# ---- block 1 ----
[src/rtl/ctrl_seq.sv]
// Instruction sequencer: program counter, request/valid fetch, one-cycle execute with
// ALU control decode, jumps, zero-flag branch and halt.
module ctrl_seq #(
    parameter int unsigned ADDRESS_BITS = 5,
    parameter int unsigned INSTR_BITS   = 3,
    localparam int unsigned VALUE_BITS  = INSTR_BITS + ADDRESS_BITS
) (
    input  logic                    clk,
    input  logic                    rst_n,
    input  logic                    enable,
    input  logic [VALUE_BITS-1:0]   value,
    input  logic                    i_valid,
    input  logic                    zero,
    output logic [ADDRESS_BITS-1:0] o_pc,
    output logic                    o_fetch,
    output logic [ADDRESS_BITS-1:0] o_address,
    output logic [7:0]              o_instr,
    output logic                    o_store,
    output logic                    o_busy,
    output logic                    o_halt,
    output logic                    o_illegal
);

    typedef enum logic [1:0] {StIdle, StFetch, StExec, StHalt} state_e;

    localparam logic [ADDRESS_BITS-1:0] PcOne = 1;

    state_e                  state;
    logic [ADDRESS_BITS-1:0] pc;
    logic [INSTR_BITS-1:0]   op;
    logic                    en_low;
    logic                    en_rise;
    logic [INSTR_BITS-1:0]   fetch_op;
    logic                    op_legal;

    // en_low resets to 0 so an enable already high at reset release is not an edge
    assign en_rise  = enable & en_low;
    assign fetch_op = value[VALUE_BITS-1:ADDRESS_BITS];
    assign op_legal = (op >> 3) == '0;
    assign o_pc     = pc;

    function automatic logic [7:0] ctrl_word(input logic [INSTR_BITS-1:0] opc);
        logic [7:0] w;
        w = 8'hFF;
        if ((opc >> 3) == '0) begin
            case (opc[2:0])
                3'd1:    w = 8'h00;
                3'd2:    w = 8'h02;
                3'd3:    w = 8'h03;
                3'd4:    w = 8'h01;
                default: w = 8'hFF;
            endcase
        end
        return w;
    endfunction

    always_ff @(posedge clk or negedge rst_n) begin
        if (!rst_n) begin
            state     <= StIdle;
            pc        <= '0;
            op        <= '0;
            en_low    <= 1'b0;
            o_fetch   <= 1'b0;
            o_address <= '0;
            o_instr   <= 8'hFF;
            o_store   <= 1'b0;
            o_busy    <= 1'b0;
            o_halt    <= 1'b0;
            o_illegal <= 1'b0;
        end else begin
            en_low <= ~enable;
            case (state)
                StIdle, StHalt: begin
                    if (en_rise) begin
                        state     <= StFetch;
                        pc        <= '0;
                        o_illegal <= 1'b0;
                        o_fetch   <= 1'b1;
                        o_busy    <= 1'b1;
                        o_halt    <= 1'b0;
                    end
                end
                StFetch: begin
                    if (i_valid) begin
                        state     <= StExec;
                        op        <= fetch_op;
                        o_fetch   <= 1'b0;
                        o_address <= value[ADDRESS_BITS-1:0];
                        o_instr   <= ctrl_word(fetch_op);
                        o_store   <= ((fetch_op >> 3) == '0) && (fetch_op[2:0] == 3'd4);
                    end
                end
                StExec: begin
                    o_instr <= 8'hFF;
                    o_store <= 1'b0;
                    if (!op_legal) begin
                        state     <= StHalt;
                        o_illegal <= 1'b1;
                        o_halt    <= 1'b1;
                        o_busy    <= 1'b0;
                    end else if (op[2:0] == 3'd7) begin
                        state  <= StHalt;
                        o_halt <= 1'b1;
                        o_busy <= 1'b0;
                    end else begin
                        state   <= StFetch;
                        o_fetch <= 1'b1;
                        // o_address still holds the operand of the executing word
                        if (op[2:0] == 3'd5 || (op[2:0] == 3'd6 && zero)) begin
                            pc <= o_address;
                        end else begin
                            pc <= pc + PcOne;
                        end
                    end
                end
                default: state <= StIdle;
            endcase
        end
    end

endmodule

[config.mk]
export PLATFORM = sky130hd
export DESIGN_NAME = ctrl_seq
export DESIGN_NICKNAME = d
export VERILOG_FILES = /design/src/rtl/ctrl_seq.sv
export SDC_FILE = /design/constraint.sdc
export NUM_CORES = 1
export LEC_CHECK = 0
export CAP_MARGIN = 20
export CORE_UTILIZATION = 26
export CTS_CLUSTER_DIAMETER = 120
export DETAILED_ROUTE_END_ITERATION = 6
export GPL_TIMING_DRIVEN = 0
export PLACE_DENSITY = 0.5
export SKIP_CTS_REPAIR_TIMING = 1
export SYNTH_ARGS = -nofsm -noshare
export SYNTH_HDL_FRONTEND = slang
export SYNTH_SLANG_ARGS = --single-unit
[constraint.sdc]
create_clock -name clk -period 1.6 [get_ports clk]
set_clock_uncertainty 0.1 [all_clocks]
set_input_delay 0.32 -clock clk [delete_from_list [all_inputs] [get_ports clk]]
set_output_delay 0.32 -clock clk [all_outputs]
set_load 0.005 [all_outputs]
**Block 1: clock routing**

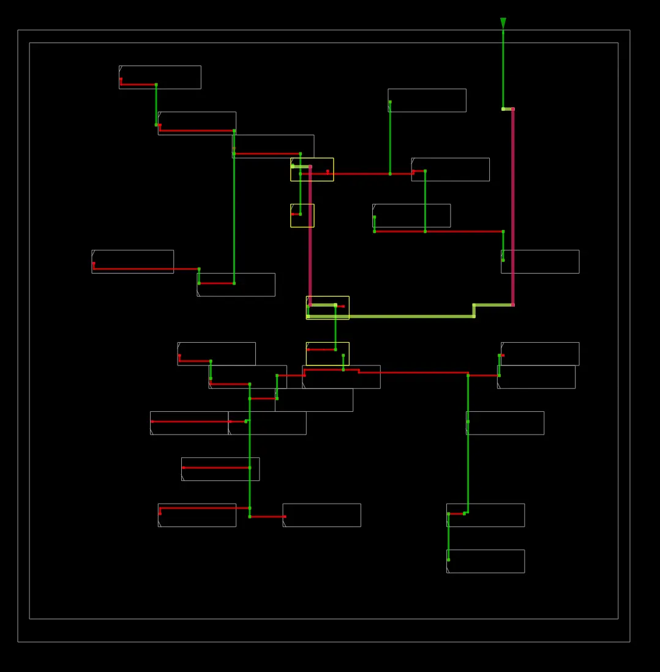
sinks on the clock net: 23
final-layout clock buffer total: 3
number of buffers created by CTS: 3

==> flow_metrics.tcl <==
# metrics dict for downstream scripts
set metrics [dict create \
    fin_util_pct 42.1 \
    netlist_top_cells_count "dfrtp_1, inv_1, a21oi_1" \
    global_route.usage.total_pct 11.9 \
    final_setup_violation_count 3 \
    detailroute.wirelength.met3_um 68 \
    worst-endpoint-arrival_ps 1710 \
    post_synth_fa_ha_maj_area_fraction_pct 3.90 \
    grtUsageMet3_pct 2.36 \
    worst_slack_ps -58.2 \
    drv_cap 0 \
    grt.met1_usage_pct 14.3 \
    antenna_cells_inserted 0 \
    grt_pass1_vias 1065 \
    outcome "finished with violations" \
    dpl_worst_slack_ps -256 \
    failed_checks "negative setup slack" \
]
[path summary, 6_finish.rpt]
| check | to | slack, ps | depth (start not counted) |
|---|---|---|---|
| max | o_pc[4] | -60 | 6 |
| min | op[1] | 340 | 1 |
| max reg2reg | o_pc[4] | -60 | 6 |
| min reg2reg | o_fetch | 400 | 2 |
| max in group asynchronous | o_instr[6] | 470 | 2 |
| min in group clk | o_fetch | 400 | 2 |
[state kept, by name, summed over array words and instances, names as in the netlist]
name and cells:
o_store 1, o_halt 1, o_busy 1, o_instr 3, o_pc 5, en_low 1
o_address 5, state 2, op 3, o_fetch 1

# ---- block 2 ----
`src/rtl/calc_sequencer.sv`:
```
// Command sequencer for the UART calculator: gathers A, B and OP words, runs the ALU once,
// and returns result_lo (and optionally result_hi) through the word transmitter.
module calc_sequencer #(
  parameter int unsigned WIDTH          = 32,
  parameter int unsigned OP_WIDTH       = 4,
  parameter int unsigned TIMEOUT_CYCLES = 100000,
  parameter bit          SEND_HI        = 1'b1
) (
  input  logic                clk,
  input  logic                rst_n,
  input  logic [WIDTH-1:0]    word_in,
  input  logic                word_valid,
  output logic [WIDTH-1:0]    operand_a,
  output logic [WIDTH-1:0]    operand_b,
  output logic [OP_WIDTH-1:0] op_select,
  input  logic [WIDTH-1:0]    result_lo,
  input  logic [WIDTH-1:0]    result_hi,
  output logic [WIDTH-1:0]    tx_word,
  output logic                tx_start,
  input  logic                tx_ready,
  input  logic                tx_done,
  output logic                busy,
  output logic                op_err,
  output logic                overrun,
  output logic                timeout
);

  localparam int unsigned CntW = (TIMEOUT_CYCLES > 1) ? $clog2(TIMEOUT_CYCLES) : 1;
  localparam logic [CntW-1:0] CntLast =
      (TIMEOUT_CYCLES > 0) ? CntW'(TIMEOUT_CYCLES - 1) : '0;
  localparam bit TimeoutEn = (TIMEOUT_CYCLES != 0);

  typedef enum logic [2:0] {
    StGetA,
    StGetB,
    StGetOp,
    StExec,
    StSendLo,
    StWaitLo,
    StSendHi,
    StWaitHi
  } state_e;

  state_e          state_q;
  logic [CntW-1:0] cnt_q;
  logic [WIDTH-1:0] res_lo_q;
  logic [WIDTH-1:0] res_hi_q;

  logic op_ok;
  logic tmo_hit;
  logic accepting;

  assign op_ok     = (word_in[WIDTH-1:OP_WIDTH] == '0);
  assign tmo_hit   = TimeoutEn && (cnt_q == CntLast);
  assign accepting = (state_q == StGetA) || (state_q == StGetB) || (state_q == StGetOp);
  assign busy      = (state_q != StGetA);

  always_ff @(posedge clk or negedge rst_n) begin
    if (!rst_n) begin
      state_q   <= StGetA;
      cnt_q     <= '0;
      res_lo_q  <= '0;
      res_hi_q  <= '0;
      operand_a <= '0;
      operand_b <= '0;
      op_select <= '0;
      tx_word   <= '0;
      tx_start  <= 1'b0;
      op_err    <= 1'b0;
      overrun   <= 1'b0;
      timeout   <= 1'b0;
    end else begin
      tx_start <= 1'b0;
      op_err   <= 1'b0;
      timeout  <= 1'b0;
      overrun  <= word_valid && !accepting;

      unique case (state_q)
        StGetA: begin
          if (word_valid) begin
            operand_a <= word_in;
            cnt_q     <= '0;
            state_q   <= StGetB;
          end
        end
        StGetB: begin
          // An accepted word beats a timeout expiring in the same cycle.
          if (word_valid) begin
            operand_b <= word_in;
            cnt_q     <= '0;
            state_q   <= StGetOp;
          end else if (tmo_hit) begin
            timeout <= 1'b1;
            cnt_q   <= '0;
            state_q <= StGetA;
          end else if (TimeoutEn) begin
            cnt_q <= cnt_q + CntW'(1);
          end
        end
        StGetOp: begin
          if (word_valid) begin
            cnt_q <= '0;
            if (op_ok) begin
              op_select <= word_in[OP_WIDTH-1:0];
              state_q   <= StExec;
            end else begin
              op_err  <= 1'b1;
              state_q <= StGetA;
            end
          end else if (tmo_hit) begin
            timeout <= 1'b1;
            cnt_q   <= '0;
            state_q <= StGetA;
          end else if (TimeoutEn) begin
            cnt_q <= cnt_q + CntW'(1);
          end
        end
        StExec: begin
          res_lo_q <= result_lo;
          res_hi_q <= result_hi;
          state_q  <= StSendLo;
        end
        StSendLo: begin
          if (tx_ready) begin
            tx_word  <= res_lo_q;
            tx_start <= 1'b1;
            state_q  <= StWaitLo;
          end
        end
        StWaitLo: begin
          if (tx_done) state_q <= SEND_HI ? StSendHi : StGetA;
        end
        StSendHi: begin
          if (tx_ready) begin
            tx_word  <= res_hi_q;
            tx_start <= 1'b1;
            state_q  <= StWaitHi;
          end
        end
        StWaitHi: begin
          if (tx_done) state_q <= StGetA;
        end
        default: state_q <= StGetA;
      endcase
    end
  end

endmodule

```
`config.mk`:
```
export PLATFORM = sky130hd
export DESIGN_NAME = calc_sequencer
export DESIGN_NICKNAME = d
export VERILOG_FILES = /design/src/rtl/calc_sequencer.sv
export SDC_FILE = /design/constraint.sdc
export NUM_CORES = 1
export LEC_CHECK = 0
export CAP_MARGIN = 20
export CORE_UTILIZATION = 49
export DETAILED_ROUTE_END_ITERATION = 10
export PLACE_DENSITY = 0.8
export SLEW_MARGIN = 20
export SYNTH_ARGS = -nofsm -noshare
export SYNTH_HDL_FRONTEND = slang
export SYNTH_SLANG_ARGS = --single-unit
```
`constraint.sdc`:
```
create_clock -name clk -period 2.04 [get_ports clk]
set_clock_uncertainty 0.05 [all_clocks]
set_input_delay 0.204 -clock clk [delete_from_list [all_inputs] [get_ports clk]]
set_output_delay 0.204 -clock clk [all_outputs]
set_load 0.01 [all_outputs]
```
**Block 2: metal 1**

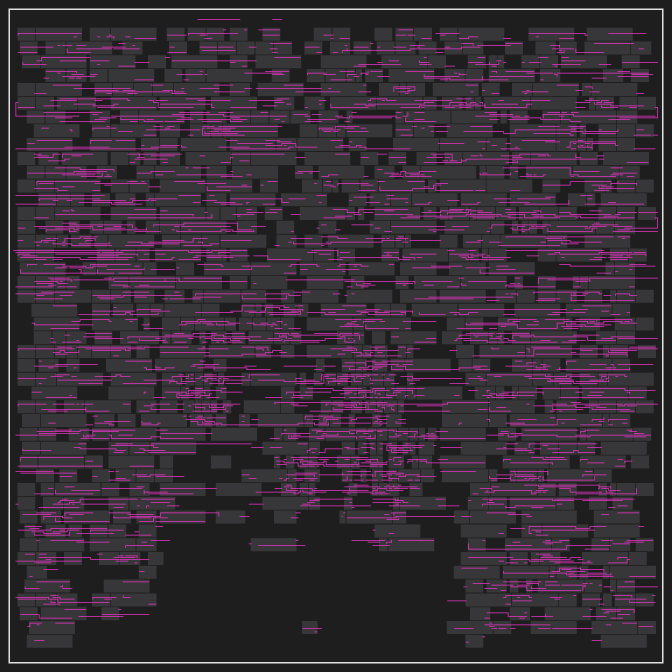
815 nets have wire on it. The wires run mostly horizontal.
routed vias: 5633
total wire length: 19000 um
routing usage on met1: 28.1%

==> flow_metrics.tcl <==
# metrics dict for downstream scripts
set metrics [dict create \
    buffers 254 \
    layout.cells.most_common "clkdlybuf4s50_1" \
    final_net_count 934 \
    vdd_drop_max_mv 0.767 \
    timing.critical_path.to_type "output port" \
    placed_cell_area_mm2 0.0105 \
    dpl_worst_slack_ps -205 \
    synth_chip_area_mm2 0.00785 \
    finalSetupTns_ps 0 \
    clockRootBuffer "clkbuf_16" \
    area.sequential_mm2 0.00471 \
    comb_power_w 0.00597 \
    p_clk_w 0.00351 \
    top_power_group "registers" \
    outcome "complete, no violations" \
    power.leakage_nw 4.92 \
    regToRegEndpoint "cnt_q[11]" \
    signal_buffer_area_fraction_pct 22.8 \
    critical-path-slowest-cell "dfrtp_2" \
    crit_type "flop to output port" \
    drt_wl_cell_um 18.0 \
]
**Block 2: M2 wires**

Bar = 50 um.
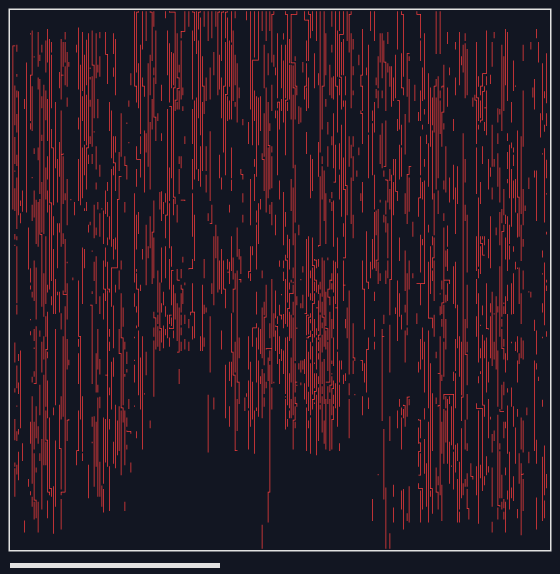
The wires run mostly vertical. 861 nets have wire on it. The layer carries 9400 um of wire. The layer holds 49% of the routed length. The longest straight run is 62.7 um.
met2 Usage GRT: 41.9%

==> cells in the mapped netlist, types with 4 or more instances <==
cell	instances	share of area, %
nand3_1	13	0.83
a21o_1	4	0.38
and4_1	4	0.45
nor2_1	8	0.38
nand2_1	45	2.2
o21ai_0	46	2.9
nor4_1	8	0.64
a21oi_1	9	0.57
clkbuf_1	10	0.48
nand4_1	6	0.48
mux2i_1	32	4.1
dfrtp_1	188	60
nor3b_1	5	0.48
mux2_2	132	19
buf_2	16	1.0
nor3_1	5	0.32
inv_1	7	0.33
a31oi_1	4	0.32
and2_1	4	0.32
or3_1	8	0.64

# ---- block 3 ----
**src/rtl/video_timing_irq_if.sv**
```systemverilog
// Bus bundle between the video timing engine (slave) and its CPU/pixel-side user (master).
// Carries the interrupt controls in and the divider, counter, sync and interrupt state out.
interface video_timing_irq_if #(
  parameter int CW = 10,
  parameter int SW = 10
);
  logic [1:0]    irq_enable;
  logic [1:0]    irq_ack;
  logic [SW-1:0] irq_line;
  logic          pixel_tick;
  logic [2:0]    sub_count;
  logic [CW-1:0] cycle;
  logic [SW-1:0] scanline;
  logic          vga_hs;
  logic          vga_vs;
  logic          vga_blank;
  logic          frame_start;
  logic [1:0]    irq_status;
  logic          irq;

  modport master (
    output irq_enable, irq_ack, irq_line,
    input  pixel_tick, sub_count, cycle, scanline, vga_hs, vga_vs, vga_blank,
           frame_start, irq_status, irq
  );

  modport slave (
    input  irq_enable, irq_ack, irq_line,
    output pixel_tick, sub_count, cycle, scanline, vga_hs, vga_vs, vga_blank,
           frame_start, irq_status, irq
  );
endinterface

```
**src/rtl/video_timing_irq.sv**
```systemverilog
// Video timing engine: pixel-enable divider, cycle/scanline counters, registered sync/blank
// decodes, and sticky vblank/raster interrupts. Raster compare is built only with VIDEO_RASTER_IRQ_EN.
module video_timing_irq #(
  parameter int DIVISION  = 4,
  parameter int H_VISIBLE = 640,
  parameter int H_FRONT   = 16,
  parameter int H_SYNC    = 96,
  parameter int H_BACK    = 48,
  parameter int V_VISIBLE = 480,
  parameter int V_FRONT   = 10,
  parameter int V_SYNC    = 2,
  parameter int V_BACK    = 33,
  parameter bit HS_POL    = 1'b0,
  parameter bit VS_POL    = 1'b0,
  parameter int CW        = 10,
  parameter int SW        = 10
) (
  input  logic              CLK100MHz,
  input  logic              rst,
  video_timing_irq_if.slave bus
);

  localparam int H_TOTAL = H_VISIBLE + H_FRONT + H_SYNC + H_BACK;
  localparam int V_TOTAL = V_VISIBLE + V_FRONT + V_SYNC + V_BACK;

  localparam logic [2:0]    SUB_LAST = 3'(DIVISION - 1);
  localparam logic [CW-1:0] H_LAST   = CW'(H_TOTAL - 1);
  localparam logic [SW-1:0] V_LAST   = SW'(V_TOTAL - 1);
  localparam logic [SW-1:0] V_VBLANK = SW'(V_VISIBLE);

  // One extra bit so a sync window ending exactly at 2^CW (or 2^SW) does not truncate to zero.
  localparam logic [CW:0] H_VIS_X  = (CW+1)'(H_VISIBLE);
  localparam logic [CW:0] HS_START = (CW+1)'(H_VISIBLE + H_FRONT);
  localparam logic [CW:0] HS_END   = (CW+1)'(H_VISIBLE + H_FRONT + H_SYNC);
  localparam logic [SW:0] V_VIS_X  = (SW+1)'(V_VISIBLE);
  localparam logic [SW:0] VS_START = (SW+1)'(V_VISIBLE + V_FRONT);
  localparam logic [SW:0] VS_END   = (SW+1)'(V_VISIBLE + V_FRONT + V_SYNC);

`ifdef VIDEO_RASTER_IRQ_EN
  localparam logic [1:0] IRQ_BITS = 2'b11;
`else
  localparam logic [1:0] IRQ_BITS = 2'b01;
`endif

  logic [2:0]    sub_q, sub_d;
  logic [CW-1:0] cyc_q, cyc_d;
  logic [SW-1:0] scan_q, scan_d;
  logic          hs_q, hs_d;
  logic          vs_q, vs_d;
  logic          blank_q, blank_d;
  logic          fs_q, fs_d;
  logic [1:0]    st_q, st_d;
  logic [1:0]    ev;
  logic          advance;
  logic          land_col0;

  always_comb begin
    advance = (sub_q == SUB_LAST);
    sub_d   = advance ? 3'd0 : sub_q + 3'd1;
    cyc_d   = cyc_q;
    scan_d  = scan_q;
    if (advance) begin
      if (cyc_q == H_LAST) begin
        cyc_d  = '0;
        scan_d = (scan_q == V_LAST) ? '0 : scan_q + SW'(1);
      end else begin
        cyc_d = cyc_q + CW'(1);
      end
    end

    // Decodes use next-state counters so they land on the same edge as the counters.
    hs_d = (({1'b0, cyc_d} >= HS_START) && ({1'b0, cyc_d} < HS_END)) ? HS_POL : ~HS_POL;
    vs_d = (({1'b0, scan_d} >= VS_START) && ({1'b0, scan_d} < VS_END)) ? VS_POL : ~VS_POL;
    blank_d = ({1'b0, cyc_d} >= H_VIS_X) || ({1'b0, scan_d} >= V_VIS_X);

    land_col0 = advance && (cyc_d == '0);
    fs_d      = land_col0 && (scan_d == '0);
    ev[0]     = land_col0 && (scan_d == V_VBLANK);
`ifdef VIDEO_RASTER_IRQ_EN
    ev[1]     = land_col0 && (scan_d == bus.irq_line);
`else
    ev[1]     = 1'b0;
`endif
  end

`ifndef VIDEO_RASTER_IRQ_EN
  logic unused_raster;
  assign unused_raster = ^bus.irq_line;
`endif

  // An event on the same edge as its ack keeps the bit set.
  genvar gi;
  generate
    for (gi = 0; gi < 2; gi++) begin : g_status
      assign st_d[gi] = IRQ_BITS[gi] & (ev[gi] | (st_q[gi] & ~bus.irq_ack[gi]));
    end
  endgenerate

  always_ff @(posedge CLK100MHz or posedge rst) begin
    if (rst) begin
      sub_q   <= '0;
      cyc_q   <= '0;
      scan_q  <= '0;
      hs_q    <= ~HS_POL;
      vs_q    <= ~VS_POL;
      blank_q <= 1'b0;
      fs_q    <= 1'b0;
      st_q    <= '0;
    end else begin
      sub_q   <= sub_d;
      cyc_q   <= cyc_d;
      scan_q  <= scan_d;
      hs_q    <= hs_d;
      vs_q    <= vs_d;
      blank_q <= blank_d;
      fs_q    <= fs_d;
      st_q    <= st_d;
    end
  end

  assign bus.pixel_tick  = advance;
  assign bus.sub_count   = sub_q;
  assign bus.cycle       = cyc_q;
  assign bus.scanline    = scan_q;
  assign bus.vga_hs      = hs_q;
  assign bus.vga_vs      = vs_q;
  assign bus.vga_blank   = blank_q;
  assign bus.frame_start = fs_q;
  assign bus.irq_status  = st_q;
  assign bus.irq         = |(st_q & bus.irq_enable);

endmodule

```
**src/flat_wrapper.sv**
```systemverilog
// flat-port wrapper written by rule: the top's interface ports become plain ports
module video_timing_irq_flat 
#(
  parameter int DIVISION  = 4,
  parameter int H_VISIBLE = 640,
  parameter int H_FRONT   = 16,
  parameter int H_SYNC    = 96,
  parameter int H_BACK    = 48,
  parameter int V_VISIBLE = 480,
  parameter int V_FRONT   = 10,
  parameter int V_SYNC    = 2,
  parameter int V_BACK    = 33,
  parameter bit HS_POL    = 1'b0,
  parameter bit VS_POL    = 1'b0,
  parameter int CW        = 10,
  parameter int SW        = 10
)
  (CLK100MHz, rst, bus_irq_enable, bus_irq_ack, bus_irq_line, bus_pixel_tick, bus_sub_count, bus_cycle, bus_scanline, bus_vga_hs, bus_vga_vs, bus_vga_blank, bus_frame_start, bus_irq_status, bus_irq);
  video_timing_irq_if #(.CW(CW), .SW(SW)) bus_i ();
  input  logic CLK100MHz;
  input  logic rst;
  input wire logic [$bits(bus_i.irq_enable)-1:0] bus_irq_enable;
  input wire logic [$bits(bus_i.irq_ack)-1:0] bus_irq_ack;
  input wire logic [$bits(bus_i.irq_line)-1:0] bus_irq_line;
  output wire logic [$bits(bus_i.pixel_tick)-1:0] bus_pixel_tick;
  output wire logic [$bits(bus_i.sub_count)-1:0] bus_sub_count;
  output wire logic [$bits(bus_i.cycle)-1:0] bus_cycle;
  output wire logic [$bits(bus_i.scanline)-1:0] bus_scanline;
  output wire logic [$bits(bus_i.vga_hs)-1:0] bus_vga_hs;
  output wire logic [$bits(bus_i.vga_vs)-1:0] bus_vga_vs;
  output wire logic [$bits(bus_i.vga_blank)-1:0] bus_vga_blank;
  output wire logic [$bits(bus_i.frame_start)-1:0] bus_frame_start;
  output wire logic [$bits(bus_i.irq_status)-1:0] bus_irq_status;
  output wire logic [$bits(bus_i.irq)-1:0] bus_irq;
  assign bus_i.irq_enable = bus_irq_enable;
  assign bus_i.irq_ack = bus_irq_ack;
  assign bus_i.irq_line = bus_irq_line;
  assign bus_pixel_tick = bus_i.pixel_tick;
  assign bus_sub_count = bus_i.sub_count;
  assign bus_cycle = bus_i.cycle;
  assign bus_scanline = bus_i.scanline;
  assign bus_vga_hs = bus_i.vga_hs;
  assign bus_vga_vs = bus_i.vga_vs;
  assign bus_vga_blank = bus_i.vga_blank;
  assign bus_frame_start = bus_i.frame_start;
  assign bus_irq_status = bus_i.irq_status;
  assign bus_irq = bus_i.irq;
  video_timing_irq #(.DIVISION(DIVISION), .H_VISIBLE(H_VISIBLE), .H_FRONT(H_FRONT), .H_SYNC(H_SYNC), .H_BACK(H_BACK), .V_VISIBLE(V_VISIBLE), .V_FRONT(V_FRONT), .V_SYNC(V_SYNC), .V_BACK(V_BACK), .HS_POL(HS_POL), .VS_POL(VS_POL), .CW(CW), .SW(SW)) u_core (.CLK100MHz(CLK100MHz), .rst(rst), .bus(bus_i));
endmodule
```
**config.mk**
```make
export PLATFORM = sky130hd
export DESIGN_NAME = video_timing_irq_flat
export DESIGN_NICKNAME = d
export VERILOG_FILES = /design/src/rtl/video_timing_irq_if.sv /design/src/rtl/video_timing_irq.sv /design/src/flat_wrapper.sv
export SDC_FILE = /design/constraint.sdc
export NUM_CORES = 1
export LEC_CHECK = 0
export CAP_MARGIN = 0
export CORE_MARGIN = 10
export CORE_UTILIZATION = 43
export DETAILED_ROUTE_END_ITERATION = 6
export HOLD_SLACK_MARGIN = 0.15
export PLACE_DENSITY = 0.75
export SYNTH_ARGS = -nofsm -noshare
export SYNTH_HDL_FRONTEND = slang
export SYNTH_SLANG_ARGS = --single-unit
```
**constraint.sdc**
```tcl
create_clock -name CLK100MHz -period 2.8 [get_ports CLK100MHz]
set_clock_uncertainty 0.2 [all_clocks]
set_input_delay 0.7 -clock CLK100MHz [delete_from_list [all_inputs] [get_ports CLK100MHz]]
set_output_delay 0.7 -clock CLK100MHz [all_outputs]
set_load 0.1 [all_outputs]
```
**Block 3: metal 1**

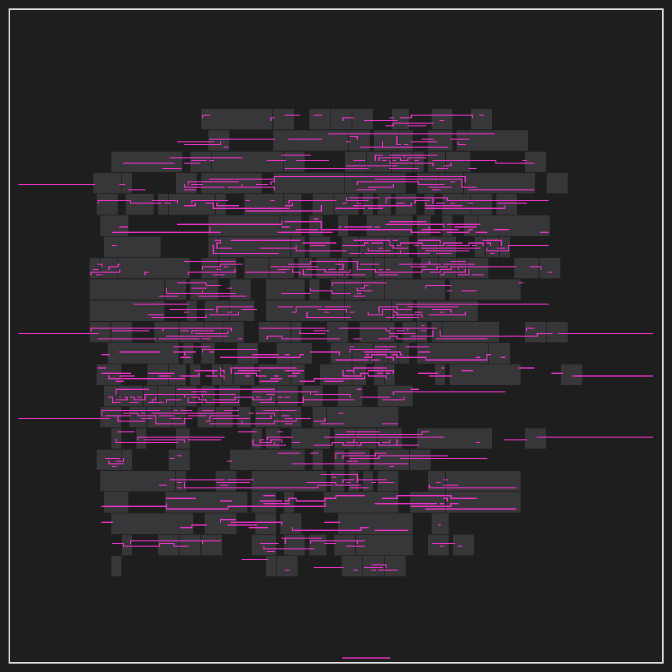
The longest straight run is 24.4 um. 218 nets have wire on it. The wires run mostly horizontal.
routed vias: 1573
routing usage on met1: 14.4%
total wire length: 4430 um

**Block 3: M2 wires**

Bar = 20 um.
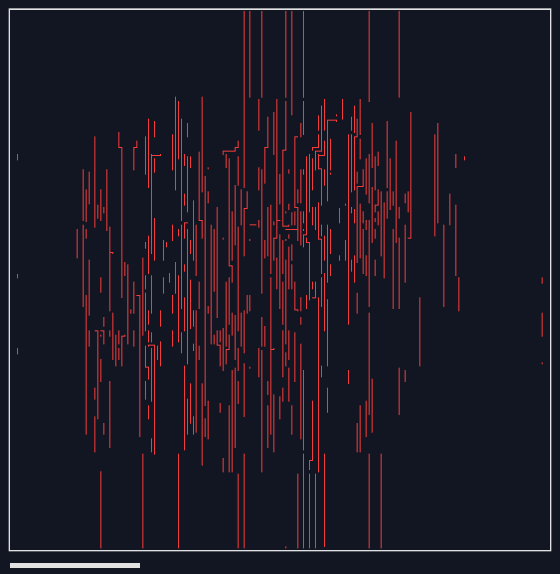
The longest straight run is 35.4 um. The layer carries 2210 um of wire. The layer holds 50% of the routed length. The wires run mostly vertical. 211 nets have wire on it.
met2 Usage GRT: 20.0%

==> flow_metrics.tcl <==
# metrics dict for downstream scripts
set metrics [dict create \
    outcome "complete, no violations" \
    postSynthNetCount 205 \
    timing.max_slew.rel_slack_pct 60.6 \
    fraction_of_area_in_registers_pct 30.4 \
    cts_resized 0 \
    synthXorXnorAreaFrac_pct 6.10 \
    area.sequential_um2 722 \
    layout.cells.most_common "buf_4" \
    grt_antenna_before_repair 0 \
    die_area_mm2 0.00694 \
    synth_chip_area_mm2 0.00172 \
    dpl_worst_slack_ps 6.89 \
    synth.ff_latch_count 28 \
    remaining_drc_errors 0 \
    holdCritPathClass "flop to flop" \
    synthDominantAreaCellType "dfrtp_1" \
    timing.critical_path.to_type "flop" \
    netlist.top_cell.by_instances "dfrtp_1" \
    final_setup_violation_count 0 \
    reg2reg_setup_slack_ps 10 \
    num-fill-cells 316 \
    routed.top_layer "met4" \
    power.sequential.total_w 0.000404 \
    post_synth_tally_of_flip_flops_with_integrated_enable 0 \
    regToRegEndpoint "u_core.bus.frame_start" \
    synth.area.mux_share_pct 0.653 \
]
[state kept, by name (all words and copies together) (netlist names)]
register	cells
u_core.bus.scanline	10
u_core.bus.frame_start	1
u_core.bus.vga_vs	1
u_core.bus.irq_status	1
u_core.bus.cycle	10
u_core.bus.sub_count	3
u_core.bus.vga_hs	1
u_core.bus.vga_blank	1
[critical path, stage by stage, from the launching register on]
cell,delay [ps]
dfrtp_4,480
or3b_4,380
or4_4,570
buf_12,170
nor4_4,310
xnor2_2,160
a211o_1,290
nor4_4,130

# ---- block 4 ----
**Block 4: clock routing**

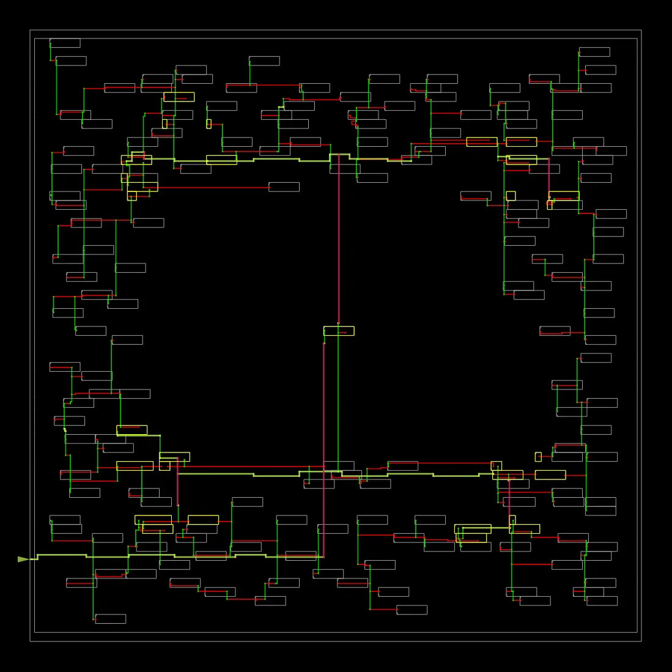
**Block 4: metal 1**

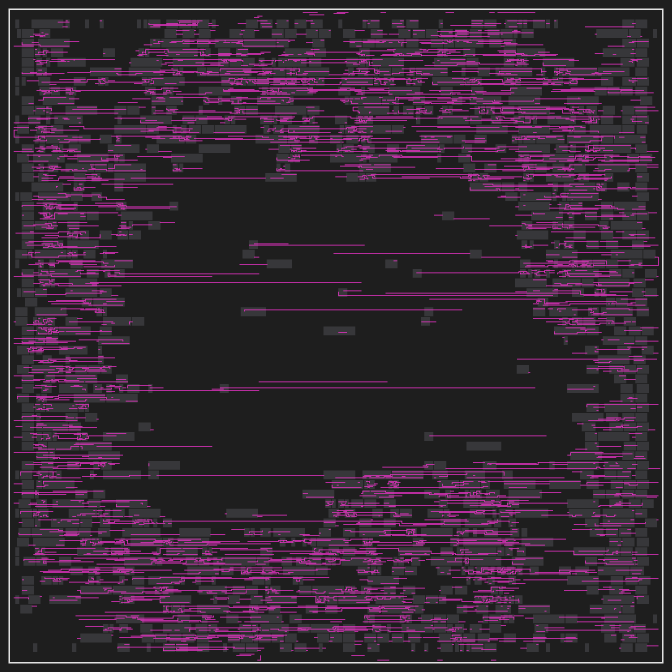
===== src/rtl/axi_bridge_pkg.sv =====
// Shared types and AXI burst constants for the D-cache to AXI4 line bridge.
package axi_bridge_pkg;

  typedef enum logic [2:0] {
    IDLE,
    RADDR,
    RDATA,
    WADDR,
    WDATA,
    WRESP,
    DONE
  } bridge_state_e;

  localparam logic [7:0] BURST_LEN_M1   = 8'd3;
  localparam logic [2:0] AXI_SIZE_4B    = 3'd2;
  localparam logic [1:0] AXI_BURST_INCR = 2'b01;
  localparam logic [1:0] AXI_RESP_OKAY  = 2'b00;

endpackage


===== src/rtl/dcache_axi_bridge.sv =====
// Converts one 128-bit D-cache line request into a single 4-beat 32-bit AXI4 INCR burst.
// state | meaning
// IDLE  | waiting for dvalid; latches the request
// RADDR | AR presented
// RDATA | collecting four read beats into the line register
// WADDR | AW presented (always ahead of W)
// WDATA | sending four write beats from the latched line
// WRESP | waiting for the write response
// DONE  | one-cycle mready / merr pulse
module dcache_axi_bridge
  import axi_bridge_pkg::*;
#(
  parameter logic [3:0] AXI_ID = 4'd1
) (
  input  logic         clk,
  input  logic         rst,
  input  logic         dvalid,
  input  logic         wen,
  input  logic [31:0]  addr,
  input  logic [127:0] wdata,
  output logic         mready,
  output logic [127:0] rline,
  output logic         merr,
  output logic [3:0]   arid,
  output logic [31:0]  araddr,
  output logic [7:0]   arlen,
  output logic [2:0]   arsize,
  output logic [1:0]   arburst,
  output logic         arvalid,
  input  logic         arready,
  input  logic [31:0]  rdata,
  input  logic [1:0]   rresp,
  input  logic         rlast,
  input  logic         rvalid,
  output logic         rready,
  output logic [3:0]   awid,
  output logic [31:0]  awaddr,
  output logic [7:0]   awlen,
  output logic [2:0]   awsize,
  output logic [1:0]   awburst,
  output logic         awvalid,
  input  logic         awready,
  output logic [31:0]  wdata_o,
  output logic [3:0]   wstrb,
  output logic         wlast,
  output logic         wvalid,
  input  logic         wready,
  input  logic [1:0]   bresp,
  input  logic         bvalid,
  output logic         bready
);

  bridge_state_e state_q, state_d;
  logic [1:0]    cnt_q;
  logic [31:0]   addr_q;
  logic [127:0]  line_q;
  logic          err_q;

  always_ff @(posedge clk or posedge rst) begin
    if (rst) state_q <= IDLE;
    else     state_q <= state_d;
  end

  always_comb begin
    state_d = state_q;
    arvalid = 1'b0;
    rready  = 1'b0;
    awvalid = 1'b0;
    wvalid  = 1'b0;
    bready  = 1'b0;
    mready  = 1'b0;
    case (state_q)
      IDLE:  if (dvalid) state_d = wen ? WADDR : RADDR;
      RADDR: begin
        arvalid = 1'b1;
        if (arready) state_d = RDATA;
      end
      RDATA: begin
        rready = 1'b1;
        if (rvalid && cnt_q == 2'd3) state_d = DONE;
      end
      WADDR: begin
        awvalid = 1'b1;
        if (awready) state_d = WDATA;
      end
      WDATA: begin
        wvalid = 1'b1;
        if (wready && cnt_q == 2'd3) state_d = WRESP;
      end
      WRESP: begin
        bready = 1'b1;
        if (bvalid) state_d = DONE;
      end
      DONE: begin
        mready  = 1'b1;
        state_d = IDLE;
      end
      default: state_d = IDLE;
    endcase
  end

  // Line register doubles as write source and read assembly buffer.
  always_ff @(posedge clk or posedge rst) begin
    if (rst) begin
      cnt_q  <= 2'd0;
      addr_q <= 32'd0;
      line_q <= 128'd0;
      err_q  <= 1'b0;
    end else begin
      case (state_q)
        IDLE: if (dvalid) begin
          addr_q <= addr & 32'hFFFF_FFF0;
          line_q <= wdata;
          cnt_q  <= 2'd0;
          err_q  <= 1'b0;
        end
        RDATA: if (rvalid) begin
          line_q[{cnt_q, 5'd0} +: 32] <= rdata;
          err_q <= err_q | (rresp != AXI_RESP_OKAY) | (rlast && cnt_q != 2'd3);
          cnt_q <= cnt_q + 2'd1;
        end
        WDATA: if (wready) cnt_q <= cnt_q + 2'd1;
        WRESP: if (bvalid) err_q <= err_q | (bresp != AXI_RESP_OKAY);
        default: ;
      endcase
    end
  end

  assign merr    = (state_q == DONE) && err_q;
  assign rline   = line_q;

  assign arid    = AXI_ID;
  assign araddr  = addr_q;
  assign arlen   = BURST_LEN_M1;
  assign arsize  = AXI_SIZE_4B;
  assign arburst = AXI_BURST_INCR;

  assign awid    = AXI_ID;
  assign awaddr  = addr_q;
  assign awlen   = BURST_LEN_M1;
  assign awsize  = AXI_SIZE_4B;
  assign awburst = AXI_BURST_INCR;

  assign wdata_o = line_q[{cnt_q, 5'd0} +: 32];
  assign wstrb   = 4'hF;
  assign wlast   = (state_q == WDATA) && (cnt_q == 2'd3);

endmodule

===== config.mk =====
export PLATFORM = sky130hd
export DESIGN_NAME = dcache_axi_bridge
export DESIGN_NICKNAME = d
export VERILOG_FILES = /design/src/rtl/axi_bridge_pkg.sv /design/src/rtl/dcache_axi_bridge.sv
export SDC_FILE = /design/constraint.sdc
export NUM_CORES = 1
export LEC_CHECK = 0
export CAP_MARGIN = 20
export CELL_PAD_IN_SITES_DETAIL_PLACEMENT = 0
export CELL_PAD_IN_SITES_GLOBAL_PLACEMENT = 1
export CORE_UTILIZATION = 26
export DETAILED_ROUTE_END_ITERATION = 7
export HOLD_SLACK_MARGIN = 0.1
export PLACE_DENSITY = 0.81
export SYNTH_ARGS = -nofsm -noshare
export SYNTH_HDL_FRONTEND = slang
export SYNTH_SLANG_ARGS = --single-unit

===== constraint.sdc =====
create_clock -name clk -period 6 [get_ports clk]
set_input_delay 1.5 -clock clk [delete_from_list [all_inputs] [get_ports clk]]
set_output_delay 1.5 -clock clk [all_outputs]
set_load 0.005 [all_outputs]

==> flow_metrics.tcl <==
# metrics dict for downstream scripts
set metrics [dict create \
    outcome "complete, no violations" \
    post_synth_tally_of_flip_flops_with_integrated_enable 0 \
    pwr-share-comb_pct 57.0 \
    final_period_minus_worst_setup_slack_ps 4440 \
    final_design_area_no_fill_mm2 0.0135 \
    tightestPinTransition_ps 1120 \
    vdd_drop_max_mv 0.340 \
    critical-path-slowest-cell "dfrtp_2" \
    warning_count 35 \
    yosys.area_share.aoi_pct 21.5 \
    cts_resized 0 \
    power_switching_share_pct 38.7 \
    post_synth_fa_ha_maj_area_fraction_pct 0.864 \
    logic_share_of_the_area_pct 28.9 \
    detailroute.wirelength.met3_um 2870 \
    grt_overflow 0 \
    comb_power_w 0.00449 \
    cts_setup_buffers 0 \
    netlist_instances 831 \
    synth.yosys.warnings 0 \
    hold_path.startpoint "araddr[6]" \
    finalSetupTns_ps 0 \
    dpl_worst_slack_ps 1930 \
    synth_cell_types 39 \
    global_route_wire_length_before_repair_um 49900 \
    fraction_of_area_in_registers_pct 30.0 \
    detail_route.iter0.violations 486 \
    synthXorXnorAreaFrac_pct 0 \
    grtUsageMet2_pct 34.0 \
    overall_power_w 0.00787 \
]
## Picture notes: 'clock routing' of block 4
final-layout clock buffer total: 20
source-to-sink clock delay at the later pin of the worst-skew pair: 440 ps
flip-flops: 162
sinks on the clock net: 162

## Picture notes: 'metal 1' of block 4
1145 nets have wire on it. The layer carries 13400 um of wire. The longest straight run is 89.2 um.
routing usage on met1: 22.9%
routed vias: 8292
total wire length: 34600 um

## worst max-delay path by stage
stage / to / slack, ps / depth (start not counted)
4_1_cts: wdata_o[1] / 1440 / 3
3_5_place_dp: wdata_o[1] / 1930 / 3
2_1_floorplan: araddr[10] / 120 / 1
3_3_place_gp: wdata_o[1] / 1930 / 3
6_report: wdata_o[13] / 1560 / 3
5_1_grt: wdata_o[1] / 1350 / 3

# ---- block 5 ----
<file path="config.mk">
export PLATFORM = sky130hd
export DESIGN_NAME = lower_layer_2_1_arbiter_flat
export DESIGN_NICKNAME = d
export VERILOG_FILES = /design/src/rtl/lower_layer_2_1_arbiter_pkg.sv /design/src/rtl/lower_layer_2_1_arbiter_if.sv /design/src/rtl/lower_layer_2_1_arbiter_rr_pick.sv /design/src/rtl/lower_layer_2_1_arbiter.sv /design/src/flat_wrapper.sv
export SDC_FILE = /design/constraint.sdc
export NUM_CORES = 1
export LEC_CHECK = 0
export ABC_AREA = 1
export CAP_MARGIN = 20
export CORE_ASPECT_RATIO = 2
export CORE_UTILIZATION = 27
export DETAILED_ROUTE_END_ITERATION = 7
export SLEW_MARGIN = 0
export SYNTH_ARGS = -nofsm -noshare
export SYNTH_HDL_FRONTEND = slang
export SYNTH_SLANG_ARGS = --single-unit
</file>
<file path="constraint.sdc">
create_clock -name clk -period 5.39 [get_ports clk]
set_clock_uncertainty 0.15 [all_clocks]
set_input_delay 0.539 -clock clk [delete_from_list [all_inputs] [get_ports clk]]
set_output_delay 0.539 -clock clk [all_outputs]
set_load 0.005 [all_outputs]
</file>
<file path="src/rtl/lower_layer_2_1_arbiter_pkg.sv">
// Shared types and constants for the lower merge-sort layer arbiter and picker.
package lower_layer_pkg;

  typedef enum logic [1:0] {
    IDLE    = 2'd0,
    LOAD    = 2'd1,
    RUN     = 2'd2,
    RELEASE = 2'd3
  } state_t;

  localparam int ELEM_CNT = 3;

  // Index width that stays legal for a single requester.
  function automatic int id_width(input int n);
    return (n > 1) ? $clog2(n) : 1;
  endfunction

endpackage

</file>
<file path="src/rtl/lower_layer_2_1_arbiter_if.sv">
// Requester-side and sorter-side signal bundle of the lower-layer arbiter.
interface lower_layer_2_1_arbiter_if #(
  parameter int DATA_WIDTH = 8,
  parameter int NUM_REQ    = 4
);
  import lower_layer_pkg::*;

  localparam int ID_W = id_width(NUM_REQ);

  logic [NUM_REQ-1:0]                     req;
  logic [NUM_REQ*ELEM_CNT*DATA_WIDTH-1:0] req_data;
  logic [NUM_REQ-1:0]                     gnt;
  logic [NUM_REQ-1:0]                     ack;
  logic                                   out_valid;
  logic [DATA_WIDTH-1:0]                  out_data;
  logic [ID_W-1:0]                        out_id;
  logic                                   out_last;
  logic                                   err;
  logic                                   sort_load;
  logic [DATA_WIDTH-1:0]                  sort_data_0;
  logic [DATA_WIDTH-1:0]                  sort_data_1;
  logic [DATA_WIDTH-1:0]                  sort_data_2;
  logic                                   sort_update;
  logic                                   sort_done;
  logic [DATA_WIDTH-1:0]                  sort_sorted_data;

  // Arbiter view.
  modport master (
    input  req, req_data, sort_update, sort_done, sort_sorted_data,
    output gnt, ack, out_valid, out_data, out_id, out_last, err,
           sort_load, sort_data_0, sort_data_1, sort_data_2
  );

  // Requesters plus sorter view.
  modport slave (
    output req, req_data, sort_update, sort_done, sort_sorted_data,
    input  gnt, ack, out_valid, out_data, out_id, out_last, err,
           sort_load, sort_data_0, sort_data_1, sort_data_2
  );

endinterface

</file>
<file path="src/rtl/lower_layer_2_1_arbiter_rr_pick.sv">
// Combinational rotate-priority picker: first set req bit above ptr, with wrap.
module lower_layer_rr_pick
  import lower_layer_pkg::*;
#(
  parameter int NUM_REQ = 4
) (
  input  logic [NUM_REQ-1:0]          req,
  input  logic [id_width(NUM_REQ)-1:0] ptr,
  output logic [NUM_REQ-1:0]          gnt_oh,
  output logic [id_width(NUM_REQ)-1:0] gnt_idx,
  output logic                        vld
);
  localparam int ID_W = id_width(NUM_REQ);

  logic [ID_W-1:0] idx_v;

  always_comb begin
    gnt_oh  = '0;
    gnt_idx = '0;
    vld     = 1'b0;
    idx_v   = '0;
    for (int i = 1; i <= NUM_REQ; i++) begin
      idx_v = ID_W'((int'(ptr) + i) % NUM_REQ);
      if (!vld && req[idx_v]) begin
        vld            = 1'b1;
        gnt_idx        = idx_v;
        gnt_oh[idx_v]  = 1'b1;
      end
    end
  end

endmodule

</file>
<file path="src/rtl/lower_layer_2_1_arbiter.sv">
// Round-robin arbiter/sequencer sharing one 3-input merge-sort unit among NUM_REQ lanes.
// Optional watchdog on RUN enabled by defining LOWER_ARB_WATCHDOG_EN.
module lower_layer_2_1_arbiter
  import lower_layer_pkg::*;
#(
  parameter int DATA_WIDTH = 8,
  parameter int NUM_REQ    = 4,
  parameter int TIMEOUT    = 64
) (
  input logic                       clk,
  input logic                       rst_n,
  lower_layer_2_1_arbiter_if.master bus
);
  localparam int ID_W  = id_width(NUM_REQ);
  localparam int CNT_W = $clog2(ELEM_CNT + 1);
  localparam logic [CNT_W-1:0] CNT_FULL = CNT_W'(ELEM_CNT);

  state_t                state_q, state_d;
  logic [ID_W-1:0]       ptr_q, win_idx_q, pick_idx;
  logic [NUM_REQ-1:0]    win_oh_q, pick_oh;
  logic                  pick_vld;
  logic [CNT_W-1:0]      cnt_q, cnt_nxt;
  logic                  fwd, err_d, wd_expire;
  logic [DATA_WIDTH-1:0] op_p0 [ELEM_CNT];
  logic                  out_vld_p1, out_last_p1, err_p1;
  logic [DATA_WIDTH-1:0] out_data_p1;
  logic [ID_W-1:0]       out_id_p1;

  lower_layer_rr_pick #(.NUM_REQ(NUM_REQ)) u_pick (
    .req     (bus.req),
    .ptr     (ptr_q),
    .gnt_oh  (pick_oh),
    .gnt_idx (pick_idx),
    .vld     (pick_vld)
  );

  always_ff @(posedge clk or negedge rst_n) begin
    if (!rst_n) state_q <= IDLE;
    else        state_q <= state_d;
  end

  always_comb begin
    state_d = state_q;
    unique case (state_q)
      IDLE:    if (pick_vld) state_d = LOAD;
      LOAD:    state_d = RUN;
      RUN:     if (bus.sort_done || wd_expire) state_d = RELEASE;
      RELEASE: state_d = IDLE;
      default: state_d = IDLE;
    endcase
  end

  always_comb begin
    bus.gnt       = (state_q == IDLE) ? '0 : win_oh_q;
    bus.ack       = (state_q == RELEASE) ? win_oh_q : '0;
    bus.sort_load = (state_q == LOAD);
  end

  // Updates past ELEM_CNT and sorter strobes outside RUN are dropped and flagged.
  always_comb begin
    fwd     = (state_q == RUN) && bus.sort_update && (cnt_q < CNT_FULL);
    cnt_nxt = cnt_q + CNT_W'(fwd);
    err_d   = 1'b0;
    if (state_q != RUN)
      err_d = bus.sort_update || bus.sort_done;
    else
      err_d = (bus.sort_update && !fwd) ||
              (bus.sort_done && (cnt_nxt < CNT_FULL)) ||
              wd_expire;
  end

`ifdef LOWER_ARB_WATCHDOG_EN
  localparam int WD_W = $clog2(TIMEOUT + 1);
  logic [WD_W-1:0] wd_q;

  always_ff @(posedge clk or negedge rst_n) begin
    if (!rst_n)                                  wd_q <= '0;
    else if (state_q != RUN || bus.sort_update)  wd_q <= '0;
    else                                         wd_q <= wd_q + WD_W'(1);
  end

  assign wd_expire = (state_q == RUN) && !bus.sort_update &&
                     (wd_q == WD_W'(TIMEOUT - 1));
`else
  logic timeout_unused;
  assign timeout_unused = (TIMEOUT > 0);
  assign wd_expire      = 1'b0;
`endif

  // p0: operand capture at grant; p1: forwarded element and status.
  always_ff @(posedge clk or negedge rst_n) begin
    if (!rst_n) begin
      ptr_q       <= ID_W'(NUM_REQ - 1);
      win_idx_q   <= '0;
      win_oh_q    <= '0;
      cnt_q       <= '0;
      for (int k = 0; k < ELEM_CNT; k++) op_p0[k] <= '0;
      out_vld_p1  <= 1'b0;
      out_last_p1 <= 1'b0;
      out_data_p1 <= '0;
      out_id_p1   <= '0;
      err_p1      <= 1'b0;
    end else begin
      out_vld_p1  <= fwd;
      out_last_p1 <= fwd && (cnt_nxt == CNT_FULL);
      err_p1      <= err_d;
      if (fwd) begin
        out_data_p1 <= bus.sort_sorted_data;
        out_id_p1   <= win_idx_q;
      end
      if (state_q == IDLE && pick_vld) begin
        ptr_q     <= pick_idx;
        win_idx_q <= pick_idx;
        win_oh_q  <= pick_oh;
        for (int k = 0; k < ELEM_CNT; k++)
          op_p0[k] <= bus.req_data[(ELEM_CNT * int'(pick_idx) + k) * DATA_WIDTH +: DATA_WIDTH];
      end
      if (state_q == RELEASE) cnt_q <= '0;
      else                    cnt_q <= cnt_nxt;
    end
  end

  assign bus.sort_data_0 = op_p0[0];
  assign bus.sort_data_1 = op_p0[1];
  assign bus.sort_data_2 = op_p0[2];
  assign bus.out_valid   = out_vld_p1;
  assign bus.out_last    = out_last_p1;
  assign bus.out_data    = out_data_p1;
  assign bus.out_id      = out_id_p1;
  assign bus.err         = err_p1;

endmodule
</file>
<file path="src/flat_wrapper.sv">
// flat-port wrapper written by rule: the top's interface ports become plain ports
module lower_layer_2_1_arbiter_flat import lower_layer_pkg::*;
#(
  parameter int DATA_WIDTH = 8,
  parameter int NUM_REQ    = 4,
  parameter int TIMEOUT    = 64
)
  (clk, rst_n, bus_req, bus_req_data, bus_sort_update, bus_sort_done, bus_sort_sorted_data, bus_gnt, bus_ack, bus_out_valid, bus_out_data, bus_out_id, bus_out_last, bus_err, bus_sort_load, bus_sort_data_0, bus_sort_data_1, bus_sort_data_2);
  lower_layer_2_1_arbiter_if #(.DATA_WIDTH(DATA_WIDTH), .NUM_REQ(NUM_REQ)) bus_i ();
  input logic clk;
  input logic rst_n;
  input wire logic [$bits(bus_i.req)-1:0] bus_req;
  input wire logic [$bits(bus_i.req_data)-1:0] bus_req_data;
  input wire logic [$bits(bus_i.sort_update)-1:0] bus_sort_update;
  input wire logic [$bits(bus_i.sort_done)-1:0] bus_sort_done;
  input wire logic [$bits(bus_i.sort_sorted_data)-1:0] bus_sort_sorted_data;
  output wire logic [$bits(bus_i.gnt)-1:0] bus_gnt;
  output wire logic [$bits(bus_i.ack)-1:0] bus_ack;
  output wire logic [$bits(bus_i.out_valid)-1:0] bus_out_valid;
  output wire logic [$bits(bus_i.out_data)-1:0] bus_out_data;
  output wire logic [$bits(bus_i.out_id)-1:0] bus_out_id;
  output wire logic [$bits(bus_i.out_last)-1:0] bus_out_last;
  output wire logic [$bits(bus_i.err)-1:0] bus_err;
  output wire logic [$bits(bus_i.sort_load)-1:0] bus_sort_load;
  output wire logic [$bits(bus_i.sort_data_0)-1:0] bus_sort_data_0;
  output wire logic [$bits(bus_i.sort_data_1)-1:0] bus_sort_data_1;
  output wire logic [$bits(bus_i.sort_data_2)-1:0] bus_sort_data_2;
  assign bus_i.req = bus_req;
  assign bus_i.req_data = bus_req_data;
  assign bus_i.sort_update = bus_sort_update;
  assign bus_i.sort_done = bus_sort_done;
  assign bus_i.sort_sorted_data = bus_sort_sorted_data;
  assign bus_gnt = bus_i.gnt;
  assign bus_ack = bus_i.ack;
  assign bus_out_valid = bus_i.out_valid;
  assign bus_out_data = bus_i.out_data;
  assign bus_out_id = bus_i.out_id;
  assign bus_out_last = bus_i.out_last;
  assign bus_err = bus_i.err;
  assign bus_sort_load = bus_i.sort_load;
  assign bus_sort_data_0 = bus_i.sort_data_0;
  assign bus_sort_data_1 = bus_i.sort_data_1;
  assign bus_sort_data_2 = bus_i.sort_data_2;
  lower_layer_2_1_arbiter #(.DATA_WIDTH(DATA_WIDTH), .NUM_REQ(NUM_REQ), .TIMEOUT(TIMEOUT)) u_core (.clk(clk), .rst_n(rst_n), .bus(bus_i));
endmodule
</file>
==> flow_metrics.tcl <==
# metrics dict for downstream scripts
set metrics [dict create \
    outcome "complete, no violations" \
    dpl_worst_slack_ps 1060 \
    timing.critical_path.cells "inv_2, ha_1, inv_1, nand3_2, nand2_4, a21oi_1, nand2_1, nand3_1, o21ai_0, o21ai_1, ha_1, buf_4, nor2_1, o21ai_0, o21ai_1, nand2_1, nand2_1" \
    holdCritPathClass "input pin to asynchronous set/reset pin" \
    gp_routability_congestion 0.883 \
    signal_buffer_area_fraction_pct 27.4 \
    layout.clock.cell_area_share_pct 3.19 \
    timing.hold.ws_ps 198 \
    final_setup_violation_count 0 \
    cp.required_ps 5470 \
    drv_cap 0 \
    synthDominantAreaCellType "dfrtp_1" \
    top_logic_kind "simple AND/OR/NAND/NOR gates" \
    critical-path-slowest-cell "dfstp_2" \
    grt_pass1_vias 4595 \
    finalHoldViolations 0 \
    synth.yosys.warnings 0 \
    area.sequential_mm2 0.00123 \
    r2r_cells 17 \
]
## kinds of logic after synthesis
kind of cell	after synthesis
compound gates	82
xor+xnor	2
fa+ha+maj	18
buf+inv	94
flops	49
simple gates	386
## layer usage
metal / vias up / global-route usage, % / share of wire [%] / routed length, um
met1: 2120 / 21.5 / 38 / 5650
li1: 2353 / - / - / -
met5: - / 0 / 0 / 0
met4: 0 / 9.92 / 4.2 / 627
met2: 168 / 35.8 / 54 / 8110
met3: 39 / 2.01 / 4.2 / 628
**Block 5: metal 1**

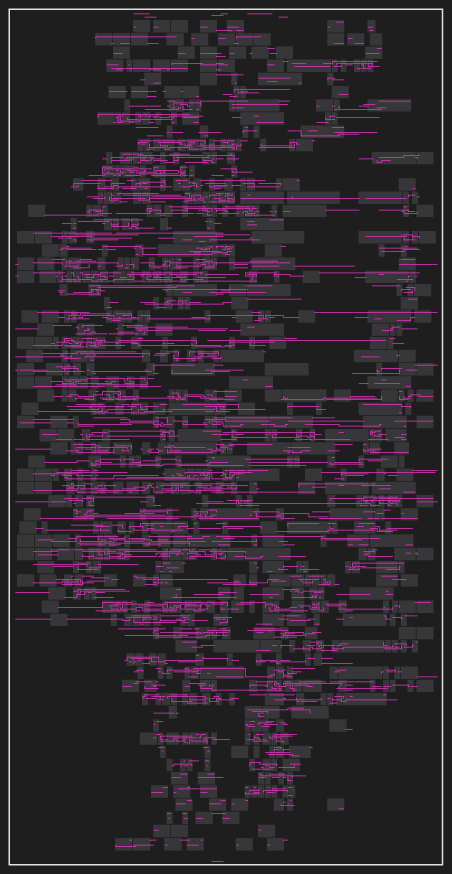
The wires run mostly horizontal. The longest straight run is 36.8 um.
total wire length: 15000 um
routing usage on met1: 21.5%
routed vias: 4680

**Block 5: M2 wires**

Bar = 20 um.
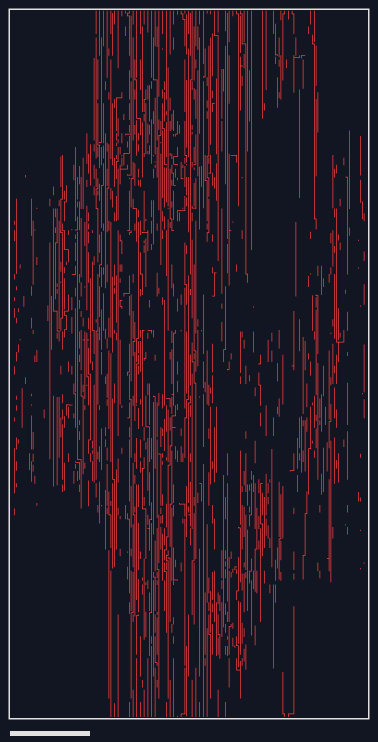
The layer carries 8110 um of wire. The layer holds 54% of the routed length.
met2 Usage GRT: 35.8%

**Block 5: metal 3**

Bar = 20 um.
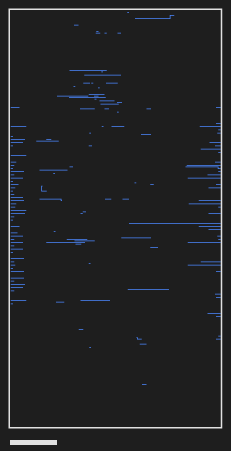
119 nets have wire on it. The longest straight run is 38.4 um. The layer holds 4.2% of the routed length.
met3 usage: 2.01%


# ---- block 6 ----
**Block 6: M2 wires**

Bar = 20 um.
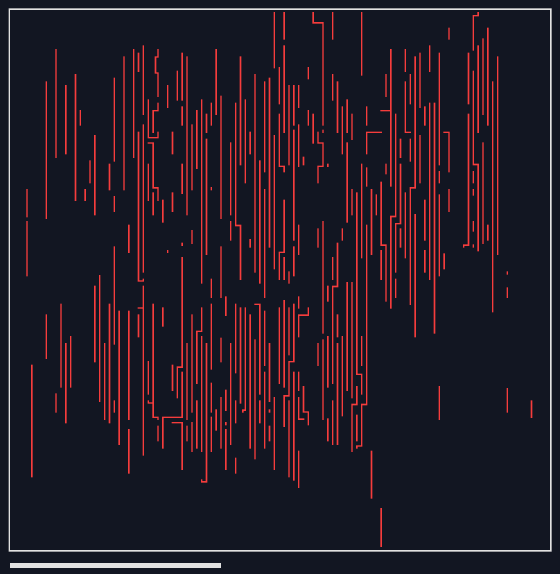
==> src/rtl/rr_arb_pkg.sv <==
// Shared types and helpers for the round-robin arbiter (rr_arbiter, rr_pick).
package rr_arb_pkg;

  typedef enum logic {IDLE = 1'b0, BUSY = 1'b1} arb_state_t;

  localparam int CNT_W = 16;

  function automatic int idx_w(input int n);
    return (n <= 1) ? 1 : $clog2(n);
  endfunction

endpackage

==> src/rtl/rr_pick.sv <==
// Circular priority encoder: lowest-index eligible request at or above ptr,
// wrapping to index 0; mask_en removes mask_idx from the search.
module rr_pick
  import rr_arb_pkg::*;
#(
  parameter int N     = 4,
  parameter int IDX_W = idx_w(N)
) (
  input  logic [N-1:0]     req,
  input  logic [IDX_W-1:0] ptr,
  input  logic [IDX_W-1:0] mask_idx,
  input  logic             mask_en,
  output logic             found,
  output logic [IDX_W-1:0] idx
);

  logic             hi_found;
  logic             lo_found;
  logic [IDX_W-1:0] hi_idx;
  logic [IDX_W-1:0] lo_idx;

  // Scan downward so the last hit written is the lowest index; the "hi" set
  // covers ptr..N-1 and wins over the wrapped "lo" set.
  always_comb begin
    hi_found = 1'b0;
    lo_found = 1'b0;
    hi_idx   = '0;
    lo_idx   = '0;
    for (int i = N - 1; i >= 0; i--) begin
      if (req[i] && !(mask_en && (mask_idx == IDX_W'(i)))) begin
        lo_found = 1'b1;
        lo_idx   = IDX_W'(i);
        if (i >= int'(ptr)) begin
          hi_found = 1'b1;
          hi_idx   = IDX_W'(i);
        end
      end
    end
  end

  assign found = hi_found | lo_found;
  assign idx   = hi_found ? hi_idx : lo_idx;

endmodule

==> src/rtl/rr_arbiter.sv <==
// Round-robin arbiter for N requesters with hold-time preemption and lock.
// Optional per-requester acquisition counters under RR_ARBITER_STATS_EN.
module rr_arbiter
  import rr_arb_pkg::*;
#(
  parameter  int N        = 4,
  parameter  int MAX_HOLD = 8,
  parameter  int HOLD_W   = 8,
  localparam int IDX_W    = idx_w(N)
) (
  input  logic                 clk,
  input  logic                 rst,
  input  logic [N-1:0]         request,
  input  logic                 lock,
  output logic [N-1:0]         grant,
  output logic                 grant_valid,
  output logic [IDX_W-1:0]     grant_idx,
`ifdef RR_ARBITER_STATS_EN
  output logic [N*CNT_W-1:0]   grant_cnt,
`endif
  output arb_state_t           dbg_state
);

  // Handshake: request[i] is a level held until the requester is done; grant[i]
  // rises one cycle after sampling and stays while request[i] stays high,
  // unless a fair preemption (hold limit reached, lock low, others waiting) fires.

  arb_state_t       state;
  logic [IDX_W-1:0] ptr;
  logic [HOLD_W-1:0] hold_cnt;

  logic             owner_req;
  logic [IDX_W-1:0] next_o;
  logic [IDX_W-1:0] pick_ptr;
  logic             pick_found;
  logic [IDX_W-1:0] pick_idx;
  logic             do_release;
  logic             do_preempt;
  logic             acquire;

  assign owner_req = |(request & grant);
  assign next_o    = (grant_idx == IDX_W'(N - 1)) ? '0 : grant_idx + 1'b1;
  assign pick_ptr  = (state == BUSY) ? next_o : ptr;

  rr_pick #(.N(N), .IDX_W(IDX_W)) u_pick (
    .req      (request),
    .ptr      (pick_ptr),
    .mask_idx (grant_idx),
    .mask_en  (state == BUSY),
    .found    (pick_found),
    .idx      (pick_idx)
  );

  always_comb begin
    do_release = 1'b0;
    do_preempt = 1'b0;
    acquire    = 1'b0;
    if (state == IDLE) begin
      acquire = pick_found;
    end else begin
      do_release = !owner_req;
      do_preempt = owner_req && (MAX_HOLD != 0) && (hold_cnt >= HOLD_W'(MAX_HOLD))
                   && !lock && pick_found;
      acquire    = (do_release || do_preempt) && pick_found;
    end
  end

  always_ff @(posedge clk) begin
    if (rst) begin
      state       <= IDLE;
      ptr         <= '0;
      hold_cnt    <= '0;
      grant       <= '0;
      grant_valid <= 1'b0;
      grant_idx   <= '0;
    end else begin
      if (do_release || do_preempt) ptr <= next_o;
      if (acquire) begin
        state       <= BUSY;
        grant       <= N'(1) << pick_idx;
        grant_valid <= 1'b1;
        grant_idx   <= pick_idx;
        hold_cnt    <= HOLD_W'(1);
      end else if (do_release) begin
        // grant_idx keeps the last owner while idle
        state       <= IDLE;
        grant       <= '0;
        grant_valid <= 1'b0;
        hold_cnt    <= '0;
      end else if (state == BUSY && hold_cnt != '1) begin
        hold_cnt <= hold_cnt + 1'b1;
      end
    end
  end

  assign dbg_state = state;

`ifdef RR_ARBITER_STATS_EN
  logic [CNT_W-1:0] cnt_q [N];

  always_ff @(posedge clk) begin
    for (int i = 0; i < N; i++) begin
      if (rst) begin
        cnt_q[i] <= '0;
      end else if (acquire && pick_idx == IDX_W'(i) && cnt_q[i] != '1) begin
        cnt_q[i] <= cnt_q[i] + 1'b1;
      end
    end
  end

  for (genvar g = 0; g < N; g++) begin : g_cnt
    assign grant_cnt[g*CNT_W +: CNT_W] = cnt_q[g];
  end
`endif

endmodule

==> config.mk <==
export PLATFORM = sky130hd
export DESIGN_NAME = rr_arbiter
export DESIGN_NICKNAME = d
export VERILOG_FILES = /design/src/rtl/rr_arb_pkg.sv /design/src/rtl/rr_pick.sv /design/src/rtl/rr_arbiter.sv
export SDC_FILE = /design/constraint.sdc
export NUM_CORES = 1
export LEC_CHECK = 0
export CAP_MARGIN = 20
export CORE_MARGIN = 1
export CORE_UTILIZATION = 49
export DETAILED_ROUTE_END_ITERATION = 6
export GPL_ROUTABILITY_DRIVEN = 0
export GPL_TIMING_DRIVEN = 0
export PLACE_DENSITY = 0.84
export SKIP_LAST_GASP = 1
export SYNTH_ARGS = -nofsm -noshare
export SYNTH_HDL_FRONTEND = slang
export SYNTH_HIERARCHICAL = 1
export SYNTH_SLANG_ARGS = --single-unit
export TNS_END_PERCENT = 100
==> constraint.sdc <==
create_clock -name clk -period 2.5 [get_ports clk]
set_input_delay 0.5 -clock clk [delete_from_list [all_inputs] [get_ports clk]]
set_output_delay 0.5 -clock clk [all_outputs]
set_load 0.01 [all_outputs]
==> flow_metrics.tcl <==
# metrics dict for downstream scripts
set metrics [dict create \
    drv_slew 0 \
    area.sequential_um2 352 \
    tightestPinTransition_ps 494 \
    synth_simple_gate_area_share_pct 28.0 \
    cell_int_power_w 0.000635 \
    clock_tree_from_tritoncts "yes" \
    reg.largest.list "hold_cnt x8, grant x4" \
    outcome "complete, no violations" \
    signal_buffer_area_fraction_pct 14.0 \
    timing.hold.ws_ps 471 \
    worst-endpoint-arrival_ps 2600 \
    worst_slack_ps 135 \
    whs_endpoint "ptr[0]" \
    synthFlopType "dfxtp_1" \
    worstSetupStartpointType "flop" \
    multi_input_comb_cells 114 \
    drv_cap 0 \
    overall_power_w 0.00103 \
    cts_resized 4 \
    global_route_wire_length_before_repair_um 4650 \
    worst_setup_path_start "grant_idx[0]" \
    p_clk_w 0.000148 \
    combGateArea_um2 787 \
    hold_path.startpoint "ptr[0]" \
]
Notes on 'M2 wires' of block 6 above:
The wires run mostly vertical. The layer carries 1450 um of wire. 155 nets have wire on it.

worst reg2reg max path, stage by stage, from the launching register on:
cell      delay (ps)
dfxtp_4          380
ha_1             300
mux2_4           300
nand2b_1         190
a21oi_2          180
o21ai_1          100
a221oi_2         240
buf_4            170
nand2b_1          70
or2_2            270
mux2i_1          110
cells in the final DEF (no fill, tap or decap), drive strengths merged, types with 5 or more instances in the layout:
master / instances
dfxtp: 17
clkdlybuf4s50: 14
nand2: 12
mux2i: 9
a21oi: 9
nand2b: 8
inv: 7
nor3: 7
nor2: 6
nand3: 6
o21ai: 6
buf: 6
clkbuf: 5

# ---- block 7 ----
**Block 7: metal 1**

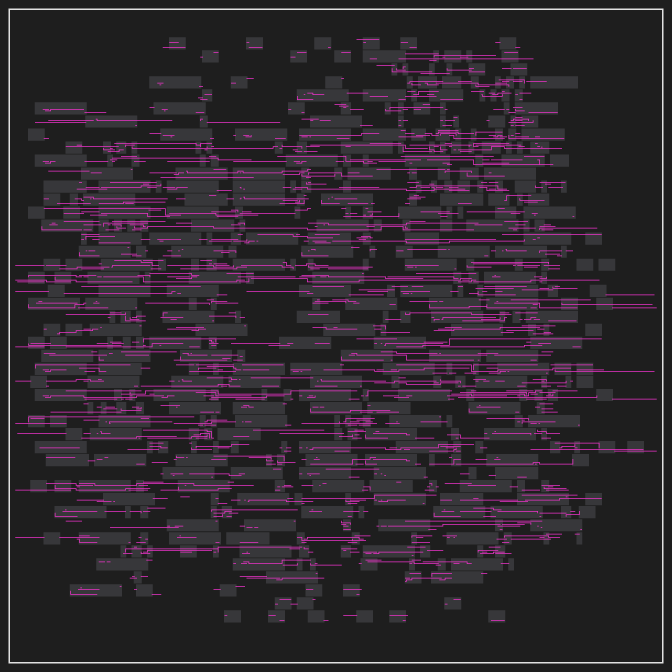
**Block 7: M2 wires**

Bar = 50 um.
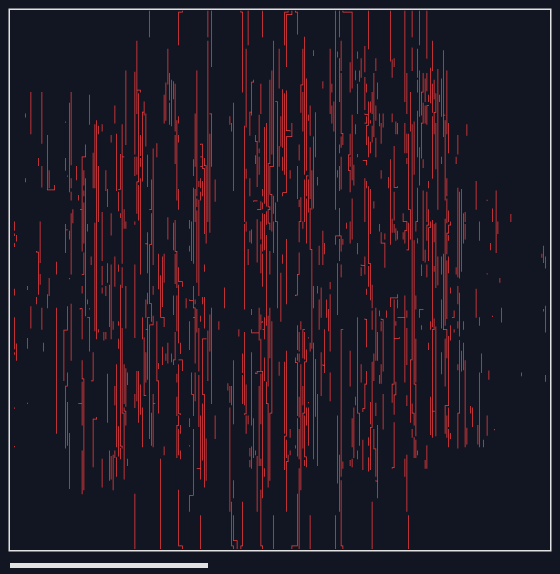
`config.mk`:
```
export PLATFORM = sky130hd
export DESIGN_NAME = vxe_pipe_ctl
export DESIGN_NICKNAME = d
export VERILOG_FILES = /design/src/rtl/vxe_pipe_ctl_pkg.sv /design/src/rtl/vxe_pipe_ofifo.sv /design/src/rtl/vxe_pipe_ctl.sv
export SDC_FILE = /design/constraint.sdc
export NUM_CORES = 1
export LEC_CHECK = 0
export ABC_AREA = 1
export CELL_PAD_IN_SITES_DETAIL_PLACEMENT = 1
export CELL_PAD_IN_SITES_GLOBAL_PLACEMENT = 1
export CORE_MARGIN = 3
export CORE_UTILIZATION = 31
export CTS_CLUSTER_DIAMETER = 60
export DETAILED_ROUTE_END_ITERATION = 8
export GPL_TIMING_DRIVEN = 1
export PLACE_DENSITY = 0.61
export SLEW_MARGIN = 20
export SYNTH_ARGS = -nofsm -noshare
export SYNTH_HDL_FRONTEND = slang
export SYNTH_SLANG_ARGS = --single-unit
export TNS_END_PERCENT = 1
```
`constraint.sdc`:
```
create_clock -name clk -period 6.6 [get_ports clk]
set_clock_uncertainty 0.2 [all_clocks]
set_input_delay 0.66 -clock clk [delete_from_list [all_inputs] [get_ports clk]]
set_output_delay 0.66 -clock clk [all_outputs]
set_load 0.1 [all_outputs]
```
`src/rtl/vxe_pipe_ctl_pkg.sv`:
```
// rtl/vxe_pipe_ctl_pkg.sv - shared defaults and width helpers for the vxe pipe controller
package vxe_pipe_ctl_pkg;

    localparam int VXE_DEFAULT_DW    = 32;
    localparam int VXE_DEFAULT_DEPTH = 4;

    // Pointer width for a power-of-two FIFO; never narrower than one bit.
    function automatic int vxe_ptr_w(input int depth);
        return (depth <= 2) ? 1 : $clog2(depth);
    endfunction

    // Occupancy counter needs one extra bit to represent "full".
    function automatic int vxe_cnt_w(input int depth);
        return vxe_ptr_w(depth) + 1;
    endfunction

endpackage

```
`src/rtl/vxe_pipe_ofifo.sv`:
```
// rtl/vxe_pipe_ofifo.sv - output FIFO capturing results leaving the pipe
module vxe_pipe_ofifo
    import vxe_pipe_ctl_pkg::*;
#(
    parameter int DATA_WIDTH = VXE_DEFAULT_DW,
    parameter int DEPTH      = VXE_DEFAULT_DEPTH
) (
    input  logic                  clk,
    input  logic                  rst,
    input  logic                  flush,
    input  logic                  push,
    input  logic [DATA_WIDTH-1:0] push_data,
    input  logic                  pop,
    output logic                  full,
    output logic                  empty,
    output logic [DATA_WIDTH-1:0] head
);

    localparam int PW = vxe_ptr_w(DEPTH);
    localparam int CW = vxe_cnt_w(DEPTH);

    logic [PW-1:0]         wr_ptr_q, wr_ptr_d;
    logic [PW-1:0]         rd_ptr_q, rd_ptr_d;
    logic [CW-1:0]         count_q, count_d;
    logic [DATA_WIDTH-1:0] mem_q [DEPTH];
    logic [DATA_WIDTH-1:0] mem_d [DEPTH];
    logic                  push_ok;
    logic                  pop_ok;

    assign full    = (count_q == CW'(DEPTH));
    assign empty   = (count_q == '0);
    assign pop_ok  = pop & ~empty;
    // A pop in the same cycle makes room even when full.
    assign push_ok = push & (~full | pop_ok) & ~flush;
    assign head    = mem_q[rd_ptr_q];

    // Pointer/count update; flush wins over any push or pop.
    always_comb begin
        wr_ptr_d = wr_ptr_q;
        rd_ptr_d = rd_ptr_q;
        count_d  = count_q;
        if (flush) begin
            wr_ptr_d = '0;
            rd_ptr_d = '0;
            count_d  = '0;
        end else begin
            if (push_ok) wr_ptr_d = wr_ptr_q + PW'(1);
            if (pop_ok)  rd_ptr_d = rd_ptr_q + PW'(1);
            case ({push_ok, pop_ok})
                2'b10:   count_d = count_q + CW'(1);
                2'b01:   count_d = count_q - CW'(1);
                default: count_d = count_q;
            endcase
        end
    end

    // Write port into the storage array.
    always_comb begin
        mem_d = mem_q;
        if (push_ok) mem_d[wr_ptr_q] = push_data;
    end

    // Control state, cleared asynchronously.
    always_ff @(posedge clk or posedge rst) begin
        if (rst) begin
            wr_ptr_q <= '0;
            rd_ptr_q <= '0;
            count_q  <= '0;
        end else begin
            wr_ptr_q <= wr_ptr_d;
            rd_ptr_q <= rd_ptr_d;
            count_q  <= count_d;
        end
    end

    // Storage is qualified by count, so it needs no reset.
    always_ff @(posedge clk) begin
        mem_q <= mem_d;
    end

endmodule

```
`src/rtl/vxe_pipe_ctl.sv`:
```
// rtl/vxe_pipe_ctl.sv - valid tracking and stall control wrapped around a vxe_pipe
module vxe_pipe_ctl
    import vxe_pipe_ctl_pkg::*;
#(
    parameter int DATA_WIDTH = VXE_DEFAULT_DW,
    parameter int NSTAGES    = 1,
    parameter int DEPTH      = VXE_DEFAULT_DEPTH
) (
    input  logic                  clk,
    input  logic                  rst,
    input  logic                  flush,
    input  logic                  i_vld,
    output logic                  i_rdy,
    output logic                  pipe_en,
    input  logic [DATA_WIDTH-1:0] pipe_out,
    output logic                  o_vld,
    input  logic                  o_rdy,
    output logic [DATA_WIDTH-1:0] o_data,
    output logic                  busy
);

    logic [NSTAGES-1:0] vld_sr_q, vld_sr_d;
    logic               fifo_full;
    logic               fifo_empty;
    logic               push;

    // Stall only when stage 0 holds a result and the FIFO cannot take it.
    // Uses registered state only, so a pop frees the slot one cycle later.
    assign pipe_en = ~vld_sr_q[0] | ~fifo_full;
    assign i_rdy   = pipe_en;
    assign push    = pipe_en & vld_sr_q[0];
    assign o_vld   = ~fifo_empty;
    assign busy    = (|vld_sr_q) | ~fifo_empty;

    // Valid bits follow the pipe data; flush drops everything in flight.
    always_comb begin
        vld_sr_d = vld_sr_q;
        if (flush) begin
            vld_sr_d = '0;
        end else if (pipe_en) begin
            for (int s = 0; s < NSTAGES - 1; s++) vld_sr_d[s] = vld_sr_q[s+1];
            vld_sr_d[NSTAGES-1] = i_vld;
        end
    end

    // Valid shift register.
    always_ff @(posedge clk or posedge rst) begin
        if (rst) vld_sr_q <= '0;
        else     vld_sr_q <= vld_sr_d;
    end

    vxe_pipe_ofifo #(
        .DATA_WIDTH (DATA_WIDTH),
        .DEPTH      (DEPTH)
    ) u_ofifo (
        .clk       (clk),
        .rst       (rst),
        .flush     (flush),
        .push      (push),
        .push_data (pipe_out),
        .pop       (o_rdy),
        .full      (fifo_full),
        .empty     (fifo_empty),
        .head      (o_data)
    );

endmodule
```
==> flow_metrics.tcl <==
# metrics dict for downstream scripts
set metrics [dict create \
    die_w_um 136 \
    final_design_area_no_fill_mm2 0.00685 \
    clock_sinks 136 \
    m1WireLength_um 5410 \
    clk_pwr_share_pct 29.5 \
    power_density_mw_per_mm2 472 \
    drive_above_1_share_pct 8.96 \
    path_clk_slew_ps 60 \
    synthFlopType "edfxtp_1" \
    warning_count 29 \
    clock_path_buffers 2 \
    outcome "complete, no violations" \
    worstReg2RegStart "u_ofifo.count_q[0]" \
    final_net_count 498 \
    vdd_drop_max_mv 0.311 \
    power.leakage_nw 2.33 \
    routed_via_density 4.80 \
    floorplan.rows 46 \
    remaining_drc_errors 0 \
    post_synth_fa_ha_maj_area_fraction_pct 1.33 \
    worstSetupEndpoint "o_data[21]" \
    grt_max_degree 66 \
]
About 'metal 1' of block 7:
465 nets have wire on it. The longest straight run is 34.5 um. The layer carries 5410 um of wire.

About 'M2 wires' of block 7:
The layer carries 6430 um of wire. The wires run mostly vertical. The longest straight run is 59.3 um. 430 nets have wire on it.
routed vias: 3290
met2 Usage GRT: 24.7%
total wire length: 12500 um

[cell type report]
cell class,instances,area [um^2]
clock buffer,20,437
clock inverter,12,156
fill,1672,9380
inverter,14,53.8
multi-input combinational,210,1080
sequential,136,4050
tap,216,270
timing repair buffer,77,811
[registers in the layout (all words and copies together), names as in the netlist]
name / cells
u_ofifo.count_q: 3
u_ofifo.mem_q: 128
u_ofifo.wr_ptr_q: 2
vld_sr_q: 1
u_ofifo.rd_ptr_q: 2

# ---- block 8 ----
**Block 8: metal 1**

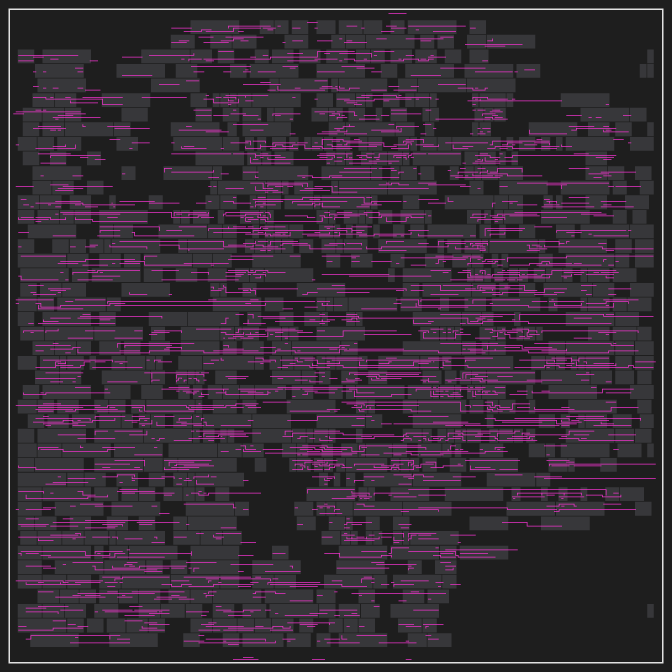
**Block 8: M2 wires**

Bar = 20 um.
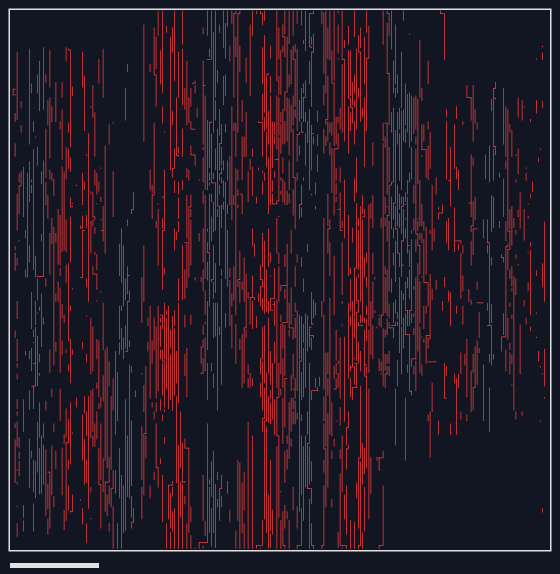
`src/rtl/fetch_unit.sv`:
```
// Instruction fetch stage: owns the PC, drives the instruction memory address and
// registers each fetched word into the IF/ID pipeline register.
module fetch_unit #(
    parameter int unsigned                  ADDRESS_WIDTH     = 32,
    parameter int unsigned                  INSTRUCTION_WIDTH = 32,
    parameter logic [ADDRESS_WIDTH-1:0]     RESET_PC          = 32'h0000_0000,
    parameter logic [INSTRUCTION_WIDTH-1:0] HALT_INSTR        = 32'h0000_0000
) (
    input  logic                         clk,
    input  logic                         rst_n,
    input  logic                         stall_i,
    input  logic                         pc_src_i,
    input  logic [ADDRESS_WIDTH-1:0]     target_i,
    output logic [ADDRESS_WIDTH-1:0]     pc_o,
    input  logic [INSTRUCTION_WIDTH-1:0] instr_i,
    output logic [ADDRESS_WIDTH-1:0]     if_id_pc_o,
    output logic [ADDRESS_WIDTH-1:0]     if_id_pc4_o,
    output logic [INSTRUCTION_WIDTH-1:0] if_id_instr_o,
    output logic                         if_id_valid_o,
    output logic                         halted_o,
    output logic                         misalign_o
);

    typedef enum logic [1:0] {
        BOOT = 2'd0,
        RUN  = 2'd1,
        HALT = 2'd2
    } state_t;

    state_t                         state;
    logic [ADDRESS_WIDTH-1:0]       pc;
    logic [ADDRESS_WIDTH-1:0]       pc_plus4;
    logic [ADDRESS_WIDTH-1:0]       redirect_pc;
    logic                           target_misaligned;
    logic                           fetched_halt;

    // Natural-width add so the PC wraps at the top of the address space.
    assign pc_plus4          = pc + ADDRESS_WIDTH'(4);
    assign redirect_pc       = {target_i[ADDRESS_WIDTH-1:2], 2'b00};
    assign target_misaligned = |target_i[1:0];
    assign fetched_halt      = (instr_i == HALT_INSTR);

    assign pc_o = pc;

    always_ff @(posedge clk or negedge rst_n) begin
        if (!rst_n) begin
            state         <= BOOT;
            pc            <= RESET_PC;
            if_id_pc_o    <= '0;
            if_id_pc4_o   <= '0;
            if_id_instr_o <= '0;
            if_id_valid_o <= 1'b0;
            halted_o      <= 1'b0;
            misalign_o    <= 1'b0;
        end else begin
            case (state)
                BOOT: begin
                    state         <= RUN;
                    if_id_valid_o <= 1'b0;
                end

                RUN: begin
                    if (pc_src_i) begin
                        pc            <= redirect_pc;
                        if_id_valid_o <= 1'b0;
                        if (target_misaligned) begin
                            misalign_o <= 1'b1;
                        end
                    end else if (!stall_i) begin
                        if_id_pc_o    <= pc;
                        if_id_pc4_o   <= pc_plus4;
                        if_id_instr_o <= instr_i;
                        if_id_valid_o <= 1'b1;
                        // A halt word is delivered downstream but the PC parks on it.
                        if (fetched_halt) begin
                            state    <= HALT;
                            halted_o <= 1'b1;
                        end else begin
                            pc <= pc_plus4;
                        end
                    end
                end

                HALT: begin
                    if_id_valid_o <= 1'b0;
                    if (pc_src_i) begin
                        pc       <= redirect_pc;
                        state    <= RUN;
                        halted_o <= 1'b0;
                        if (target_misaligned) begin
                            misalign_o <= 1'b1;
                        end
                    end
                end

                default: begin
                    state         <= BOOT;
                    if_id_valid_o <= 1'b0;
                    halted_o      <= 1'b0;
                end
            endcase
        end
    end

endmodule

```
`config.mk`:
```
export PLATFORM = sky130hd
export DESIGN_NAME = fetch_unit
export DESIGN_NICKNAME = d
export VERILOG_FILES = /design/src/rtl/fetch_unit.sv
export SDC_FILE = /design/constraint.sdc
export NUM_CORES = 1
export LEC_CHECK = 0
export ABC_CLOCK_PERIOD_IN_PS = 2550
export CAP_MARGIN = 20
export CORE_UTILIZATION = 42
export DETAILED_ROUTE_END_ITERATION = 8
export HOLD_SLACK_MARGIN = 0.15
export PLACE_DENSITY = 0.77
export SLEW_MARGIN = 40
export SYNTH_ARGS = -nofsm -noshare
export SYNTH_HDL_FRONTEND = slang
export SYNTH_SLANG_ARGS = --single-unit
```
`constraint.sdc`:
```
create_clock -name clk -period 2.55 [get_ports clk]
set_clock_uncertainty 0.2 [all_clocks]
set_input_delay 0.765 -clock clk [delete_from_list [all_inputs] [get_ports clk]]
set_output_delay 0.765 -clock clk [all_outputs]
set_load 0.05 [all_outputs]
```
==> flow_metrics.tcl <==
# metrics dict for downstream scripts
set metrics [dict create \
    outcome "complete, no violations" \
    worst_setup_path_start "instr_i[17]" \
    synthXorXnorAreaFrac_pct 4.09 \
    grt_max_degree 54 \
    hold_path.startpoint "misalign_o" \
    antenna_cells_inserted 0 \
    h-tree-depth 4 \
    worst_path_largest_cell_delay_ps 450 \
    routed.top_layer "met4" \
    synth.yosys.warnings 0 \
    worstSkewPairLatency_ps 420 \
    tightestPinTransition_ps 527 \
    power_switching_share_pct 37.4 \
    detailroute.wirelength.met2_um 8320 \
    global_route.usage.total_pct 24.5 \
    synth.ff_latch_count 127 \
    power_density_mw_per_mm2 860 \
    crit_type "input pin to flop" \
    comb_power_w 0.00283 \
    cts_resized 99 \
    fin_util_pct 66.3 \
    core_mm2 0.0139 \
    detailroute.via_count 5250 \
    synthFlopType "dfrtp_1" \
]
About 'metal 1' of block 8:
722 nets have wire on it. The wires run mostly horizontal. The longest straight run is 38.6 um. The layer holds 40% of the routed length. The layer carries 6820 um of wire.

About 'M2 wires' of block 8:
The wires run mostly vertical. 793 nets have wire on it. The layer holds 48% of the routed length. The layer carries 8320 um of wire. The longest straight run is 38.6 um.

## flip-flops by register name, summed over array words and instances, names as in the netlist
name	count
state	2
if_id_pc4_o	30
if_id_valid_o	1
if_id_instr_o	32
if_id_pc_o	30
pc_o	30
halted_o	1
misalign_o	1
## stage by stage
step                      hold slack (ps)  worst slack (ps)  total power, W  area, um^2
final                                 265              47.8         0.00792        9200
after global routing                  305             -12.7         0.00825        9200
after CTS                             271             0.107         0.00798        9090
after detailed placement              263              -781         0.00557        8410
after global placement                258              -696         0.00552        8410
after floorplan                       269             -51.8         0.00445        6040

# ---- block 9 ----
**Block 9: metal 1**

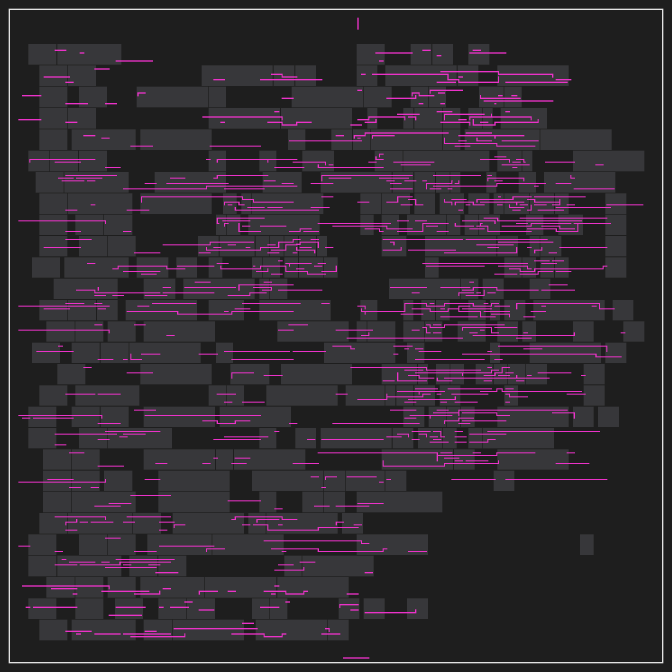
**Block 9: M2 wires**

Bar = 20 um.
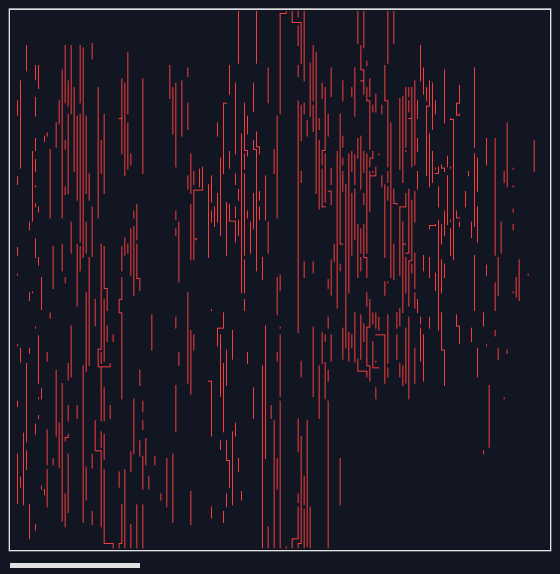
**Block 9: metal 3**

Bar = 20 um.
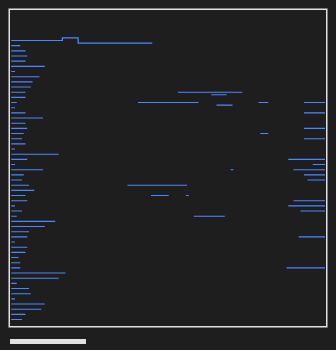
File: config.mk
export PLATFORM = sky130hd
export DESIGN_NAME = tp_debug_sel
export DESIGN_NICKNAME = d
export VERILOG_FILES = /design/src/rtl/tp_debug_sel.sv
export SDC_FILE = /design/constraint.sdc
export NUM_CORES = 1
export LEC_CHECK = 0
export CAP_MARGIN = 25
export CORE_MARGIN = 2
export CORE_UTILIZATION = 39
export CTS_CLUSTER_DIAMETER = 80
export CTS_CLUSTER_SIZE = 40
export DETAILED_ROUTE_END_ITERATION = 10
export PLACE_DENSITY = 0.8
export SLEW_MARGIN = 15
export SYNTH_ARGS = -nofsm -noshare
export SYNTH_HDL_FRONTEND = slang
export SYNTH_SLANG_ARGS = --single-unit
export TNS_END_PERCENT = 100
File: constraint.sdc
create_clock -name CLK -period 3.11 [get_ports CLK]
set_clock_uncertainty 0.05 [all_clocks]
set_input_delay 0.622 -clock CLK [delete_from_list [all_inputs] [get_ports CLK]]
set_output_delay 0.622 -clock CLK [all_outputs]
set_load 0.1 [all_outputs]
File: src/rtl/tp_debug_sel.sv
// Debug group selector and pulse stretcher for the test-point driver.
// Define TP_STRETCH_EN to build the per-bit pulse-stretch counters.
module tp_debug_sel #(
    parameter int unsigned STRETCH = 8,
    parameter int unsigned BLANK   = 4
) (
    input  logic        CLK,
    input  logic        RST_B,
    input  logic [13:0] GRP0,
    input  logic [13:0] GRP1,
    input  logic [13:0] GRP2,
    input  logic [13:0] GRP3,
    input  logic        SEL_WR,
    input  logic [1:0]  SEL_DATA,
    input  logic        EVT_CLR,
    output logic [13:0] TP_OUT,
    output logic [1:0]  TP_GRP,
    output logic        TP_BUSY,
    output logic [15:0] EVT_CNT
);

    typedef enum logic {
        ST_RUN   = 1'b0,
        ST_BLANK = 1'b1
    } state_t;

    state_t      state_q;
    logic [1:0]  grp_q;
    logic [3:0]  blk_q;
    logic [13:0] s_q, s_d;
    logic [13:0] sp_q, sp_d;
    logic [13:0] out_q, out_d;
    logic [15:0] evt_q;
    logic        run;
    logic        rise0;

    // Select the active debug group
    always_comb begin
        s_d = GRP0;
        case (grp_q)
            2'd0: s_d = GRP0;
            2'd1: s_d = GRP1;
            2'd2: s_d = GRP2;
            2'd3: s_d = GRP3;
            default: s_d = GRP0;
        endcase
    end

    // Outputs are live only in RUN with no switch request this cycle
    assign run = (state_q == ST_RUN) && !SEL_WR;

    // While blanking, s_prev follows the incoming level so exit sees no edge
    assign sp_d = (state_q == ST_BLANK) ? s_d : s_q;

`ifdef TP_STRETCH_EN
    logic [7:0]  cnt_q [14];
    logic [13:0] rise;
    logic [13:0] hold;

    // Rising edges and stretch-active flags
    always_comb begin
        rise = run ? (s_q & ~sp_q) : '0;
        hold = '0;
        for (int i = 0; i < 14; i++) begin
            hold[i] = (cnt_q[i] != 8'd0);
        end
        out_d = run ? (s_q | hold | rise) : '0;
    end

    assign rise0 = rise[0];

    // Per-bit stretch counters: load on edge, count down, clear when blanked
    always_ff @(posedge CLK or negedge RST_B) begin
        if (!RST_B) begin
            for (int i = 0; i < 14; i++) begin
                cnt_q[i] <= 8'd0;
            end
        end else begin
            for (int i = 0; i < 14; i++) begin
                if (!run) begin
                    cnt_q[i] <= 8'd0;
                end else if (rise[i]) begin
                    cnt_q[i] <= 8'(STRETCH - 1);
                end else if (cnt_q[i] != 8'd0) begin
                    cnt_q[i] <= cnt_q[i] - 8'd1;
                end
            end
        end
    end
`else
    // Plain pass-through of the registered group, gated by blanking
    always_comb begin
        out_d = run ? s_q : '0;
    end

    assign rise0 = run & s_q[0] & ~sp_q[0];
`endif

    // Input pipeline and registered test-point output
    always_ff @(posedge CLK or negedge RST_B) begin
        if (!RST_B) begin
            s_q   <= '0;
            sp_q  <= '0;
            out_q <= '0;
        end else begin
            s_q   <= s_d;
            sp_q  <= sp_d;
            out_q <= out_d;
        end
    end

    // Group switch FSM: a write always blanks, repeated writes restart it
    always_ff @(posedge CLK or negedge RST_B) begin
        if (!RST_B) begin
            state_q <= ST_RUN;
            grp_q   <= 2'd0;
            blk_q   <= 4'd0;
        end else if (SEL_WR) begin
            state_q <= ST_BLANK;
            grp_q   <= SEL_DATA;
            blk_q   <= 4'(BLANK - 1);
        end else if (state_q == ST_BLANK) begin
            if (blk_q == 4'd0) begin
                state_q <= ST_RUN;
            end else begin
                blk_q <= blk_q - 4'd1;
            end
        end
    end

    // Saturating event counter on bit 0; clear and blanking take priority
    always_ff @(posedge CLK or negedge RST_B) begin
        if (!RST_B) begin
            evt_q <= 16'd0;
        end else if (EVT_CLR || SEL_WR || state_q == ST_BLANK) begin
            evt_q <= 16'd0;
        end else if (rise0 && evt_q != 16'hFFFF) begin
            evt_q <= evt_q + 16'd1;
        end
    end

    assign TP_OUT  = out_q;
    assign TP_GRP  = grp_q;
    assign TP_BUSY = (state_q == ST_BLANK);
    assign EVT_CNT = evt_q;

endmodule

==> flow_metrics.tcl <==
# metrics dict for downstream scripts
set metrics [dict create \
    detailroute.wirelength.met3_um 432 \
    grt_pass1_vias 1981 \
    worstPathBufferInverterCount 1 \
    cts_setup_buffers 0 \
    cts_resized 0 \
    tap-cell-count 75 \
    grt_max_degree 30 \
    post_synth_fa_ha_maj_area_fraction_pct 1.54 \
    finalHoldViolations 0 \
    regToRegEndpoint "EVT_CNT[9]" \
    layout.non_clock_inverters 6 \
    critPathTopFamily "simple AND/OR/NAND/NOR gates" \
    die_w_um 83.2 \
    numCtsBuffers 5 \
    synth.ff_latch_count 52 \
    timing.critical_path.to_type "flop" \
    worst_setup_path_start "SEL_WR" \
    power.leakage_nw 1.47 \
    clk_pwr_share_pct 31.9 \
    vdd_drop_max_mv 0.261 \
    ant_nets 0 \
    worstReg2RegStart "TP_BUSY" \
    detailroute.wirelength.met2_um 2660 \
    worst-endpoint-arrival_ps 2720 \
    netlist_top_cells_count "dfrtp_1, and2_1, mux4_2" \
    yosys.area_share.aoi_pct 10.3 \
    layout_top_cells "clkdlybuf4s50_1, dfrtp_1, buf_4, mux4_2, and2_1" \
    worstSkewPairLatency_ps 300 \
    outcome "complete, no violations" \
    relative_contribution_of_sequential_cells_to_total_power_pct 46.6 \
]
## Picture notes: 'metal 1' of block 9
The layer holds 40% of the routed length. The longest straight run is 17.0 um. The layer carries 2090 um of wire.
routed vias: 1985
routing usage on met1: 17.8%
total wire length: 5260 um

## Picture notes: 'M2 wires' of block 9
315 nets have wire on it. The layer carries 2660 um of wire. The wires run mostly vertical. The longest straight run is 35.7 um.

## Picture notes: 'metal 3' of block 9
76 nets have wire on it. The longest straight run is 19.3 um.

[through the flow]
stage	instances	hold WS (ps)	setup WS [ps]	power (W)	instance area (um^2)
2_1_floorplan	196	276	401	0.000986	2440
3_3_place_gp	362	379	234	0.00112	3410
3_5_place_dp	362	382	198	0.00113	3410
4_1_cts	369	249	509	0.00165	3530
5_1_grt	369	267	357	0.00171	3530
6_report	369	244	509	0.00163	3530
[sequential cells by signal, indices dropped and copies added (netlist names)]
register	cells
EVT_CNT	16
TP_BUSY	1
TP_GRP	2
TP_OUT	14
blk_q	4
s_q	14
sp_q	1

# ---- block 10 ----
**Block 10: clock routing**

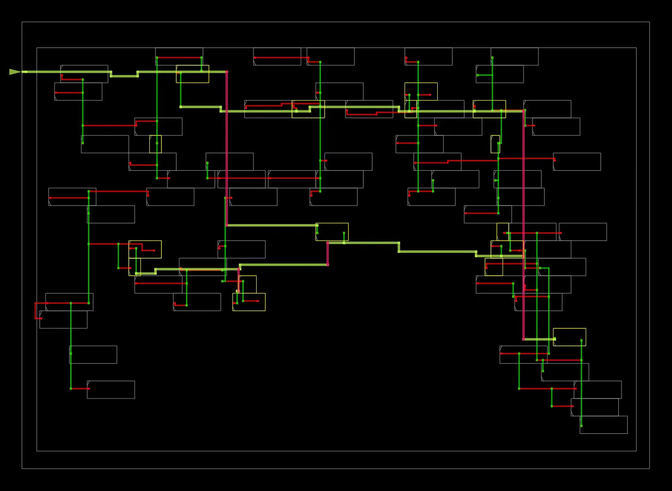
File: src/rtl/vend_sequencer.sv
// rtl/vend_sequencer.sv - vending transaction controller: credit, vend decision, timed dispense/ending phases
module vend_sequencer #(
   parameter int               CNT_W       = 27,
   parameter logic [7:0]       PRICE       = 8'd15,
   parameter logic [CNT_W-1:0] HOLD_CYCLES = 27'd100_000_000
) (
   input  logic        clk,
   input  logic        rst,
   input  logic        coin_in,
   input  logic [7:0]  coin_val,
   input  logic        cancel,
   output logic [15:0] disp_word,
   output logic [1:0]  msg_sel,
   output logic [7:0]  credit,
   output logic [7:0]  change,
   output logic        dispense,
   output logic        coin_reject,
   output logic        busy
);

   typedef enum logic [1:0] {
      S_IDLE     = 2'd0,
      S_COLLECT  = 2'd1,
      S_DISPENSE = 2'd2,
      S_ENDING   = 2'd3
   } state_t;

   localparam logic [CNT_W-1:0] ONE       = {{(CNT_W-1){1'b0}}, 1'b1};
   localparam logic [CNT_W-1:0] HOLD_LAST = HOLD_CYCLES - ONE;

   state_t           r_state;
   logic [CNT_W-1:0] r_timer;

   state_t           w_state_nxt;
   logic [CNT_W-1:0] w_timer_nxt;
   logic [7:0]       w_credit_nxt;
   logic [7:0]       w_change_nxt;
   logic             w_dispense_nxt;
   logic             w_reject_nxt;
   logic [15:0]      w_disp_nxt;
   logic [8:0]       w_sum;
   logic [7:0]       w_sat;
   logic             w_vend;
   logic             w_timer_done;

   // IDLE starts from zero credit, so the same saturating sum serves both states
   always_comb begin
      w_sum        = (r_state == S_COLLECT) ? ({1'b0, credit} + {1'b0, coin_val})
                                            : {1'b0, coin_val};
      w_sat        = w_sum[8] ? 8'hFF : w_sum[7:0];
      w_vend       = (w_sat >= PRICE);
      w_timer_done = (r_timer == HOLD_LAST);
   end

   always_comb begin
      w_state_nxt    = r_state;
      w_timer_nxt    = '0;
      w_credit_nxt   = credit;
      w_change_nxt   = change;
      w_dispense_nxt = 1'b0;
      w_reject_nxt   = 1'b0;
      case (r_state)
         S_IDLE, S_COLLECT: begin
            if (r_state == S_COLLECT && cancel) begin
               w_state_nxt  = S_ENDING;
               w_change_nxt = credit;
               w_credit_nxt = 8'h00;
               w_reject_nxt = coin_in;
            end else if (coin_in) begin
               if (w_vend) begin
                  w_state_nxt    = S_DISPENSE;
                  w_change_nxt   = w_sat - PRICE;
                  w_credit_nxt   = 8'h00;
                  w_dispense_nxt = 1'b1;
               end else begin
                  w_state_nxt  = S_COLLECT;
                  w_credit_nxt = w_sat;
               end
            end
         end
         S_DISPENSE: begin
            w_reject_nxt = coin_in;
            if (w_timer_done) w_state_nxt = S_ENDING;
            else              w_timer_nxt = r_timer + ONE;
         end
         S_ENDING: begin
            w_reject_nxt = coin_in;
            if (w_timer_done) begin
               w_state_nxt  = S_IDLE;
               w_change_nxt = 8'h00;
               w_credit_nxt = 8'h00;
            end else begin
               w_timer_nxt = r_timer + ONE;
            end
         end
         default: begin
            w_state_nxt  = S_IDLE;
            w_change_nxt = 8'h00;
            w_credit_nxt = 8'h00;
         end
      endcase

      case (w_state_nxt)
         S_COLLECT:  w_disp_nxt = {8'h00, w_credit_nxt};
         S_DISPENSE: w_disp_nxt = {8'hD0, w_change_nxt};
         S_ENDING:   w_disp_nxt = 16'h00FF;
         default:    w_disp_nxt = 16'h0000;
      endcase
   end

   always_ff @(posedge clk) begin
      if (rst) begin
         r_state     <= S_IDLE;
         r_timer     <= '0;
         credit      <= 8'h00;
         change      <= 8'h00;
         dispense    <= 1'b0;
         coin_reject <= 1'b0;
         busy        <= 1'b0;
         msg_sel     <= 2'd0;
         disp_word   <= 16'h0000;
      end else begin
         r_state     <= w_state_nxt;
         r_timer     <= w_timer_nxt;
         credit      <= w_credit_nxt;
         change      <= w_change_nxt;
         dispense    <= w_dispense_nxt;
         coin_reject <= w_reject_nxt;
         busy        <= (w_state_nxt == S_DISPENSE) || (w_state_nxt == S_ENDING);
         msg_sel     <= w_state_nxt;
         disp_word   <= w_disp_nxt;
      end
   end

endmodule

File: config.mk
export PLATFORM = sky130hd
export DESIGN_NAME = vend_sequencer
export DESIGN_NICKNAME = d
export VERILOG_FILES = /design/src/rtl/vend_sequencer.sv
export SDC_FILE = /design/constraint.sdc
export NUM_CORES = 1
export LEC_CHECK = 0
export CAP_MARGIN = 10
export CORE_ASPECT_RATIO = 0.7
export CORE_MARGIN = 2
export CORE_UTILIZATION = 54
export DETAILED_ROUTE_END_ITERATION = 10
export HOLD_SLACK_MARGIN = 0.1
export PLACE_DENSITY = 0.78
export REMOVE_ABC_BUFFERS = 1
export SLEW_MARGIN = 20
export SYNTH_ARGS = -nofsm -noshare
export SYNTH_HDL_FRONTEND = slang
export SYNTH_SLANG_ARGS = --single-unit
export TNS_END_PERCENT = 1
File: constraint.sdc
create_clock -name clk -period 5.15 [get_ports clk]
set_input_delay 1.2875 -clock clk [delete_from_list [all_inputs] [get_ports clk]]
set_output_delay 1.2875 -clock clk [all_outputs]
set_load 0.05 [all_outputs]
==> flow_metrics.tcl <==
# metrics dict for downstream scripts
set metrics [dict create \
    layout_worst_path_cycle_share_pct 97.1 \
    yosys.area_share.aoi_pct 20.5 \
    tap-cell-count 75 \
    place.port_buffers 43 \
    clock_sinks 57 \
    area.sequential_mm2 0.00114 \
    worstSetupStartpointType "input pin" \
    drt_wl_cell_um 16.6 \
    global_route.usage.total_pct 26.2 \
    final_design_area_no_fill_mm2 0.00401 \
    remaining_drc_errors 0 \
    outcome "complete, no violations" \
    ys_seq_share_pct 34.7 \
    synth.ff_latch_count 57 \
    global_route_wire_length_before_repair_um 14300 \
]
Notes on 'clock routing' of block 10 above:
final-layout clock buffer total: 10
number of buffers created by CTS: 9
source-to-sink clock delay at the later pin of the worst-skew pair: 350 ps

-- per-layer routing --
layer	vias to the layer above	global-route usage [%]	part of all wire (%)
met4	0	6.17	1.1
met2	163	36.7	42
met1	1486	37.8	47
li1	1537	-	-
met3	13	10.4	11
met5	-	0	0
-- state kept, by name, summed over array words and instances (netlist names) --
name         cells
credit           8
disp_word        9
dispense         1
busy             1
r_timer         27
coin_reject      1
r_state          2
change           8
-- power by group --
part | leakage, nW | switching (W) | internal, W
Combinational | 0.999 | 0.000149 | 0.0000781
Clock | 0.0818 | 0.000182 | 0.000170
Sequential | 0.462 | 0.0000112 | 0.000455


==> notes/layouts.md <==
Pictures saved along the way, in no particular order.

Metal 1.
Plate I
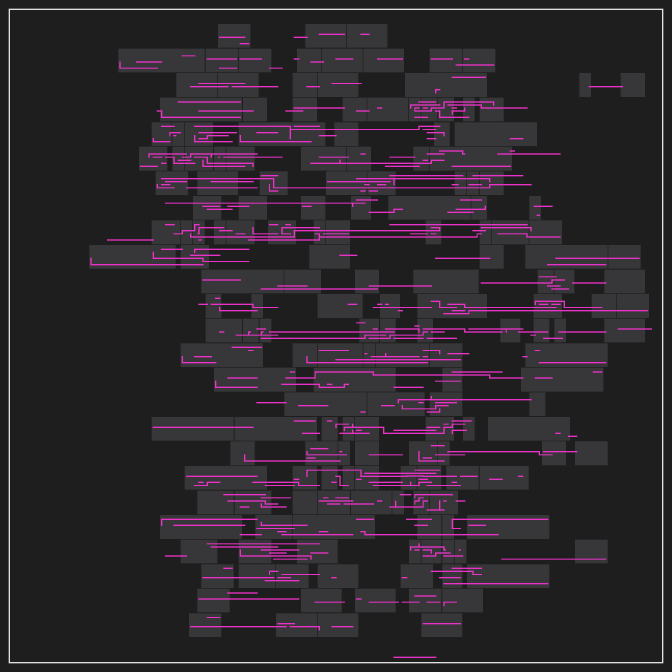
Plate II
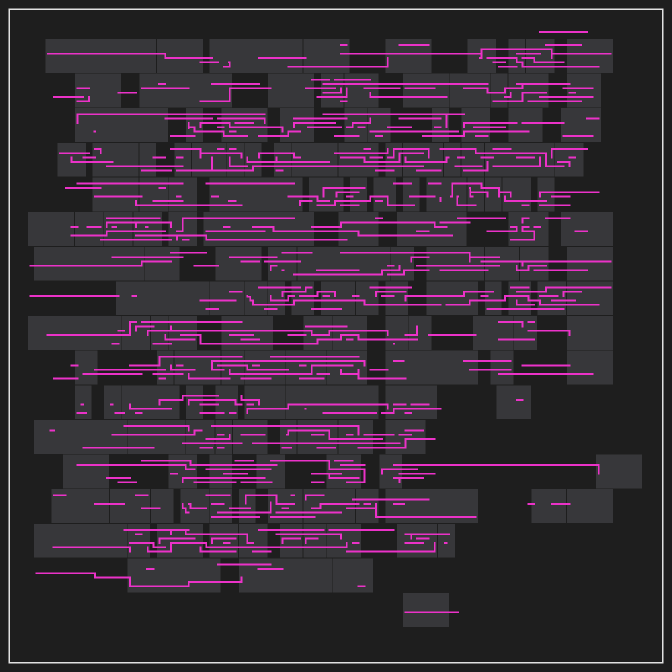
Plate III
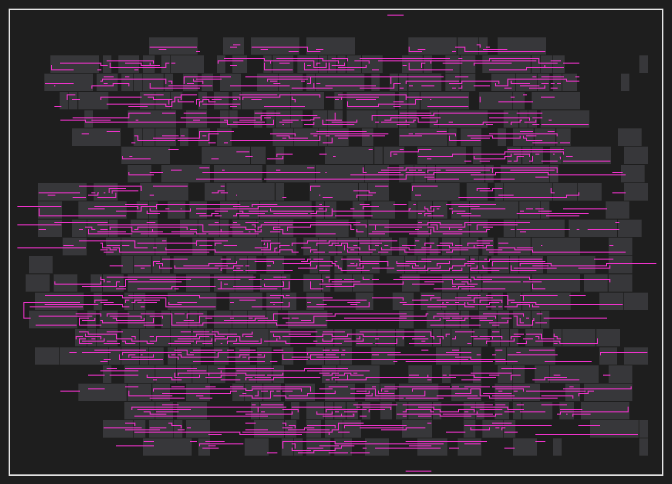
block 6: Plate II
block 10: Plate III
block 1: Plate I

Key to Plate III:
432 nets have wire on it. The longest straight run is 29.4 um. The wires run mostly horizontal. The layer holds 47% of the routed length.


==> notes/layouts.md <==
Pictures saved along the way, in no particular order.

Clock routing.
panel A
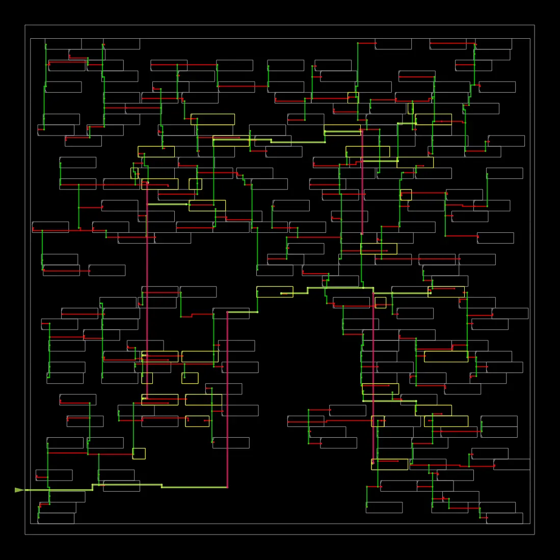
panel B
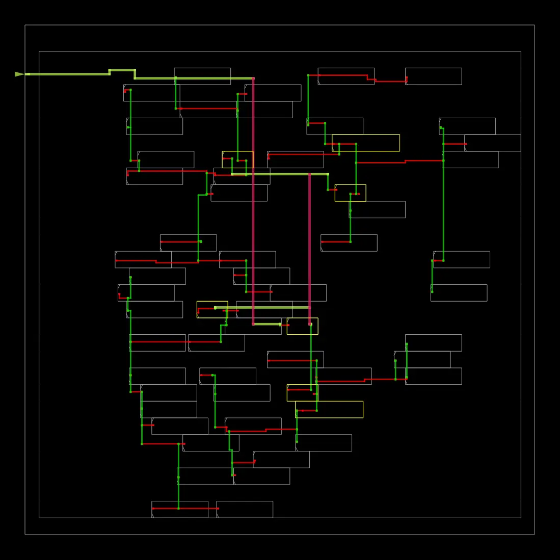
panel C
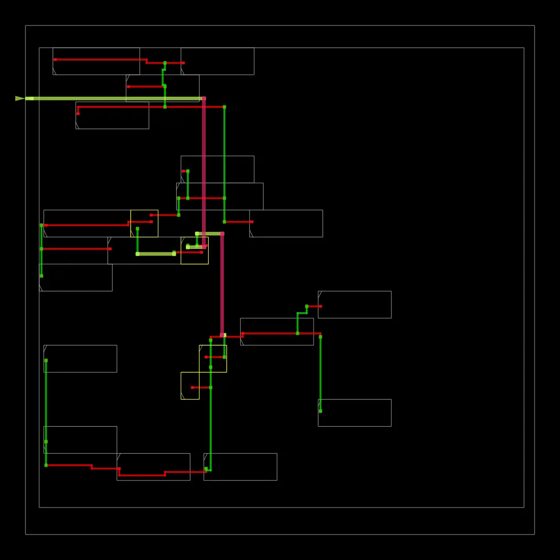
panel D
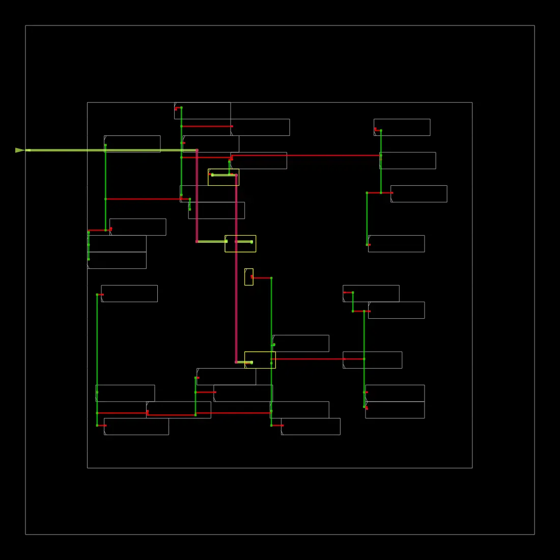
panel E
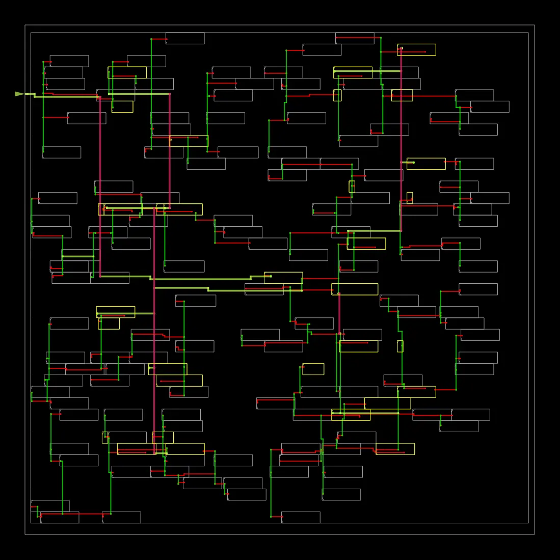
panel F
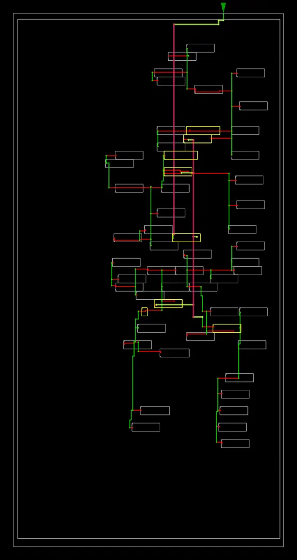
- fewest sequential cells: panel C
- most sequential cells: panel A
For block 9, see panel B.
For block 5, see panel F.
For block 2, see panel A.
For block 8, see panel E.
For block 3, see panel D.
For block 6, see panel C.

Power figures rest on the tool's default switching activity, not on a simulated workload.
